######## design 1 ########
==> design_1/placement_by_type.png <==
Bar = 10 microns.
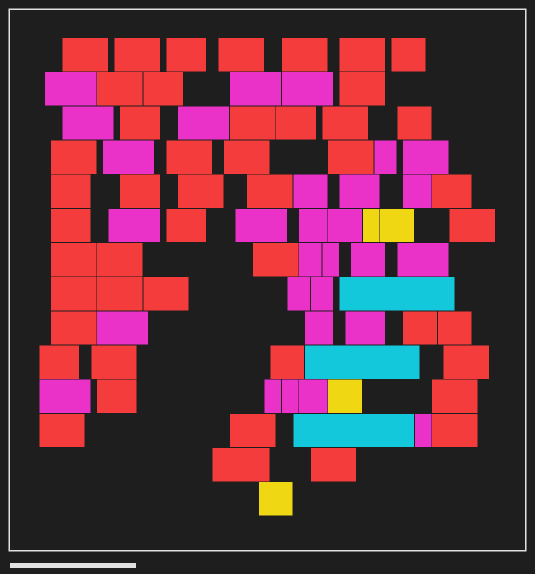

## config.mk

```make
export PLATFORM = sky130hd
export DESIGN_NAME = aurora_tx_arbiter
export DESIGN_NICKNAME = d
export VERILOG_FILES = /design/src/rtl/aurora_tx_arbiter.sv
export SDC_FILE = /design/constraint.sdc
export NUM_CORES = 1
export LEC_CHECK = 0
export CORE_AREA = 2 2 39 41
export DETAILED_ROUTE_END_ITERATION = 10
export DIE_AREA = 0 0 41 43
export HOLD_SLACK_MARGIN = 0.06
export PLACE_DENSITY = 0.86
export SYNTH_ARGS = -nofsm -noshare
export SYNTH_HDL_FRONTEND = slang
export SYNTH_SLANG_ARGS = --single-unit
```

## constraint.sdc

```tcl
create_clock -name clk -period 1.8 [get_ports clk]
set_input_delay 0.27 -clock clk [delete_from_list [all_inputs] [get_ports clk]]
set_output_delay 0.27 -clock clk [all_outputs]
set_load 0.01 [all_outputs]
```

## src/rtl/aurora_tx_arbiter.sv

```systemverilog
// Frame-atomic round-robin arbiter merging N AXI-Stream sources onto one Aurora TX stream.
// A grant is held from the first beat through tlast; new grants are issued only while channel_up=1.
module aurora_tx_arbiter #(
  parameter int unsigned N      = 2,
  parameter int unsigned DATA_W = 8,
  parameter int unsigned KEEP_W = DATA_W / 8,
  localparam int unsigned IDX_W = (N > 1) ? $clog2(N) : 1
) (
  input  logic                  rst,
  input  logic                  clk,
  input  logic                  channel_up,
  input  logic [N-1:0]          port_en,
  input  logic [N*DATA_W-1:0]   i_tdata,
  input  logic [N*KEEP_W-1:0]   i_tkeep,
  input  logic [N-1:0]          i_tvalid,
  input  logic [N-1:0]          i_tlast,
  output logic [N-1:0]          i_tready,
  output logic [DATA_W-1:0]     o_tdata,
  output logic [KEEP_W-1:0]     o_tkeep,
  output logic                  o_tvalid,
  output logic                  o_tlast,
  input  logic                  o_tready,
  output logic                  grant_vld,
  output logic [IDX_W-1:0]      grant_idx
);

  typedef enum logic {IDLE, XFER} state_e;

  state_e           state_q, state_d;
  logic [IDX_W-1:0] sel_q, sel_d;
  logic [IDX_W-1:0] last_q, last_d;
  logic [IDX_W-1:0] pick;
  logic             found;
  logic [N-1:0]     req;

  assign req = i_tvalid & port_en;

  // Round-robin search starting just after the most recently completed source.
  always_comb begin : rr_pick
    int unsigned idx;
    idx   = 0;
    pick  = '0;
    found = 1'b0;
    for (int unsigned off = 1; off <= N; off++) begin
      idx = (32'(last_q) + off) % N;
      if (!found && req[IDX_W'(idx)]) begin
        pick  = IDX_W'(idx);
        found = 1'b1;
      end
    end
  end

  always_ff @(posedge clk or posedge rst) begin : state_reg
    if (rst) begin
      state_q <= IDLE;
      sel_q   <= '0;
      last_q  <= IDX_W'(N - 1);
    end else begin
      state_q <= state_d;
      sel_q   <= sel_d;
      last_q  <= last_d;
    end
  end

  always_comb begin : fsm_next
    state_d = state_q;
    sel_d   = sel_q;
    last_d  = last_q;
    unique case (state_q)
      IDLE: begin
        if (channel_up && found) begin
          sel_d   = pick;
          state_d = XFER;
        end
      end
      XFER: begin
        // Grant is locked: only the tlast handshake releases it.
        if (o_tvalid && o_tready && o_tlast) begin
          state_d = IDLE;
          last_d  = sel_q;
        end
      end
      default: state_d = IDLE;
    endcase
  end

  // Combinational datapath steered by the registered selection.
  always_comb begin : out_mux
    o_tdata  = i_tdata[0 +: DATA_W];
    o_tkeep  = i_tkeep[0 +: KEEP_W];
    o_tlast  = i_tlast[0];
    o_tvalid = 1'b0;
    i_tready = '0;
    if (state_q == XFER) begin
      o_tdata         = i_tdata[32'(sel_q) * DATA_W +: DATA_W];
      o_tkeep         = i_tkeep[32'(sel_q) * KEEP_W +: KEEP_W];
      o_tlast         = i_tlast[sel_q];
      o_tvalid        = i_tvalid[sel_q];
      i_tready[sel_q] = o_tready;
    end
  end

  assign grant_vld = (state_q == XFER);
  assign grant_idx = sel_q;

endmodule

```

######## design 2 ########
--- config.mk ---
export PLATFORM = sky130hd
export DESIGN_NAME = xgmii_nch_rx_rate_mon
export DESIGN_NICKNAME = d
export VERILOG_FILES = /design/src/rtl/xgmii_rate_pkg.sv /design/src/rtl/xgmii_rate_ch.sv /design/src/rtl/xgmii_nch_rx_rate_mon.sv
export SDC_FILE = /design/constraint.sdc
export NUM_CORES = 1
export LEC_CHECK = 0
export CAP_MARGIN = 10
export CORE_MARGIN = 2
export CORE_UTILIZATION = 55
export DETAILED_ROUTE_END_ITERATION = 10
export GPL_ROUTABILITY_DRIVEN = 0
export MAX_ROUTING_LAYER = met4
export PLACE_DENSITY = 0.79
export SLEW_MARGIN = 20
export SYNTH_ARGS = -nofsm -noshare
export SYNTH_HDL_FRONTEND = slang
export SYNTH_SLANG_ARGS = --single-unit
--- constraint.sdc ---
create_clock -name clk -period 18.72 [get_ports clk]
set_input_delay 1.872 -clock clk [delete_from_list [all_inputs] [get_ports clk]]
set_output_delay 1.872 -clock clk [all_outputs]
set_load 0.01 [all_outputs]
--- src/rtl/xgmii_rate_pkg.sv ---
// Shared constants for the XGMII receive-rate monitor: default counter widths,
// the 1 s window at 156.25 MHz and the layout of the per-channel length word.
package xgmii_rate_pkg;

  localparam int DEF_BYTE_W      = 32;
  localparam int DEF_PKT_W       = 28;
  localparam int DEF_TICK_CYCLES = 156250000;

  localparam int LEN_ERR_BIT = 15;
  localparam int LEN_W       = 15;

endpackage

--- src/rtl/xgmii_rate_ch.sv ---
// One receive channel: classifies eop events, keeps saturating per-window
// accumulators, snapshots them on the shared terminal cycle and holds peaks.
module xgmii_rate_ch
  import xgmii_rate_pkg::*;
#(
  parameter int BYTE_W = DEF_BYTE_W,
  parameter int PKT_W  = DEF_PKT_W
) (
  input  logic              clk,
  input  logic              reset,
  input  logic              term,
  input  logic              clr_peak,
  input  logic              weop,
  input  logic [15:0]       wlen,
  output logic [BYTE_W-1:0] byte_rate,
  output logic [PKT_W-1:0]  pps_rate,
  output logic [PKT_W-1:0]  err_rate,
  output logic [BYTE_W-1:0] peak_byte,
  output logic [PKT_W-1:0]  peak_pps,
  output logic [1:0]        stat_inc
);

  // One spare bit above the wider of accumulator and length detects overflow.
  localparam int SW = ((BYTE_W > LEN_W) ? BYTE_W : LEN_W) + 1;

  logic              good;
  logic              bad;
  logic [SW-1:0]     byte_sum;
  logic [BYTE_W-1:0] byte_acc;
  logic [BYTE_W-1:0] byte_nxt;
  logic [PKT_W-1:0]  pkt_acc;
  logic [PKT_W-1:0]  pkt_nxt;
  logic [PKT_W-1:0]  err_acc;
  logic [PKT_W-1:0]  err_nxt;
  logic [BYTE_W-1:0] peak_byte_base;
  logic [PKT_W-1:0]  peak_pps_base;

  always_comb begin
    good     = weop & ~wlen[LEN_ERR_BIT];
    bad      = weop &  wlen[LEN_ERR_BIT];
    byte_sum = SW'(byte_acc) + (good ? SW'(wlen[LEN_W-1:0]) : '0);
    byte_nxt = (|byte_sum[SW-1:BYTE_W]) ? '1 : byte_sum[BYTE_W-1:0];
    pkt_nxt  = (good && !(&pkt_acc)) ? pkt_acc + PKT_W'(1) : pkt_acc;
    err_nxt  = (bad  && !(&err_acc)) ? err_acc + PKT_W'(1) : err_acc;
    // Clear first, so a coincident snapshot compares against zero.
    peak_byte_base = clr_peak ? '0 : peak_byte;
    peak_pps_base  = clr_peak ? '0 : peak_pps;
  end

  always_ff @(posedge clk or posedge reset) begin
    if (reset) begin
      byte_acc  <= '0;
      pkt_acc   <= '0;
      err_acc   <= '0;
      byte_rate <= '0;
      pps_rate  <= '0;
      err_rate  <= '0;
      peak_byte <= '0;
      peak_pps  <= '0;
      stat_inc  <= '0;
    end else begin
      stat_inc <= {bad, good};
      if (term) begin
        byte_acc  <= '0;
        pkt_acc   <= '0;
        err_acc   <= '0;
        byte_rate <= byte_nxt;
        pps_rate  <= pkt_nxt;
        err_rate  <= err_nxt;
        peak_byte <= (byte_nxt > peak_byte_base) ? byte_nxt : peak_byte_base;
        peak_pps  <= (pkt_nxt > peak_pps_base) ? pkt_nxt : peak_pps_base;
      end else begin
        byte_acc  <= byte_nxt;
        pkt_acc   <= pkt_nxt;
        err_acc   <= err_nxt;
        peak_byte <= peak_byte_base;
        peak_pps  <= peak_pps_base;
      end
    end
  end

endmodule

--- src/rtl/xgmii_nch_rx_rate_mon.sv ---
// N-channel XGMII receive-rate monitor: owns the measurement window counter
// and tick, and instantiates one rate channel per receive port.
module xgmii_nch_rx_rate_mon
  import xgmii_rate_pkg::*;
#(
  parameter int NUM_CH      = 2,
  parameter int TICK_CYCLES = DEF_TICK_CYCLES,
  parameter int BYTE_W      = DEF_BYTE_W,
  parameter int PKT_W       = DEF_PKT_W
) (
  input  logic                     clk,
  input  logic                     reset,
  input  logic                     clr_peak,
  input  logic [NUM_CH-1:0]        ch_weop,
  input  logic [NUM_CH*16-1:0]     ch_wlen,
  output logic                     tick,
  output logic [NUM_CH*BYTE_W-1:0] byte_rate,
  output logic [NUM_CH*PKT_W-1:0]  pps_rate,
  output logic [NUM_CH*PKT_W-1:0]  err_rate,
  output logic [NUM_CH*BYTE_W-1:0] peak_byte,
  output logic [NUM_CH*PKT_W-1:0]  peak_pps,
  output logic [NUM_CH*2-1:0]      stat_inc
);

  localparam int            CW   = $clog2(TICK_CYCLES);
  localparam logic [CW-1:0] LAST = CW'(TICK_CYCLES - 1);

  logic [CW-1:0] cnt;
  logic          term;

  assign term = (cnt == LAST);

  // Wrapping at LAST keeps tick spacing exactly TICK_CYCLES.
  always_ff @(posedge clk or posedge reset) begin
    if (reset) begin
      cnt  <= '0;
      tick <= 1'b0;
    end else begin
      tick <= term;
      cnt  <= term ? '0 : cnt + CW'(1);
    end
  end

  for (genvar i = 0; i < NUM_CH; i++) begin : g_ch
    xgmii_rate_ch #(
      .BYTE_W (BYTE_W),
      .PKT_W  (PKT_W)
    ) u_ch (
      .clk       (clk),
      .reset     (reset),
      .term      (term),
      .clr_peak  (clr_peak),
      .weop      (ch_weop[i]),
      .wlen      (ch_wlen[16*i +: 16]),
      .byte_rate (byte_rate[BYTE_W*i +: BYTE_W]),
      .pps_rate  (pps_rate[PKT_W*i +: PKT_W]),
      .err_rate  (err_rate[PKT_W*i +: PKT_W]),
      .peak_byte (peak_byte[BYTE_W*i +: BYTE_W]),
      .peak_pps  (peak_pps[PKT_W*i +: PKT_W]),
      .stat_inc  (stat_inc[2*i +: 2])
    );
  end

endmodule
######## design 3 ########
File: src/rtl/div_sign_wrapper.sv
// Signed/unsigned front end for the unsigned divider: magnitudes out, sign-corrected results back.
// Latency: issue+done+2 cycles, dbz/ovf bypass 1 cycle; one request in flight, result held until out_ready.
module div_sign_wrapper #(
    parameter int WIDTH = 16
) (
    input  logic             clk,
    input  logic             rst,
    input  logic             in_valid,
    output logic             in_ready,
    input  logic [WIDTH-1:0] in_a,
    input  logic [WIDTH-1:0] in_b,
    input  logic             in_signed,
    output logic             out_valid,
    input  logic             out_ready,
    output logic [WIDTH-1:0] out_q,
    output logic [WIDTH-1:0] out_r,
    output logic             out_dbz,
    output logic             out_ovf,
    output logic             div_start,
    output logic [WIDTH-1:0] div_a,
    output logic [WIDTH-1:0] div_b,
    input  logic             div_busy,
    input  logic             div_done,
    input  logic [WIDTH-1:0] div_q,
    input  logic [WIDTH-1:0] div_r
);

    typedef enum logic [2:0] {
        S_IDLE,
        S_ISSUE,
        S_WAIT,
        S_FIX,
        S_RESP
    } state_t;

    localparam logic [WIDTH-1:0] ONE     = {{(WIDTH-1){1'b0}}, 1'b1};
    localparam logic [WIDTH-1:0] MOST_NEG = {1'b1, {(WIDTH-1){1'b0}}};
    localparam logic [WIDTH-1:0] ALL_ONES = {WIDTH{1'b1}};

    function automatic logic [WIDTH-1:0] negate(input logic [WIDTH-1:0] x);
        return ~x + ONE;
    endfunction

    state_t           state_q, state_d;
    logic             neg_a_q, neg_a_d;
    logic             neg_b_q, neg_b_d;
    logic [WIDTH-1:0] div_a_q, div_a_d;
    logic [WIDTH-1:0] div_b_q, div_b_d;
    logic             div_start_q, div_start_d;
    logic [WIDTH-1:0] quo_q, quo_d;
    logic [WIDTH-1:0] rem_q, rem_d;
    logic             dbz_q, dbz_d;
    logic             ovf_q, ovf_d;

    logic             sa_neg, sb_neg;

    always_comb begin
        state_d     = state_q;
        neg_a_d     = neg_a_q;
        neg_b_d     = neg_b_q;
        div_a_d     = div_a_q;
        div_b_d     = div_b_q;
        div_start_d = 1'b0;
        quo_d       = quo_q;
        rem_d       = rem_q;
        dbz_d       = dbz_q;
        ovf_d       = ovf_q;
        sa_neg      = in_signed & in_a[WIDTH-1];
        sb_neg      = in_signed & in_b[WIDTH-1];

        case (state_q)
            S_IDLE: begin
                if (in_valid) begin
                    neg_a_d = sa_neg;
                    neg_b_d = sb_neg;
                    div_a_d = sa_neg ? negate(in_a) : in_a;
                    div_b_d = sb_neg ? negate(in_b) : in_b;
                    dbz_d   = 1'b0;
                    ovf_d   = 1'b0;
                    if (in_b == '0) begin
                        quo_d   = ALL_ONES;
                        rem_d   = in_a;
                        dbz_d   = 1'b1;
                        state_d = S_RESP;
                    end else if (in_signed && in_a == MOST_NEG && in_b == ALL_ONES) begin
                        quo_d   = MOST_NEG;
                        rem_d   = '0;
                        ovf_d   = 1'b1;
                        state_d = S_RESP;
                    end else begin
                        // Start is registered, so busy is sampled one cycle ahead of the pulse.
                        div_start_d = ~div_busy;
                        state_d     = S_ISSUE;
                    end
                end
            end
            S_ISSUE: begin
                if (div_start_q) begin
                    state_d = S_WAIT;
                end else if (!div_busy) begin
                    div_start_d = 1'b1;
                end
            end
            S_WAIT: begin
                if (div_done) begin
                    quo_d   = div_q;
                    rem_d   = div_r;
                    state_d = S_FIX;
                end
            end
            S_FIX: begin
                // Remainder follows the dividend's sign.
                quo_d   = (neg_a_q ^ neg_b_q) ? negate(quo_q) : quo_q;
                rem_d   = neg_a_q ? negate(rem_q) : rem_q;
                state_d = S_RESP;
            end
            S_RESP: begin
                if (out_ready) begin
                    state_d = S_IDLE;
                end
            end
            default: begin
                state_d = S_IDLE;
            end
        endcase
    end

    always_ff @(posedge clk) begin
        if (rst) begin
            state_q     <= S_IDLE;
            neg_a_q     <= 1'b0;
            neg_b_q     <= 1'b0;
            div_a_q     <= '0;
            div_b_q     <= '0;
            div_start_q <= 1'b0;
            quo_q       <= '0;
            rem_q       <= '0;
            dbz_q       <= 1'b0;
            ovf_q       <= 1'b0;
        end else begin
            state_q     <= state_d;
            neg_a_q     <= neg_a_d;
            neg_b_q     <= neg_b_d;
            div_a_q     <= div_a_d;
            div_b_q     <= div_b_d;
            div_start_q <= div_start_d;
            quo_q       <= quo_d;
            rem_q       <= rem_d;
            dbz_q       <= dbz_d;
            ovf_q       <= ovf_d;
        end
    end

    assign in_ready  = (state_q == S_IDLE);
    assign out_valid = (state_q == S_RESP);
    assign out_q     = quo_q;
    assign out_r     = rem_q;
    assign out_dbz   = dbz_q;
    assign out_ovf   = ovf_q;
    assign div_start = div_start_q;
    assign div_a     = div_a_q;
    assign div_b     = div_b_q;

endmodule

File: config.mk
export PLATFORM = sky130hd
export DESIGN_NAME = div_sign_wrapper
export DESIGN_NICKNAME = d
export VERILOG_FILES = /design/src/rtl/div_sign_wrapper.sv
export SDC_FILE = /design/constraint.sdc
export NUM_CORES = 1
export LEC_CHECK = 0
export CAP_MARGIN = 40
export CORE_AREA = 2 2 87 110
export CTS_CLUSTER_SIZE = 14
export DETAILED_ROUTE_END_ITERATION = 7
export DIE_AREA = 0 0 89 112
export PLACE_DENSITY = 0.92
export REMOVE_ABC_BUFFERS = 1
export SYNTH_ARGS = -nofsm -noshare
export SYNTH_HDL_FRONTEND = slang
export SYNTH_SLANG_ARGS = --single-unit
File: constraint.sdc
create_clock -name clk -period 3.26 [get_ports clk]
set_input_delay 0.652 -clock clk [delete_from_list [all_inputs] [get_ports clk]]
set_output_delay 0.652 -clock clk [all_outputs]
set_load 0.02 [all_outputs]

==> screenshots <==
Supply network.
Pins as bars on the die edge. Tap cells in gray.
(a)
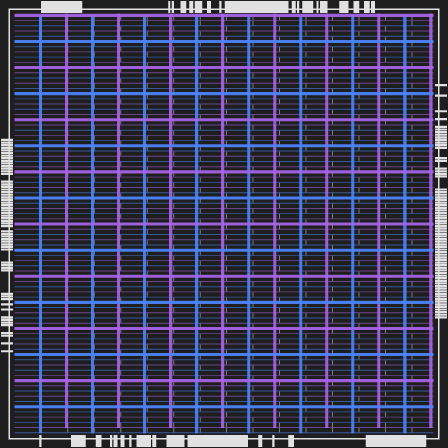
(b)
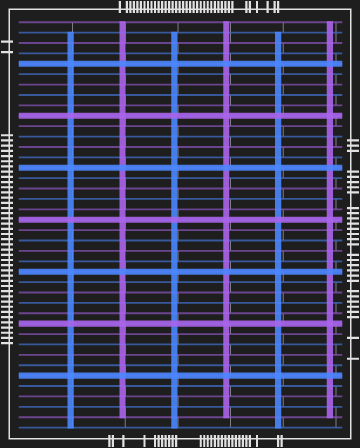
(c)
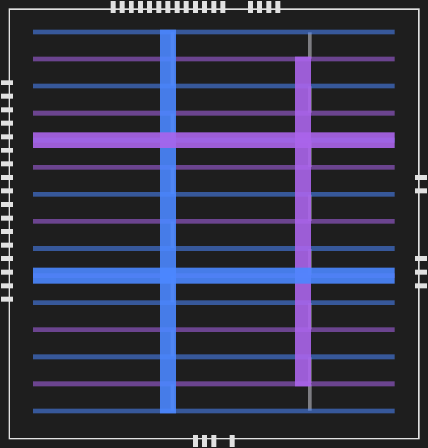
design 2 -> (a)
design 1 -> (c)
design 3 -> (b)
- most pins: (a)

Key to (c):
color	net
blue	VSS
purple	VDD
rows	14
met1 rails	15

==> design_2/logic_types.png <==
Bar = 50 microns.
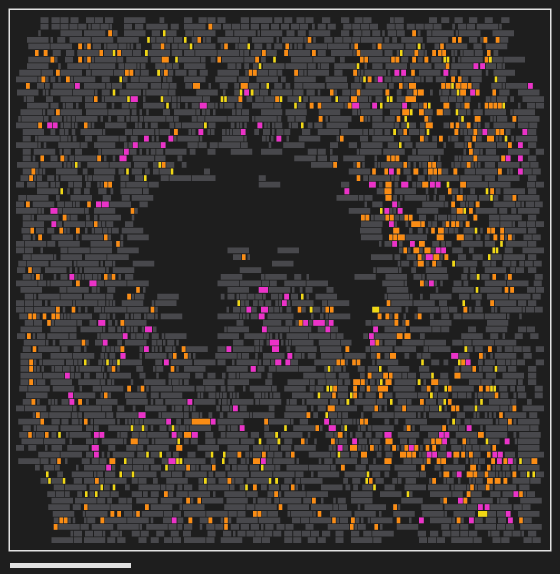
color	family	cells	where
magenta	and/or cells	131	spread over the die
orange	aoi and oai cells	416	spread over the die
yellow	inv cells	146	spread over the die
fin cells: 3710
dominant logic cell type in the layout: dfrtp_1
Comb area share: 39.54%

==> results.txt, design 2 <==
Outcome - complete, no violations
Power share of the clock group - 36.7%
Worst-margin pin slew - 1.071 ns
PortBufs - 337
R2r endpoint - g_ch[1].u_ch.peak_byte[20]
Crit path from - ch_weop[1]
Antenna Cells - 0
CP Capture Type - register
Final min period - 7.655 ns
Most used cell, CP - inv_1
Yosys chip area - 26410 sq um
Synth area leader - dfrtp_1
Top cells by count - dfrtp_1 (505), nor2_1 (286), nand2_1 (275), o21ai_0 (233), ha_1 (155)
Synth Seq Share - 47.85%
Final clock skew - 0.02747 ns
CTS Hold Bufs - 0
Arr. time, crit path - 8.14 ns
Delay-heaviest family, CP - AND-OR/OR-AND gates
Yosys cell count - 2754
FF+latch count - 505
Fraction of area in registers - 39.44%
TritonCTS clock tree - built
Syn_nets - 2948
Worst skew pair latency - 0.63 ns
Max incr delay on CP - 0.71 ns
Sink Count - 505
## design 2: state kept, by name (all words and copies together) (netlist names), 4 cells and up
| signal | cells |
|---|---|
| g_ch.u_ch.byte_rate | 64 |
| g_ch.u_ch.peak_byte | 64 |
| g_ch.u_ch.pps_rate | 56 |
| g_ch.u_ch.stat_inc | 4 |
| g_ch.u_ch.err_acc | 56 |
| cnt | 28 |
| g_ch.u_ch.peak_pps | 56 |
| g_ch.u_ch.err_rate | 56 |
| g_ch.u_ch.byte_acc | 64 |
| g_ch.u_ch.pkt_acc | 56 |
## design 2: per-stage QoR
stage                     power (W)  worst slack, ns
final                      0.003012            11.07
after global routing       0.003162            10.71
after CTS                  0.003013            11.30
after detailed placement   0.001908            10.68
after global placement     0.001876            10.83
after floorplan            0.001725            2.747
## design 2: power groups by stage
stage                     combinational, W  clock, W  sequential, W
after detailed placement          0.000676         0        0.00123
after floorplan                   0.000507         0        0.00122
after global placement            0.000647         0        0.00123
after global routing              0.000779   0.00116        0.00122
after CTS                         0.000682   0.00112        0.00121
final                             0.000693   0.00110        0.00122
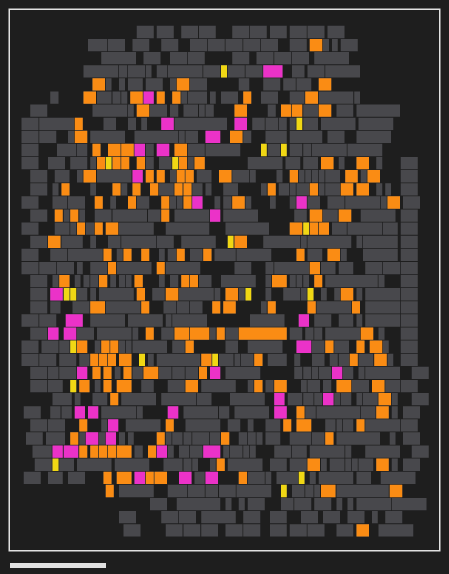
(design_3/logic_types.png)
Bar = 20 microns.
color	family	cells
yellow	inv cells	19
magenta	and/or cells	36
orange	aoi and oai cells	161

==> results.txt, design 3 <==
Outcome - complete, no violations
Psw - 0.0008558 W
Xor/xnor share - 7.229%
Mapped cell area - 4483 sq um
PortBufs - 139
YS warnings - 0
Final Util - 72.21%
Clk slew on worst S/H paths - 0.06 ns
Layout cell share with drive strength beyond 1 - 9.459%
Grt met1 use - 39.09%
Synth unique cells - 57
Most frequent cells in the layout - clkdlybuf4s50_1 (138), nor2_1 (85), dfxtp_1 (72), a21oi_1 (59), nand2_1 (45)
Pre-CTS WS - 0.1073 ns
# nets final - 811
Rows - 39
Crit Path Class - in -> reg
GR peak layer - met2
Post-CTS setup buffer count - 0
Setup TNS - 0 ns
Primary FF master, synth - dfxtp_1
Grt total ovfl - 0
Switching share of power - 29.40%
Worst reg2reg path depth - 7
PostCTS Resize Cnt - 0
Initial drt markers - 292
Synth Seq Share - 32.15%
Antenna Cells - 0
DP Area - 6147 sq um
Die Size - 9968 sq um
Clk buf depth - 2
CTS root buffer - clkbuf_16
## design 3: layer usage
metal	vias up	wire [microns]
li1	2424	-
met1	2368	5897
met2	271	7752
met3	33	1114
met4	0	323
met5	-	0
## design 3: critical path, delay by kind of cell
kind / cells / cell delay [ns]
and+or+nand+nor: 2 / 0.87
AOI/OAI and AO/OA: 4 / 0.80
buffers and inverters: 2 / 0.74
## design 3: state kept, by name (all words and copies together) (netlist names)
name       cells
div_start      1
div_a         16
div_b         16
out_dbz        1
out_r         16
neg_a_q        1
out_q         16
out_ovf        1
state_q        3
neg_b_q        1
## design 3: cell type report
type / count / area (sq um) / share of cell area (%)
multi-input combinational: 461 / 2821 / 43.52
timing repair buffer: 172 / 1659 / 25.59
sequential: 72 / 1441 / 22.23
clock buffer: 10 / 229.0 / 3.531
tap: 123 / 153.9 / 2.374
clock inverter: 6 / 107.6 / 1.660
inverter: 19 / 71.32 / 1.100
## design 3: power groups by stage
stage,combinational [W],clock (W),sequential (W)
floorplan,0.000344,0,0.00108
global placement,0.000753,0,0.00101
detailed placement,0.000771,0,0.00101
CTS,0.000782,0.00113,0.000992
global route,0.000854,0.00117,0.000999
finish,0.000788,0.00113,0.000993
==> design_1/logic_types.png <==
Bar = 10 microns.
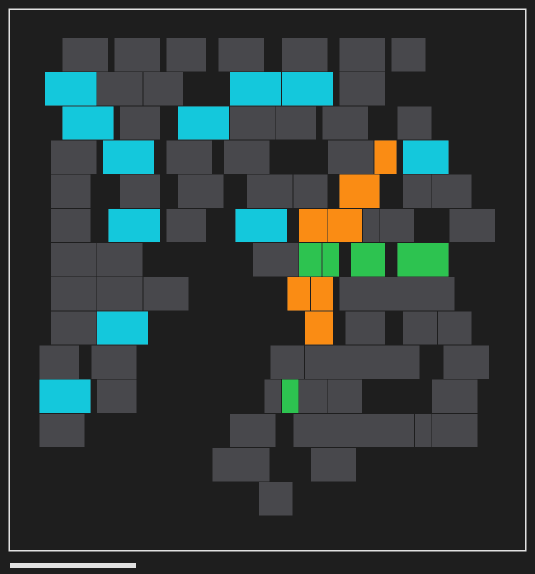
color	family	cells
orange	aoi and oai cells	7
green	nand cells	5
cyan	mux cells	11

==> design_1/clocks.png <==
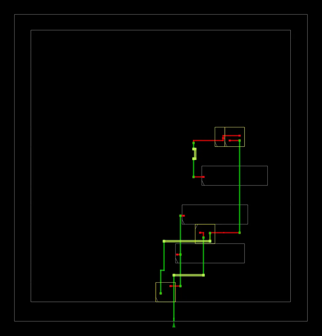
FF+latch count: 3
P_clk: 0.000121 W
Sink Count: 3
worst skew pair latency: 0.24 ns

Notes on design_1/placement_by_type.png above:
color	class	cells	share of their area
magenta	combinational and other logic	29	30%
yellow	clock drivers and dummy loads	4	3.4%
red	remaining buffers and delay cells	47	57%
cyan	sequential cells	3	9.7%
Final Util: 58.05%
post-route cell area: 803.3 sq um

==> results.txt, design 1 <==
Outcome - complete, no violations
Rel. slew slack - 86.99%
Worst-margin pin slew - 0.1934 ns
Setup TNS - 0 ns
Final worst slack - 0.06259 ns
Yosys chip area - 315.3 sq um
Data buffer area share - 55.61%
Met3 wire length - 122 microns
CTS root buffer - clkbuf_4
CP Capture Type - output port
Worst Hold Class - in -> async
Hold Violations, Final - 0
Post-route ant nets - 0
Storage element area - 76.32 sq um
Global-route wire length before repair - 1.794 mm
Final period utilization - 96.52%
PortBufs - 42
Footprint of the multi-input gates - 230.2 sq um
Total routed wirelength - 1.187 mm
RSZ-0062 raised after global routing - no
Final min period - 1.737 ns
Mapped cell area - 315.3 sq um
DR DRC count - 0
Pre-CTS WS - 0.06016 ns
Clock buffer count from CTS - 3
DP Cell Count - 95
N_taps - 16
H-tree level count - 1
Clock-cell share - 3.271%
Comb group - 0.000641 W
Psw - 0.0003298 W
Core footprint - 1384 sq um
Met2 Wirelength - 715 microns
Async SR Flop Fraction - 100.0%
WL met1 - 349 microns
Die Size - 1763 sq um
Most common cell in the netlist - mux2_2
Top cells by count - mux2_2 (10), a31oi_1 (2), dfrtp_1 (2), nand2_1 (2), o21ai_0 (2)
Overall power - 0.0008981 W
Max incr delay on CP - 0.54 ns
P_int - 0.0005683 W
design 1: flip-flops by register name, summed over array words and instances, names as in the netlist:
register / count
grant_idx: 1
grant_vld: 1
last_q: 1
design 1: worst max-delay path, delay by kind of cell (launching register included):
family,cells,cell delay (ns)
buf+inv,2,0.70
flops,1,0.38
simple gates,1,0.15
design 1: logic make-up (layout without fill, tap and decap cells):
group / count (synthesis) / after routing / share of synthesized area [%]
buffers and inverters: 2 / 52 / 2.775
flip-flops: 3 / 3 / 24.21
AND-OR/OR-AND: 8 / 8 / 16.67
multiplexers: 11 / 11 / 38.89
AND/OR/NAND/NOR: 9 / 9 / 17.46
design 1: worst paths after layout:
| check | startpoint | end | slack (ns) |
|---|---|---|---|
| setup / recovery | grant_vld | i_tready[1] | 0.06 |
| hold reg to reg | last_q | last_q | 0.51 |
| hold / removal | rst | grant_idx | 0.21 |
| setup reg to reg | grant_vld | last_q | 0.62 |
| max in group asynchronous | rst | last_q | 1.38 |
| min in group clk | last_q | last_q | 0.51 |

######## design 4 ########
==> design_4/clk_routes.png <==
Bar = 50 microns.
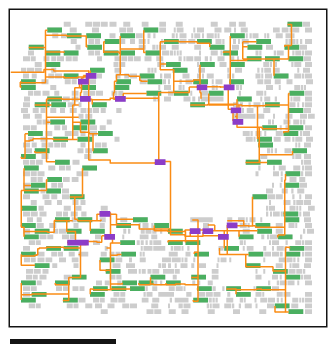

## config.mk

```make
export PLATFORM = sky130hd
export DESIGN_NAME = mem_port_arbiter_flat
export DESIGN_NICKNAME = d
export VERILOG_FILES = /design/src/rtl/mem_port_arbiter_if.sv /design/src/rtl/mem_port_arbiter.sv /design/src/flat_wrapper.sv
export SDC_FILE = /design/constraint.sdc
export NUM_CORES = 1
export LEC_CHECK = 0
export CORE_MARGIN = 5
export CORE_UTILIZATION = 29
export CTS_BUF_LIST = sky130_fd_sc_hd__clkbuf_2 sky130_fd_sc_hd__clkbuf_4 sky130_fd_sc_hd__clkbuf_8
export CTS_CLUSTER_DIAMETER = 200
export DETAILED_ROUTE_END_ITERATION = 6
export PLACE_DENSITY = 0.62
export REMOVE_ABC_BUFFERS = 1
export SLEW_MARGIN = 15
export SYNTH_ARGS = -nofsm -noshare
export SYNTH_HDL_FRONTEND = slang
export SYNTH_SLANG_ARGS = --single-unit
```

## constraint.sdc

```tcl
create_clock -name clk -period 6.3 [get_ports clk]
set_clock_uncertainty 0.15 [all_clocks]
set_input_delay 1.575 -clock clk [delete_from_list [all_inputs] [get_ports clk]]
set_output_delay 1.575 -clock clk [all_outputs]
set_load 0.03 [all_outputs]
```

## src/rtl/mem_port_arbiter_if.sv

```systemverilog
// rtl/mem_port_arbiter_if.sv - bus bundle between fetch/MEM requesters, the arbiter and the memory
//
// Signal groups:
//   fetch  : if_req, if_addr -> if_rdata, if_ready
//   data   : d_read, d_write, d_addr, d_wdata -> d_rdata, d_ready
//   memory : mem_req, mem_we, mem_addr, mem_wdata <- mem_rdata, mem_ack
//   status : stall_o, err_o
// master modport is the arbiter's view; slave modport is the surrounding pipeline/memory view.
interface mem_port_arbiter_if #(
  parameter int AW = 32,
  parameter int DW = 32
);
  logic          if_req;
  logic [AW-1:0] if_addr;
  logic [DW-1:0] if_rdata;
  logic          if_ready;

  logic          d_read;
  logic          d_write;
  logic [AW-1:0] d_addr;
  logic [DW-1:0] d_wdata;
  logic [DW-1:0] d_rdata;
  logic          d_ready;

  logic          mem_req;
  logic          mem_we;
  logic [AW-1:0] mem_addr;
  logic [DW-1:0] mem_wdata;
  logic [DW-1:0] mem_rdata;
  logic          mem_ack;

  logic          stall_o;
  logic          err_o;

  modport master (
    input  if_req, if_addr, d_read, d_write, d_addr, d_wdata, mem_rdata, mem_ack,
    output if_rdata, if_ready, d_rdata, d_ready, mem_req, mem_we, mem_addr, mem_wdata,
           stall_o, err_o
  );

  modport slave (
    output if_req, if_addr, d_read, d_write, d_addr, d_wdata, mem_rdata, mem_ack,
    input  if_rdata, if_ready, d_rdata, d_ready, mem_req, mem_we, mem_addr, mem_wdata,
           stall_o, err_o
  );
endinterface

```

## src/rtl/mem_port_arbiter.sv

```systemverilog
// rtl/mem_port_arbiter.sv - single-port memory arbiter between IF fetch and MEM-stage load/store
//
// Ports:
//   clk   : rising-edge clock
//   rst   : synchronous active-high reset
//   bus   : mem_port_arbiter_if.master (fetch, data, memory handshake, stall_o, err_o)
// Parameter:
//   TIMEOUT : max cycles mem_req may stay high without mem_ack (>= 2)
module mem_port_arbiter #(
  parameter int TIMEOUT = 16
) (
  input  logic                 clk,
  input  logic                 rst,
  mem_port_arbiter_if.master   bus
);

  localparam int WW = $clog2(TIMEOUT + 1);
  localparam logic [WW-1:0] TO_VAL = WW'(TIMEOUT);

  typedef enum logic [1:0] {IDLE, BUSY_I, BUSY_D, RESP} state_t;

  state_t        state_q;
  state_t        state_d;
  logic          last_d_q;
  logic [WW-1:0] wd_q;
  logic          grant_d;
  logic          grant_i;
  logic          done;
  logic          timeout;
  logic          d_pend;

  assign d_pend = bus.d_read | bus.d_write;

  // Combinational so the pipeline freezes in the same cycle a request appears.
  assign bus.stall_o = (bus.if_req & ~bus.if_ready) | (d_pend & ~bus.d_ready);

  always_ff @(posedge clk) begin
    if (rst) begin
      state_q <= IDLE;
    end else begin
      state_q <= state_d;
    end
  end

  always_comb begin
    state_d = state_q;
    grant_d = 1'b0;
    grant_i = 1'b0;
    done    = 1'b0;
    timeout = 1'b0;
    unique case (state_q)
      IDLE: begin
        // On a tie the side that did not win last time gets the port.
        if (d_pend && (!bus.if_req || !last_d_q)) begin
          grant_d = 1'b1;
          state_d = BUSY_D;
        end else if (bus.if_req) begin
          grant_i = 1'b1;
          state_d = BUSY_I;
        end
      end
      BUSY_I, BUSY_D: begin
        if (bus.mem_ack) begin
          done = 1'b1;
        end else if (wd_q == TO_VAL) begin
          done    = 1'b1;
          timeout = 1'b1;
        end
        if (done) begin
          state_d = RESP;
        end
      end
      RESP: begin
        state_d = IDLE;
      end
      default: begin
        state_d = IDLE;
      end
    endcase
  end

  always_ff @(posedge clk) begin
    if (rst) begin
      bus.mem_req   <= 1'b0;
      bus.mem_we    <= 1'b0;
      bus.mem_addr  <= '0;
      bus.mem_wdata <= '0;
      bus.if_rdata  <= '0;
      bus.if_ready  <= 1'b0;
      bus.d_rdata   <= '0;
      bus.d_ready   <= 1'b0;
      bus.err_o     <= 1'b0;
      wd_q          <= '0;
      last_d_q      <= 1'b0;
    end else begin
      bus.if_ready <= 1'b0;
      bus.d_ready  <= 1'b0;
      // Simultaneous load and store is a controller bug; it is flagged and run as a store.
      if (bus.d_read && bus.d_write) begin
        bus.err_o <= 1'b1;
      end
      if (grant_d) begin
        bus.mem_req   <= 1'b1;
        bus.mem_we    <= bus.d_write;
        bus.mem_addr  <= bus.d_addr;
        bus.mem_wdata <= bus.d_wdata;
        wd_q          <= WW'(1);
        last_d_q      <= 1'b1;
      end else if (grant_i) begin
        bus.mem_req  <= 1'b1;
        bus.mem_we   <= 1'b0;
        bus.mem_addr <= bus.if_addr;
        wd_q         <= WW'(1);
        last_d_q     <= 1'b0;
      end else if (done) begin
        // A timed-out access completes with zero data so the requester never hangs.
        bus.mem_req <= 1'b0;
        if (timeout) begin
          bus.err_o <= 1'b1;
        end
        if (state_q == BUSY_I) begin
          bus.if_ready <= 1'b1;
          bus.if_rdata <= timeout ? '0 : bus.mem_rdata;
        end else begin
          bus.d_ready <= 1'b1;
          if (!bus.mem_we) begin
            bus.d_rdata <= timeout ? '0 : bus.mem_rdata;
          end
        end
      end else if (state_q == BUSY_I || state_q == BUSY_D) begin
        wd_q <= wd_q + WW'(1);
      end
    end
  end

endmodule

```

## src/flat_wrapper.sv

```systemverilog
// flat-port wrapper written by rule: the top's interface ports become plain ports
module mem_port_arbiter_flat 
#(
  parameter int TIMEOUT = 16
)
  (clk, rst, bus_if_req, bus_if_addr, bus_d_read, bus_d_write, bus_d_addr, bus_d_wdata, bus_mem_rdata, bus_mem_ack, bus_if_rdata, bus_if_ready, bus_d_rdata, bus_d_ready, bus_mem_req, bus_mem_we, bus_mem_addr, bus_mem_wdata, bus_stall_o, bus_err_o);
  mem_port_arbiter_if #(.AW(32), .DW(32)) bus_i ();
  input  logic clk;
  input  logic rst;
  input wire logic [$bits(bus_i.if_req)-1:0] bus_if_req;
  input wire logic [$bits(bus_i.if_addr)-1:0] bus_if_addr;
  input wire logic [$bits(bus_i.d_read)-1:0] bus_d_read;
  input wire logic [$bits(bus_i.d_write)-1:0] bus_d_write;
  input wire logic [$bits(bus_i.d_addr)-1:0] bus_d_addr;
  input wire logic [$bits(bus_i.d_wdata)-1:0] bus_d_wdata;
  input wire logic [$bits(bus_i.mem_rdata)-1:0] bus_mem_rdata;
  input wire logic [$bits(bus_i.mem_ack)-1:0] bus_mem_ack;
  output wire logic [$bits(bus_i.if_rdata)-1:0] bus_if_rdata;
  output wire logic [$bits(bus_i.if_ready)-1:0] bus_if_ready;
  output wire logic [$bits(bus_i.d_rdata)-1:0] bus_d_rdata;
  output wire logic [$bits(bus_i.d_ready)-1:0] bus_d_ready;
  output wire logic [$bits(bus_i.mem_req)-1:0] bus_mem_req;
  output wire logic [$bits(bus_i.mem_we)-1:0] bus_mem_we;
  output wire logic [$bits(bus_i.mem_addr)-1:0] bus_mem_addr;
  output wire logic [$bits(bus_i.mem_wdata)-1:0] bus_mem_wdata;
  output wire logic [$bits(bus_i.stall_o)-1:0] bus_stall_o;
  output wire logic [$bits(bus_i.err_o)-1:0] bus_err_o;
  assign bus_i.if_req = bus_if_req;
  assign bus_i.if_addr = bus_if_addr;
  assign bus_i.d_read = bus_d_read;
  assign bus_i.d_write = bus_d_write;
  assign bus_i.d_addr = bus_d_addr;
  assign bus_i.d_wdata = bus_d_wdata;
  assign bus_i.mem_rdata = bus_mem_rdata;
  assign bus_i.mem_ack = bus_mem_ack;
  assign bus_if_rdata = bus_i.if_rdata;
  assign bus_if_ready = bus_i.if_ready;
  assign bus_d_rdata = bus_i.d_rdata;
  assign bus_d_ready = bus_i.d_ready;
  assign bus_mem_req = bus_i.mem_req;
  assign bus_mem_we = bus_i.mem_we;
  assign bus_mem_addr = bus_i.mem_addr;
  assign bus_mem_wdata = bus_i.mem_wdata;
  assign bus_stall_o = bus_i.stall_o;
  assign bus_err_o = bus_i.err_o;
  mem_port_arbiter #(.TIMEOUT(TIMEOUT)) u_core (.clk(clk), .rst(rst), .bus(bus_i));
endmodule
```

######## design 5 ########
## config.mk

```make
export PLATFORM = sky130hd
export DESIGN_NAME = pixel_phase_tracker
export DESIGN_NICKNAME = d
export VERILOG_FILES = /design/src/rtl/pixel_phase_tracker_pkg.sv /design/src/rtl/pixel_edge_sync.sv /design/src/rtl/pixel_phase_tracker.sv
export SDC_FILE = /design/constraint.sdc
export NUM_CORES = 1
export LEC_CHECK = 0
export ABC_AREA = 1
export CORE_ASPECT_RATIO = 2
export CORE_MARGIN = 2
export CORE_UTILIZATION = 35
export DETAILED_ROUTE_END_ITERATION = 6
export PLACE_DENSITY = 0.51
export SETUP_SLACK_MARGIN = 0.3
export SYNTH_ARGS = -nofsm -noshare
export SYNTH_HDL_FRONTEND = slang
export SYNTH_SLANG_ARGS = --single-unit
```

## constraint.sdc

```tcl
create_clock -name pixelClockXN -period 1.4 [get_ports pixelClockXN]
set_input_delay 0.28 -clock pixelClockXN [delete_from_list [all_inputs] [get_ports pixelClockXN]]
set_output_delay 0.28 -clock pixelClockXN [all_outputs]
set_load 0.005 [all_outputs]
```

## src/rtl/pixel_phase_tracker_pkg.sv

```systemverilog
`default_nettype none
// ============================================================================
// Module   : pixel_phase_tracker_pkg
// Purpose  : Shared types and widths for the pixel-clock phase tracker
//            (tracking-state encoding, counter widths).
// Revision : 1.0 - initial parametrised release
// ============================================================================
package pixel_phase_tracker_pkg;

  // Tracker lock state
  typedef enum logic [1:0] {
    SEARCH  = 2'd0,
    ACQUIRE = 2'd1,
    LOCKED  = 2'd2
  } track_state_t;

  localparam int SLIP_W = 8;  // slipCount width (saturates at 255)
  localparam int GOOD_W = 8;  // good-edge counter, holds LOCK_COUNT-1 (<=254)
  localparam int ERR_W  = 4;  // error counter, holds UNLOCK_ERRS-1 (<=14)

endpackage
`default_nettype wire

```

## src/rtl/pixel_edge_sync.sv

```systemverilog
`default_nettype none
// ============================================================================
// Module   : pixel_edge_sync
// Purpose  : Three-flop synchroniser for an asynchronous input with a
//            one-cycle rising-edge pulse taken from the two settled stages.
// Ports    : clk      - sampling clock
//            rst_n    - synchronous active-low reset, clears all stages
//            async_in - asynchronous input
//            rise     - one-cycle pulse on a synchronised rising edge
// Revision : 1.0 - initial release
// ============================================================================
module pixel_edge_sync (
  input  logic clk,
  input  logic rst_n,
  input  logic async_in,
  output logic rise
);

  logic s1;
  logic s2;
  logic s3;

  always_ff @(posedge clk) begin
    if (!rst_n) begin
      s1 <= 1'b0;
      s2 <= 1'b0;
      s3 <= 1'b0;
    end else begin
      s1 <= async_in;
      s2 <= s1;
      s3 <= s2;
    end
  end

  // s1 may be metastable; only the settled stages feed the detector.
  assign rise = s2 & ~s3;

endmodule
`default_nettype wire

```

## src/rtl/pixel_phase_tracker.sv

```systemverilog
`default_nettype none
// ============================================================================
// Module   : pixel_phase_tracker
// Purpose  : Aligns a free-running mod-RATIO phase counter, clocked by the
//            PLL-multiplied system clock, to the rising edges of the raw
//            pixel clock. Provides lock acquisition, holdover through bad
//            edges, missing-clock detection and a saturating slip counter.
// Ports    : pixelClockXN    - system clock (RATIO x pixel clock)
//            nReset          - synchronous active-low reset
//            pixelClockIn    - raw asynchronous pixel clock
//            pixelClockPhase - current phase 0..RATIO-1
//            pixelClockX1_en - one-cycle pulse coincident with phase 0
//            locked          - high while in the LOCKED state
//            slipCount       - saturating count of phase-changing realigns
// Revision : 1.0 - initial parametrised release
// ============================================================================
module pixel_phase_tracker
  import pixel_phase_tracker_pkg::*;
#(
  parameter  int RATIO       = 6,
  parameter  int EDGE_OFFSET = 0,
  parameter  int LOCK_COUNT  = 16,
  parameter  int UNLOCK_ERRS = 4,
  localparam int PHASE_W     = $clog2(RATIO)
) (
  input  logic               pixelClockXN,
  input  logic               nReset,
  input  logic               pixelClockIn,
  output logic [PHASE_W-1:0] pixelClockPhase,
  output logic               pixelClockX1_en,
  output logic               locked,
  output logic [SLIP_W-1:0]  slipCount
);

  localparam int WD_W = $clog2(2 * RATIO);
  localparam logic [PHASE_W-1:0] PHASE_LAST = PHASE_W'(RATIO - 1);
  localparam logic [PHASE_W-1:0] PHASE_LOAD = PHASE_W'(EDGE_OFFSET);
  localparam logic [WD_W-1:0]    WD_LAST    = WD_W'(2 * RATIO - 1);
  localparam logic [GOOD_W-1:0]  GOOD_LAST  = GOOD_W'(LOCK_COUNT - 1);
  localparam logic [ERR_W-1:0]   ERR_LAST   = ERR_W'(UNLOCK_ERRS - 1);

  logic               pix_edge;
  logic [PHASE_W-1:0] natural_next;
  logic [PHASE_W-1:0] phase_next;
  logic               edge_good;
  logic               missing;
  logic               realign;
  logic [WD_W-1:0]    wd_cnt;
  track_state_t       state;
  track_state_t       state_next;
  logic [GOOD_W-1:0]  good_cnt;
  logic [GOOD_W-1:0]  good_cnt_next;
  logic [ERR_W-1:0]   err_cnt;
  logic [ERR_W-1:0]   err_cnt_next;

  pixel_edge_sync u_edge_sync (
    .clk      (pixelClockXN),
    .rst_n    (nReset),
    .async_in (pixelClockIn),
    .rise     (pix_edge)
  );

  assign natural_next = (pixelClockPhase == PHASE_LAST) ? '0
                                                        : pixelClockPhase + PHASE_W'(1);
  // An edge is good when it lands where the counter is already heading.
  assign edge_good    = pix_edge && (natural_next == PHASE_LOAD);
  // An edge arriving on the expiry cycle takes priority over the timeout.
  assign missing      = !pix_edge && (wd_cnt == WD_LAST);
  assign phase_next   = realign ? PHASE_LOAD : natural_next;

  always_comb begin
    state_next    = state;
    good_cnt_next = good_cnt;
    err_cnt_next  = err_cnt;
    realign       = 1'b0;
    case (state)
      SEARCH: begin
        if (pix_edge) begin
          realign       = 1'b1;
          good_cnt_next = '0;
          state_next    = ACQUIRE;
        end
      end
      ACQUIRE: begin
        if (edge_good) begin
          if (good_cnt == GOOD_LAST) begin
            good_cnt_next = '0;
            err_cnt_next  = '0;
            state_next    = LOCKED;
          end else begin
            good_cnt_next = good_cnt + GOOD_W'(1);
          end
        end else if (pix_edge) begin
          realign       = 1'b1;
          good_cnt_next = '0;
        end else if (missing) begin
          state_next = SEARCH;
        end
      end
      LOCKED: begin
        // Holdover: the phase free-runs, bad events only accumulate.
        if (edge_good) begin
          err_cnt_next = '0;
        end else if (pix_edge || missing) begin
          if (err_cnt == ERR_LAST) begin
            err_cnt_next = '0;
            state_next   = SEARCH;
          end else begin
            err_cnt_next = err_cnt + ERR_W'(1);
          end
        end
      end
      default: begin
        state_next = SEARCH;
      end
    endcase
  end

  always_ff @(posedge pixelClockXN) begin
    if (!nReset) begin
      state           <= SEARCH;
      good_cnt        <= '0;
      err_cnt         <= '0;
      wd_cnt          <= '0;
      pixelClockPhase <= '0;
      pixelClockX1_en <= 1'b0;
      locked          <= 1'b0;
      slipCount       <= '0;
    end else begin
      state           <= state_next;
      good_cnt        <= good_cnt_next;
      err_cnt         <= err_cnt_next;
      wd_cnt          <= (pix_edge || missing) ? '0 : wd_cnt + WD_W'(1);
      pixelClockPhase <= phase_next;
      pixelClockX1_en <= (phase_next == '0);
      locked          <= (state_next == LOCKED);
      // Only realigns that actually move the phase count as a slip.
      if (realign && (PHASE_LOAD != natural_next) && (slipCount != '1)) begin
        slipCount <= slipCount + SLIP_W'(1);
      end
    end
  end

endmodule
`default_nettype wire

```

######## design 6 ########
[config.mk]
export PLATFORM = sky130hd
export DESIGN_NAME = maxnet_controller
export DESIGN_NICKNAME = d
export VERILOG_FILES = /design/src/rtl/maxnet_controller.sv
export SDC_FILE = /design/constraint.sdc
export NUM_CORES = 1
export LEC_CHECK = 0
export CAP_MARGIN = 10
export CORE_MARGIN = 2
export CORE_UTILIZATION = 55
export DETAILED_ROUTE_END_ITERATION = 12
export DONT_BUFFER_PORTS = 1
export PLACE_DENSITY_LB_ADDON = 0.3
export SLEW_MARGIN = 20
export SYNTH_ARGS = -nofsm -noshare
export SYNTH_HDL_FRONTEND = slang
export SYNTH_SLANG_ARGS = --single-unit
[constraint.sdc]
create_clock -name clk -period 3.4 [get_ports clk]
set_input_delay 0.85 -clock clk [delete_from_list [all_inputs] [get_ports clk]]
set_output_delay 0.85 -clock clk [all_outputs]
set_load 0.005 [all_outputs]
[src/rtl/maxnet_controller.sv]
// maxnet_controller
// Sequencing FSM for a 4-lane Maxnet winner-take-all datapath. A run loads the
// initial lane values, then repeats compute / write-back iterations until one
// lane survives, every lane has reached zero, or the iteration limit is hit.
//
// Ports:
//   clk, rst       rising-edge clock, synchronous active-high reset
//   start          run request, only sampled in IDLE (not queued)
//   nz_mask[3:0]   per-lane nonzero flags from the datapath, only used in CHECK
//   ld_init        datapath loads initial values
//   calc_en        datapath computes next values (held CALC_CYCLES cycles)
//   reg_wr         datapath registers capture the computed values
//   busy           high in every state except IDLE
//   done           one-cycle pulse when a run terminates
//   winner[1:0]    surviving lane index, meaningful when winner_valid=1
//   winner_valid   run ended with exactly one nonzero lane
//   err_zero       run ended with all lanes zero
//   err_timeout    run ended at the iteration limit without a winner
//   iter_count     write-back iterations completed in the current/last run
module maxnet_controller #(
    parameter int MAX_ITER    = 15,
    parameter int ITER_W      = 4,
    parameter int CALC_CYCLES = 1
) (
    input  logic              clk,
    input  logic              rst,
    input  logic              start,
    input  logic [3:0]        nz_mask,
    output logic              ld_init,
    output logic              calc_en,
    output logic              reg_wr,
    output logic              busy,
    output logic              done,
    output logic [1:0]        winner,
    output logic              winner_valid,
    output logic              err_zero,
    output logic              err_timeout,
    output logic [ITER_W-1:0] iter_count
);

    localparam int                CNT_W      = (CALC_CYCLES > 1) ? $clog2(CALC_CYCLES) : 1;
    localparam logic [CNT_W-1:0]  CALC_LAST  = CNT_W'(CALC_CYCLES - 1);
    localparam logic [ITER_W-1:0] ITER_LIMIT = ITER_W'(MAX_ITER);

    typedef enum logic [2:0] {
        S_IDLE, S_LOAD, S_CHECK, S_CALC, S_UPDATE, S_FIN
    } state_t;

    state_t            r_state, w_next;
    logic [CNT_W-1:0]  r_calc_cnt;
    logic [ITER_W-1:0] r_iter;
    logic [1:0]        r_winner;
    logic              r_winner_valid, r_err_zero, r_err_timeout;

    logic       w_onehot;
    logic [1:0] w_win_idx;
    logic       w_ld, w_calc, w_wr, w_busy, w_done;

    // Exact one-hot match; any other pattern (including multi-bit) is not a winner.
    always_comb begin
        w_onehot  = 1'b1;
        w_win_idx = 2'd0;
        case (nz_mask)
            4'b0001: w_win_idx = 2'd0;
            4'b0010: w_win_idx = 2'd1;
            4'b0100: w_win_idx = 2'd2;
            4'b1000: w_win_idx = 2'd3;
            default: w_onehot  = 1'b0;
        endcase
    end

    always_ff @(posedge clk) begin
        if (rst) r_state <= S_IDLE;
        else     r_state <= w_next;
    end

    always_comb begin
        w_next = r_state;
        w_ld   = 1'b0;
        w_calc = 1'b0;
        w_wr   = 1'b0;
        w_busy = 1'b1;
        w_done = 1'b0;
        case (r_state)
            S_IDLE: begin
                w_busy = 1'b0;
                if (start) w_next = S_LOAD;
            end
            S_LOAD: begin
                w_ld   = 1'b1;
                w_next = S_CHECK;
            end
            S_CHECK: begin
                if (w_onehot || nz_mask == 4'b0000 || r_iter == ITER_LIMIT)
                    w_next = S_FIN;
                else
                    w_next = S_CALC;
            end
            S_CALC: begin
                w_calc = 1'b1;
                if (r_calc_cnt == CALC_LAST) w_next = S_UPDATE;
            end
            S_UPDATE: begin
                w_wr   = 1'b1;
                w_next = S_CHECK;
            end
            S_FIN: begin
                w_done = 1'b1;
                w_next = S_IDLE;
            end
            default: begin
                w_busy = 1'b0;
                w_next = S_IDLE;
            end
        endcase
    end

    // Strobes are masked by rst so a reset arriving mid-run (e.g. in UPDATE)
    // never lets a write-back or load reach the datapath during the reset cycle.
    assign ld_init = w_ld   & ~rst;
    assign calc_en = w_calc & ~rst;
    assign reg_wr  = w_wr   & ~rst;
    assign busy    = w_busy & ~rst;
    assign done    = w_done & ~rst;

    always_ff @(posedge clk) begin
        if (rst) begin
            r_calc_cnt     <= '0;
            r_iter         <= '0;
            r_winner       <= 2'd0;
            r_winner_valid <= 1'b0;
            r_err_zero     <= 1'b0;
            r_err_timeout  <= 1'b0;
        end else begin
            r_calc_cnt <= '0;
            case (r_state)
                S_IDLE: begin
                    if (start) begin
                        r_iter         <= '0;
                        r_winner       <= 2'd0;
                        r_winner_valid <= 1'b0;
                        r_err_zero     <= 1'b0;
                        r_err_timeout  <= 1'b0;
                    end
                end
                S_CHECK: begin
                    // Same priority as the exit decision: winner, then all-zero, then limit.
                    if (w_onehot) begin
                        r_winner       <= w_win_idx;
                        r_winner_valid <= 1'b1;
                    end else if (nz_mask == 4'b0000) begin
                        r_err_zero <= 1'b1;
                    end else if (r_iter == ITER_LIMIT) begin
                        r_err_timeout <= 1'b1;
                    end
                end
                S_CALC:   r_calc_cnt <= r_calc_cnt + 1'b1;
                S_UPDATE: r_iter     <= r_iter + 1'b1;
                default: ;
            endcase
        end
    end

    assign winner       = r_winner;
    assign winner_valid = r_winner_valid;
    assign err_zero     = r_err_zero;
    assign err_timeout  = r_err_timeout;
    assign iter_count   = r_iter;

endmodule

######## design 7 ########
## config.mk

```make
export PLATFORM = sky130hd
export DESIGN_NAME = store_load_sequencer
export DESIGN_NICKNAME = d
export VERILOG_FILES = /design/src/rtl/store_load_sequencer.sv
export SDC_FILE = /design/constraint.sdc
export NUM_CORES = 1
export LEC_CHECK = 0
export CORE_AREA = 3 3 62 47
export DETAILED_ROUTE_END_ITERATION = 8
export DIE_AREA = 0 0 65 50
export GPL_ROUTABILITY_DRIVEN = 0
export HOLD_SLACK_MARGIN = 0.05
export PLACE_DENSITY = 0.75
export SLEW_MARGIN = 5
export SYNTH_ARGS = -nofsm -noshare
export SYNTH_HDL_FRONTEND = slang
export SYNTH_SLANG_ARGS = --single-unit
```

## constraint.sdc

```tcl
create_clock -name clock -period 2 [get_ports clock]
set_input_delay 0.2 -clock clock [delete_from_list [all_inputs] [get_ports clock]]
set_output_delay 0.2 -clock clock [all_outputs]
set_load 0.01 [all_outputs]
```

## src/rtl/store_load_sequencer.sv

```systemverilog
`default_nettype none
// ============================================================================
// Module   : store_load_sequencer
// Purpose  : Sequences the loading of one serial frame into a downstream
//            n-bit storage register. On a frame request it clears the storage
//            register, then writes each strobed serial bit at the next bit
//            index, and finally reports frame completion.
// Ports    : clock      - system clock, all logic on posedge
//            reset      - synchronous, active-high
//            start      - frame request pulse, honoured only when idle
//            abort      - cancel the frame in progress
//            bit_valid  - serial bit strobe
//            bit_data   - serial bit, qualified by bit_valid
//            oeenable   - active-low load strobe to the storage register
//            ramadrs    - {bit index, frame sequence number}
//            txda       - data bit to the storage register
//            clr_n      - active-low clear to the storage register
//            busy       - frame in progress (CLEAR, ARM, FINISH)
//            done       - one-cycle frame-complete pulse
//            error      - one-cycle pulse on abort (or timeout) of a frame
// Option   : STORE_SEQ_TIMEOUT_EN - adds parameter timeout_cycles and an
//            idle-gap watchdog in ARM that ends the frame like an abort.
// Revision : 1.0 - initial release
// ============================================================================
module store_load_sequencer #(
    parameter int counter_size   = 4,
    parameter int buffer_size    = 16
`ifdef STORE_SEQ_TIMEOUT_EN
    ,
    parameter int timeout_cycles = 64
`endif
) (
    input  logic                      clock,
    input  logic                      reset,
    input  logic                      start,
    input  logic                      abort,
    input  logic                      bit_valid,
    input  logic                      bit_data,
    output logic                      oeenable,
    output logic [2*counter_size:0]   ramadrs,
    output logic                      txda,
    output logic                      clr_n,
    output logic                      busy,
    output logic                      done,
    output logic                      error
);

    localparam logic [counter_size-1:0] c_IDX_LAST = counter_size'(buffer_size - 1);
    localparam logic [counter_size-1:0] c_IDX_ONE  = counter_size'(1);
    localparam logic [counter_size:0]   c_SEQ_ONE  = (counter_size + 1)'(1);

    typedef enum logic [1:0] {
        S_IDLE   = 2'd0,
        S_CLEAR  = 2'd1,
        S_ARM    = 2'd2,
        S_FINISH = 2'd3
    } state_t;

    state_t                  r_state;
    state_t                  w_next;
    logic [counter_size-1:0] r_index;
    logic [counter_size-1:0] r_adr_idx;
    logic [counter_size:0]   r_seq;
    logic                    r_oe_n;
    logic                    r_txda;
    logic                    r_clr_n;
    logic                    r_busy;
    logic                    r_done;
    logic                    r_error;

    logic                    w_strobe;
    logic                    w_abort;
    logic                    w_timeout;
    logic                    w_complete;

`ifdef STORE_SEQ_TIMEOUT_EN
    localparam int c_GW = (timeout_cycles > 1) ? $clog2(timeout_cycles) : 1;
    localparam logic [c_GW-1:0] c_GAP_LAST = c_GW'(timeout_cycles - 1);
    localparam logic [c_GW-1:0] c_GAP_ONE  = c_GW'(1);

    logic [c_GW-1:0] r_gap;

    // Gap counter only runs in ARM; it is zero on ARM entry because it is
    // held clear in every other state, and each strobe restarts it.
    always_ff @(posedge clock) begin
        if (reset || r_state != S_ARM || bit_valid) begin
            r_gap <= '0;
        end else begin
            r_gap <= r_gap + c_GAP_ONE;
        end
    end
`endif

    // Next-state and per-cycle event decode
    always_comb begin
        w_next    = r_state;
        w_strobe  = 1'b0;
        w_abort   = 1'b0;
        w_timeout = 1'b0;
        case (r_state)
            S_IDLE: begin
                if (start) begin
                    w_next = S_CLEAR;
                end
            end
            S_CLEAR: begin
                w_next = S_ARM;
            end
            S_ARM: begin
                if (bit_valid) begin
                    w_strobe = 1'b1;
                    if (r_index == c_IDX_LAST) begin
                        w_next = S_FINISH;
                    end
                end
`ifdef STORE_SEQ_TIMEOUT_EN
                else if (r_gap == c_GAP_LAST) begin
                    w_timeout = 1'b1;
                    w_next    = S_IDLE;
                end
`endif
            end
            S_FINISH: begin
                w_next = S_IDLE;
            end
            default: begin
                w_next = S_IDLE;
            end
        endcase
        // Abort outranks the bit strobe and the frame completion
        if (r_state != S_IDLE && abort) begin
            w_abort  = 1'b1;
            w_strobe = 1'b0;
            w_next   = S_IDLE;
        end
    end

    assign w_complete = (r_state == S_FINISH) && !w_abort;

    // State and registered outputs
    always_ff @(posedge clock) begin
        if (reset) begin
            r_state   <= S_IDLE;
            r_index   <= '0;
            r_adr_idx <= '0;
            r_seq     <= '0;
            r_oe_n    <= 1'b1;
            r_txda    <= 1'b0;
            r_clr_n   <= 1'b0;
            r_busy    <= 1'b0;
            r_done    <= 1'b0;
            r_error   <= 1'b0;
        end else begin
            r_state <= w_next;
            r_busy  <= (w_next != S_IDLE);
            r_clr_n <= (w_next != S_CLEAR);
            r_oe_n  <= !w_strobe;
            r_done  <= w_complete;
            // Timeout cannot fire when abort wins, so this is one pulse
            r_error <= w_abort | w_timeout;

            if (r_state == S_CLEAR) begin
                r_index <= '0;
            end else if (w_strobe) begin
                r_index <= (r_index == c_IDX_LAST) ? '0 : r_index + c_IDX_ONE;
            end

            // Address and data are presented in the cycle after the strobe
            if (w_strobe) begin
                r_txda    <= bit_data;
                r_adr_idx <= r_index;
            end

            if (w_complete) begin
                r_seq <= r_seq + c_SEQ_ONE;
            end
        end
    end

    assign oeenable = r_oe_n;
    assign ramadrs  = {r_adr_idx, r_seq};
    assign txda     = r_txda;
    assign clr_n    = r_clr_n;
    assign busy     = r_busy;
    assign done     = r_done;
    assign error    = r_error;

endmodule
`default_nettype wire

```


==> gallery <==
Supply network.
Pins as bars on the die edge. Tap cells in gray.
panel A
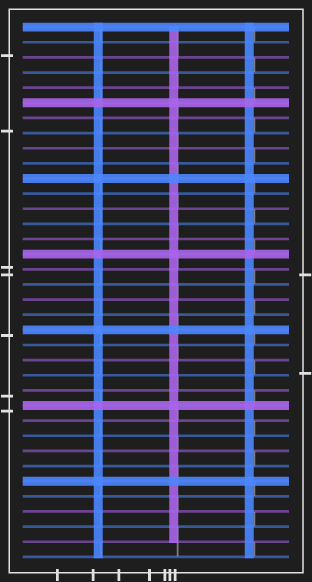
panel B
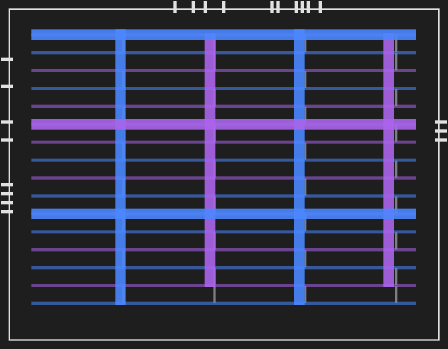
panel C
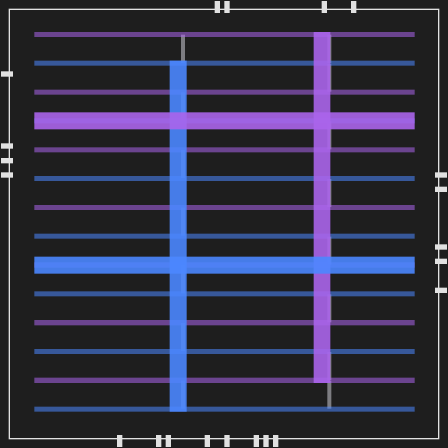
panel D
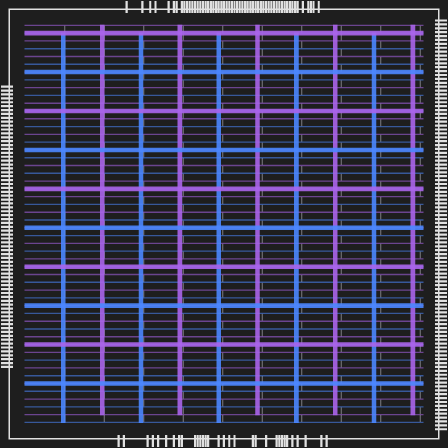
| from | picture |
|---|---|
| design 4 | panel D |
| design 6 | panel C |
| design 5 | panel A |
| design 7 | panel B |
Of these, most pins: panel D
Of these, largest die: panel D

==> design_5/placement_by_type.png <==
Bar = 20 microns.
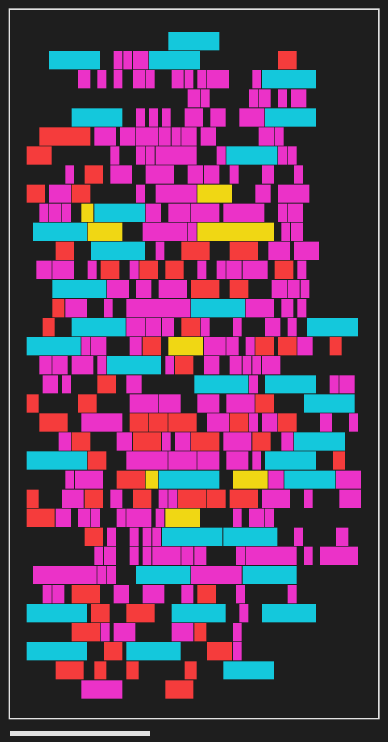
color	class	cells	share of their area
magenta	combinational and other logic	197	49%
cyan	sequential cells	34	28%
red	remaining buffers and delay cells	61	20%
yellow	clock drivers and dummy loads	8	4.2%
post-route cell area: 2679 sq um
core footprint: 4554 sq um

==> results.txt, design 5 <==
Top Layer Used - met4
TritonCTS clock tree - built
DR vias - 1705
Worst-margin pin slew - 0.2418 ns
Hold Crit Start - u_edge_sync.s1
Syn_nets - 240
Global-route wire length before repair - 7.341 mm
Total routed wirelength - 4.560 mm
Worst Hold Class - reg -> reg
CP cell instances - ha_4 > nand2_4 > nor2_4 > nand4_1 > nand2_4 > buf_4 > nand3_2 > nand2_1 > nor2_1
Outcome - complete, no violations
RSZ-0062 raised after global routing - yes
Slowest cell on the critical path - dfxtp_2
Core Density at Floorplan - 36.15%
# IOs - 16
Layout cell share with drive strength beyond 1 - 52.33%
Simple-Gate Area Share - 31.84%
Rel. slew slack - 83.84%
Total GRT Usage - 18.52%
Clk slew on worst S/H paths - 0.08 ns
Setup TNS - 0 ns
Pwr dens - 795.8 nW/um^2
Buffer and inverter count on the worst path - 1
Grt met1 use - 18.33%
Overall power - 0.002132 W
Adder Area Share - 3.040%
R2r endpoint - err_cnt[2]
Max frequency - 715.1 MHz
YS warnings - 0
Critical Path Fanout Max - 7
Arr. time, crit path - 1.58 ns
# nets final - 306
[design 5: through the flow]
step	cell area [sq um]	util [%]	hold slack [ns]	setup slack, ns
after global routing	2679	58.82	0.4395	-0.05524
after global placement	2062	45.27	0.4095	0.04171
after floorplan	1727	-	0.3776	0.1179
after CTS	2401	52.72	0.4254	0.05565
after detailed placement	2062	45.27	0.4163	0.01601
final	2679	58.82	0.4200	0.001555
[design 5: final cells by class]
type / instances / area [sq um]
clock buffers: 5 / 68.82
clock inverters: 3 / 40.04
fillers: 430 / 1876
inverters: 35 / 148.9
multi-input cells: 162 / 1124
flip-flops and latches: 34 / 718.2
well taps: 55 / 68.82
repair buffers: 61 / 510.5
[design 5: flip-flops by register name, summed over array words and instances, names as in the netlist]
name and cells:
locked 1, slipCount 8, pixelClockX1_en 1, wd_cnt 4, u_edge_sync.s3 1, u_edge_sync.s1 1, pixelClockPhase 3, good_cnt 8
u_edge_sync.s2 1, err_cnt 4, state 2
[design 5: where the power goes]
part | total, W | switching (W) | internal [W] | leakage, nW
clock network | 0.000904 | 0.000379 | 0.000524 | 0.0579
registers | 0.00101 | 0.0000183 | 0.000988 | 0.286
logic | 0.000222 | 0.000109 | 0.000113 | 0.845
==> design_7/logic_types.png <==
Bar = 20 microns.
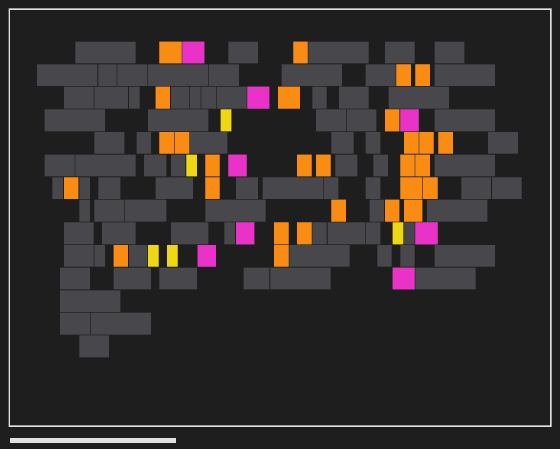
color	family	cells
magenta	and/or cells	8
yellow	inv cells	5
orange	aoi and oai cells	28

==> results.txt, design 7 <==
Outcome - complete, no violations
Top class by area - combinational gates
Non-clock buffer count - 21
Vias in the first global route - 752
Overall power - 0.0007969 W
Initial drt markers - 98
RSZ-0062 raised after global routing - no
Area growth syn-to-layout - 26.14%
Worst skew pair latency - 0.30 ns
CP Capture Type - register
Total GRT Usage - 13.76%
H-tree level count - 1
Yosys chip area - 933.4 sq um
Initial antenna violation count - 0
Core footprint - 2384 sq um
Footprint of the multi-input gates - 460.4 sq um
[design 7: power by group]
group / internal (W) / switching, W / total, W
Combinational: 0.0000646 / 0.0000816 / 0.000146
Clock: 0.0000746 / 0.000125 / 0.000200
Sequential: 0.000438 / 0.0000127 / 0.000451
Total: 0.000577 / 0.000220 / 0.000797
[design 7: metrics by stage]
| step | hold slack (ns) | setup slack, ns | utilization, % |
|---|---|---|---|
| 6_report | 0.4442 | 0.3518 | 49.40 |
| 5_1_grt | 0.4539 | 0.1984 | 49.40 |
| 4_1_cts | 0.4418 | 0.3523 | 49.40 |
| 3_5_place_dp | 0.4726 | 0.3066 | 48.24 |
| 3_3_place_gp | 0.4683 | 0.3681 | 48.24 |
| 2_1_floorplan | 0.3477 | 0.5098 | - |
[design 7: worst max-delay path, stage by stage (launching register included)]
cell and delay, ns:
dfxtp_1 0.37, inv_1 0.10, ha_1 0.21, nand2_1 0.22, or4_1 0.53, a31oi_1 0.16
[design 7: path summary, 6_finish.rpt]
path,end,slack [ns],cells past startpoint
setup / recovery,r_index[3],0.35,5
hold / removal,txda,0.44,3
setup reg to reg,r_index[3],0.35,5
hold reg to reg,r_adr_idx[3],0.49,2
==> design_6/clocks.png <==
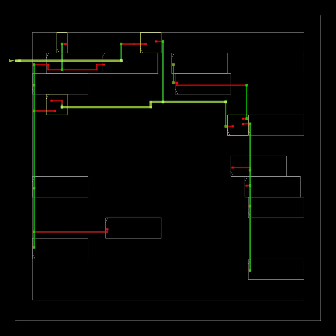
clock buffer count from CTS: 3
P_clk: 0.0000923 W
final clock skew: 0.003067 ns
clkbuf count: 4

==> results.txt, design 6 <==
Outcome - complete, no violations
Syn Area/Cell - 8.567 sq um
Mapped Cells - 85
Simple-Gate Area Share - 29.38%
Tool warnings - 26
Vias in the first global route - 521
Max cap viols - 0
WL met1 - 624 microns
Slowest cell on the critical path - dfxtp_1
# IOs - 21
CP Capture Type - output port
Power share of the clock group - 31.4%
Clk slew on worst S/H paths - 0.07 ns
Top cell area share - 35.74%
CP cell instances - or3b_1 > nor2_1
Antenna Cells - 0
Yosys cell count - 85
RSZ-0062 raised after global routing - no
Die height - 40.39 microns
Final min period - 2.349 ns
Final period utilization - 69.09%
design 6: area by class of cell:
type | count | area (sq um) | area share (%)
tap | 15 | 18.77 | 2.568
clock buffer | 4 | 26.28 | 3.596
multi-input combinational | 63 | 414.1 | 56.68
inverter | 3 | 11.26 | 1.541
sequential | 13 | 260.3 | 35.62
design 6: state kept, by name (all words and copies together) (netlist names):
name and cells:
err_timeout 1, err_zero 1, iter_count 4, r_calc_cnt 1, r_state 3, winner 2, winner_valid 1
design 6: power by group through the flow:
stage | clock network [W] | registers (W) | logic, W
floorplan | 0 | 0.000163 | 0.0000430
global placement | 0 | 0.000171 | 0.0000338
detailed placement | 0 | 0.000171 | 0.0000344
CTS | 0.0000970 | 0.000167 | 0.0000346
global route | 0.000103 | 0.000169 | 0.0000394
finish | 0.0000923 | 0.000167 | 0.0000344
design 6: worst paths after layout:
path,slack (ns),end,cells past startpoint
min reg2reg,0.48,winner[0],2
min,0.48,winner[0],2
max reg2reg,1.91,winner[1],3
max,1.05,reg_wr,2
design 6: critical path: cells and delay by family, from the launching register on:
family / cells / cell delay [ns]
flops: 1 / 0.64
simple gates: 2 / 0.58
==> design_4/logic_types.png <==
Bar = 50 microns.
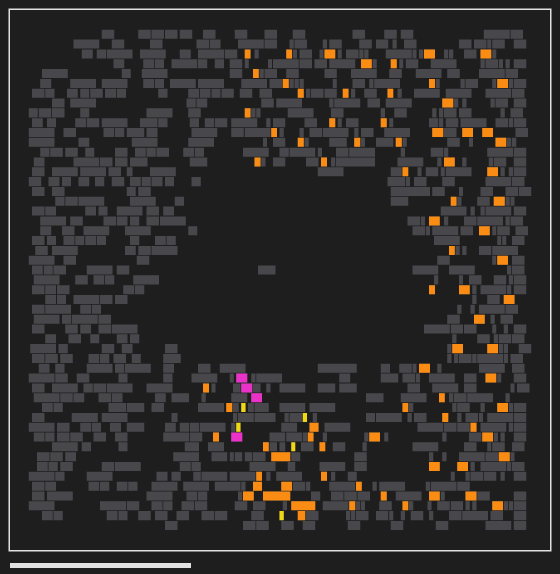
color	family	cells
orange	aoi and oai cells	78
magenta	xor and xnor cells	4
yellow	inv cells	5
Comb area share: 28.41%
fin cells: 1124

Notes on design_4/clk_routes.png above:
[orange] clock wires | length: 1950 microns
[purple] clock drivers | count: 17
[green] flip-flops | count: 141
routed clock nets	18
flops lie	spread over the die
worst skew pair latency: 0.42 ns
P_clk: 0.000763 W
power share of the clock group: 21.8%

==> results.txt, design 4 <==
Placer Congestion - 0.7201
Rows - 51
Core footprint - 19330 sq um
DP Cell Count - 1093
Core Density at Floorplan - 29.20%
N_taps - 265
Top class by area - registers
Sequential Power - 0.00117 W
Setup Viol. Count Final - 0
Dominant logic cell type in the layout - clkdlybuf4s50_1
Met3 wire length - 2.469 mm
Most used cell, CP - clkdlybuf4s50_1
Synth Seq Share - 50.00%
DR DRC count - 0
RSZ-0062 raised after global routing - no
Footprint of the multi-input gates - 2506 sq um
DR vias - 5275
Die height - 149.5 microns
Crit Path Class - in -> out
Clk buf depth - 2
Max incr delay on CP - 0.69 ns
Depth of the worst hold-timing path - 2
Comb group - 0.00157 W
H-tree level count - 4
Wire per inst - 15.97 microns
Worst-margin pin slew - 0.9062 ns
# IOs - 268
CP Capture Type - output port
Delay-heaviest family, CP - buffers and inverters
Post-route cell area - 8821 sq um
CTS Hold Bufs - 0
Outcome - complete, no violations
Initial drt markers - 186
Psw - 0.001397 W
GR peak layer - met2
Worst Hold Class - reg -> reg
PortBufs - 267
Overall power - 0.003507 W
Simple-Gate Area Share - 21.79%
Critical Path Fanout Max - 5
Rel. slew slack - 39.59%
==> design 4: registers in the layout, indices dropped and copies added, names as in the netlist, 2 cells and up <==
register              cells
u_core.bus.if_rdata      32
u_core.state_q            2
u_core.bus.mem_wdata     32
u_core.wd_q               5
u_core.bus.d_rdata       32
u_core.bus.mem_addr      32
==> design 4: cell usage after synthesis, drive strengths merged <==
| cell | number |
|---|---|
| o22ai | 1 |
| and2 | 2 |
| o2111a | 2 |
| ha | 5 |
| nor3 | 1 |
| nor2b | 2 |
| inv | 5 |
| o31ai | 1 |
| buf | 38 |
| a21oi | 37 |
| clkbuf | 18 |
| a311oi | 32 |
| a31o | 64 |
| dfxtp | 141 |
| a211oi | 1 |
| xor2 | 3 |
| a21boi | 1 |
| a32oi | 1 |
| nor3b | 64 |
| mux2i | 2 |
| nand4 | 2 |
| nand2b | 1 |
| nand4bb | 1 |
| a221oi | 1 |
| nor4bb | 1 |
| nand3 | 2 |
| a2bb2oi | 1 |
| o21ai | 1 |
| a22oi | 1 |
| xnor2 | 1 |
| nor2 | 44 |
| nand2 | 132 |


## Gallery

Placed cells, one color a class.
picture 1
Bar = 20 microns.
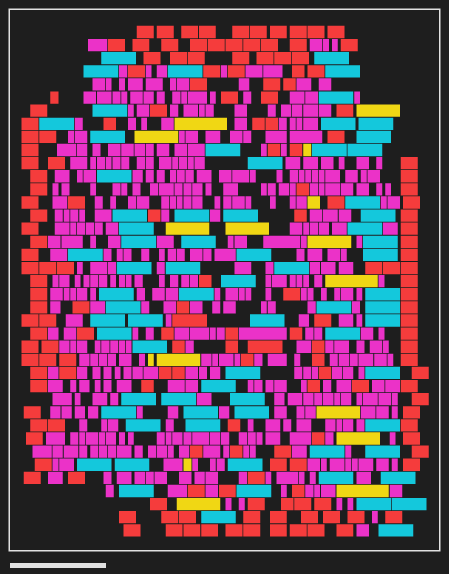
picture 2
Bar = 20 microns.
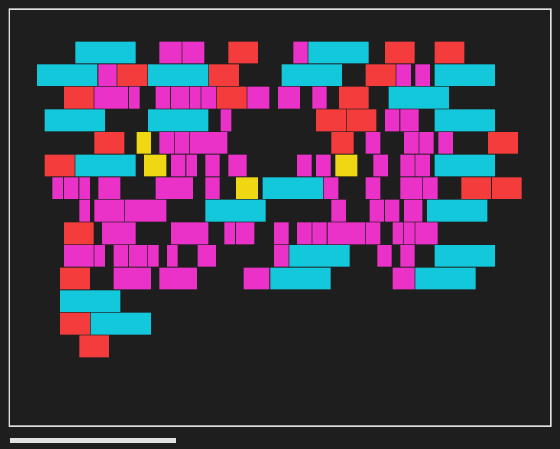
picture 3
Bar = 50 microns.
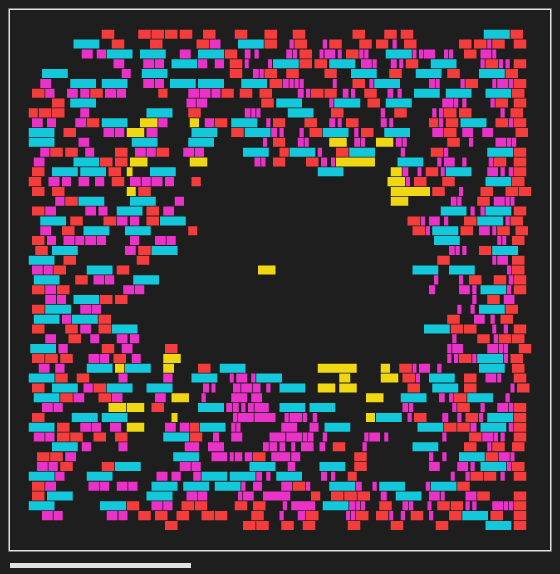
picture 4
Bar = 10 microns.
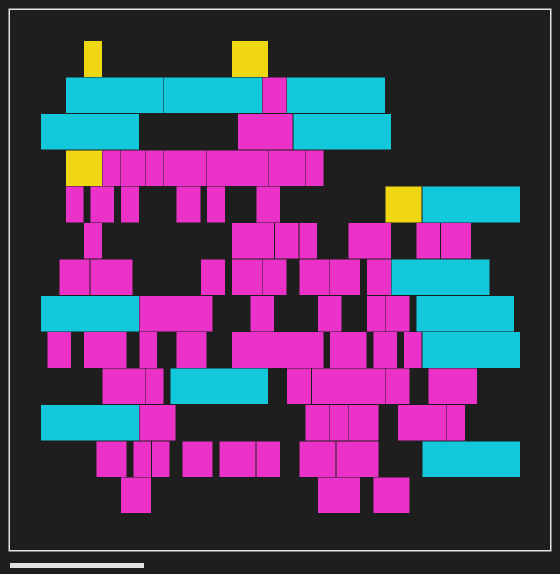
picture 5
Bar = 50 microns.
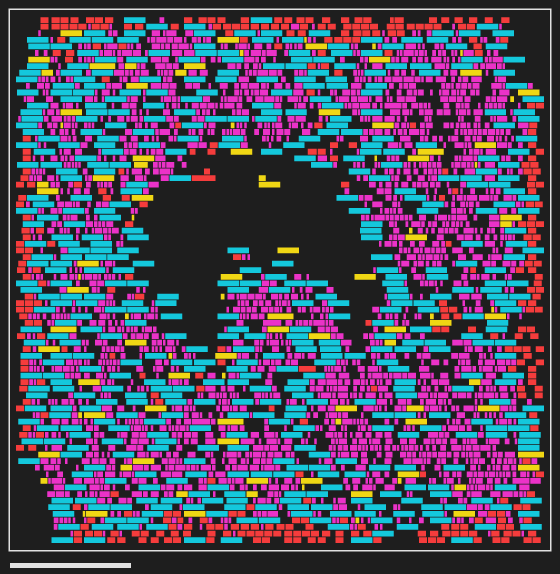
The one with the most cells is picture 5.
The one with the smallest die is picture 4.
picture 2 -> design 7
picture 4 -> design 6
picture 3 -> design 4
picture 1 -> design 3
picture 5 -> design 2

Key to picture 4:
color	class	cells	share of their area
magenta	combinational and other logic	66	60%
cyan	sequential cells	13	37%
yellow	clock drivers and dummy loads	4	3.7%


==> gallery <==
Clock wiring as the flow saved it.
Plate I
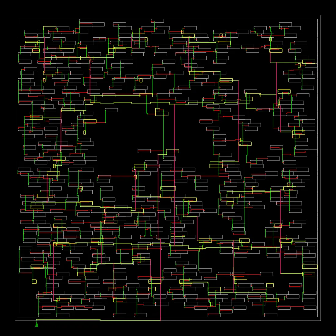
Plate II
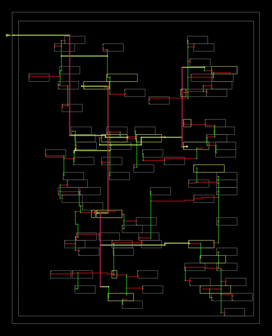
Plate III
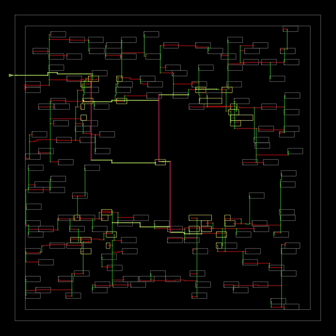
- Plate I = design 2
- Plate II = design 3
- Plate III = design 4
Of these, most sequential cells: Plate I

Power is estimated from default activity; no workload was simulated.
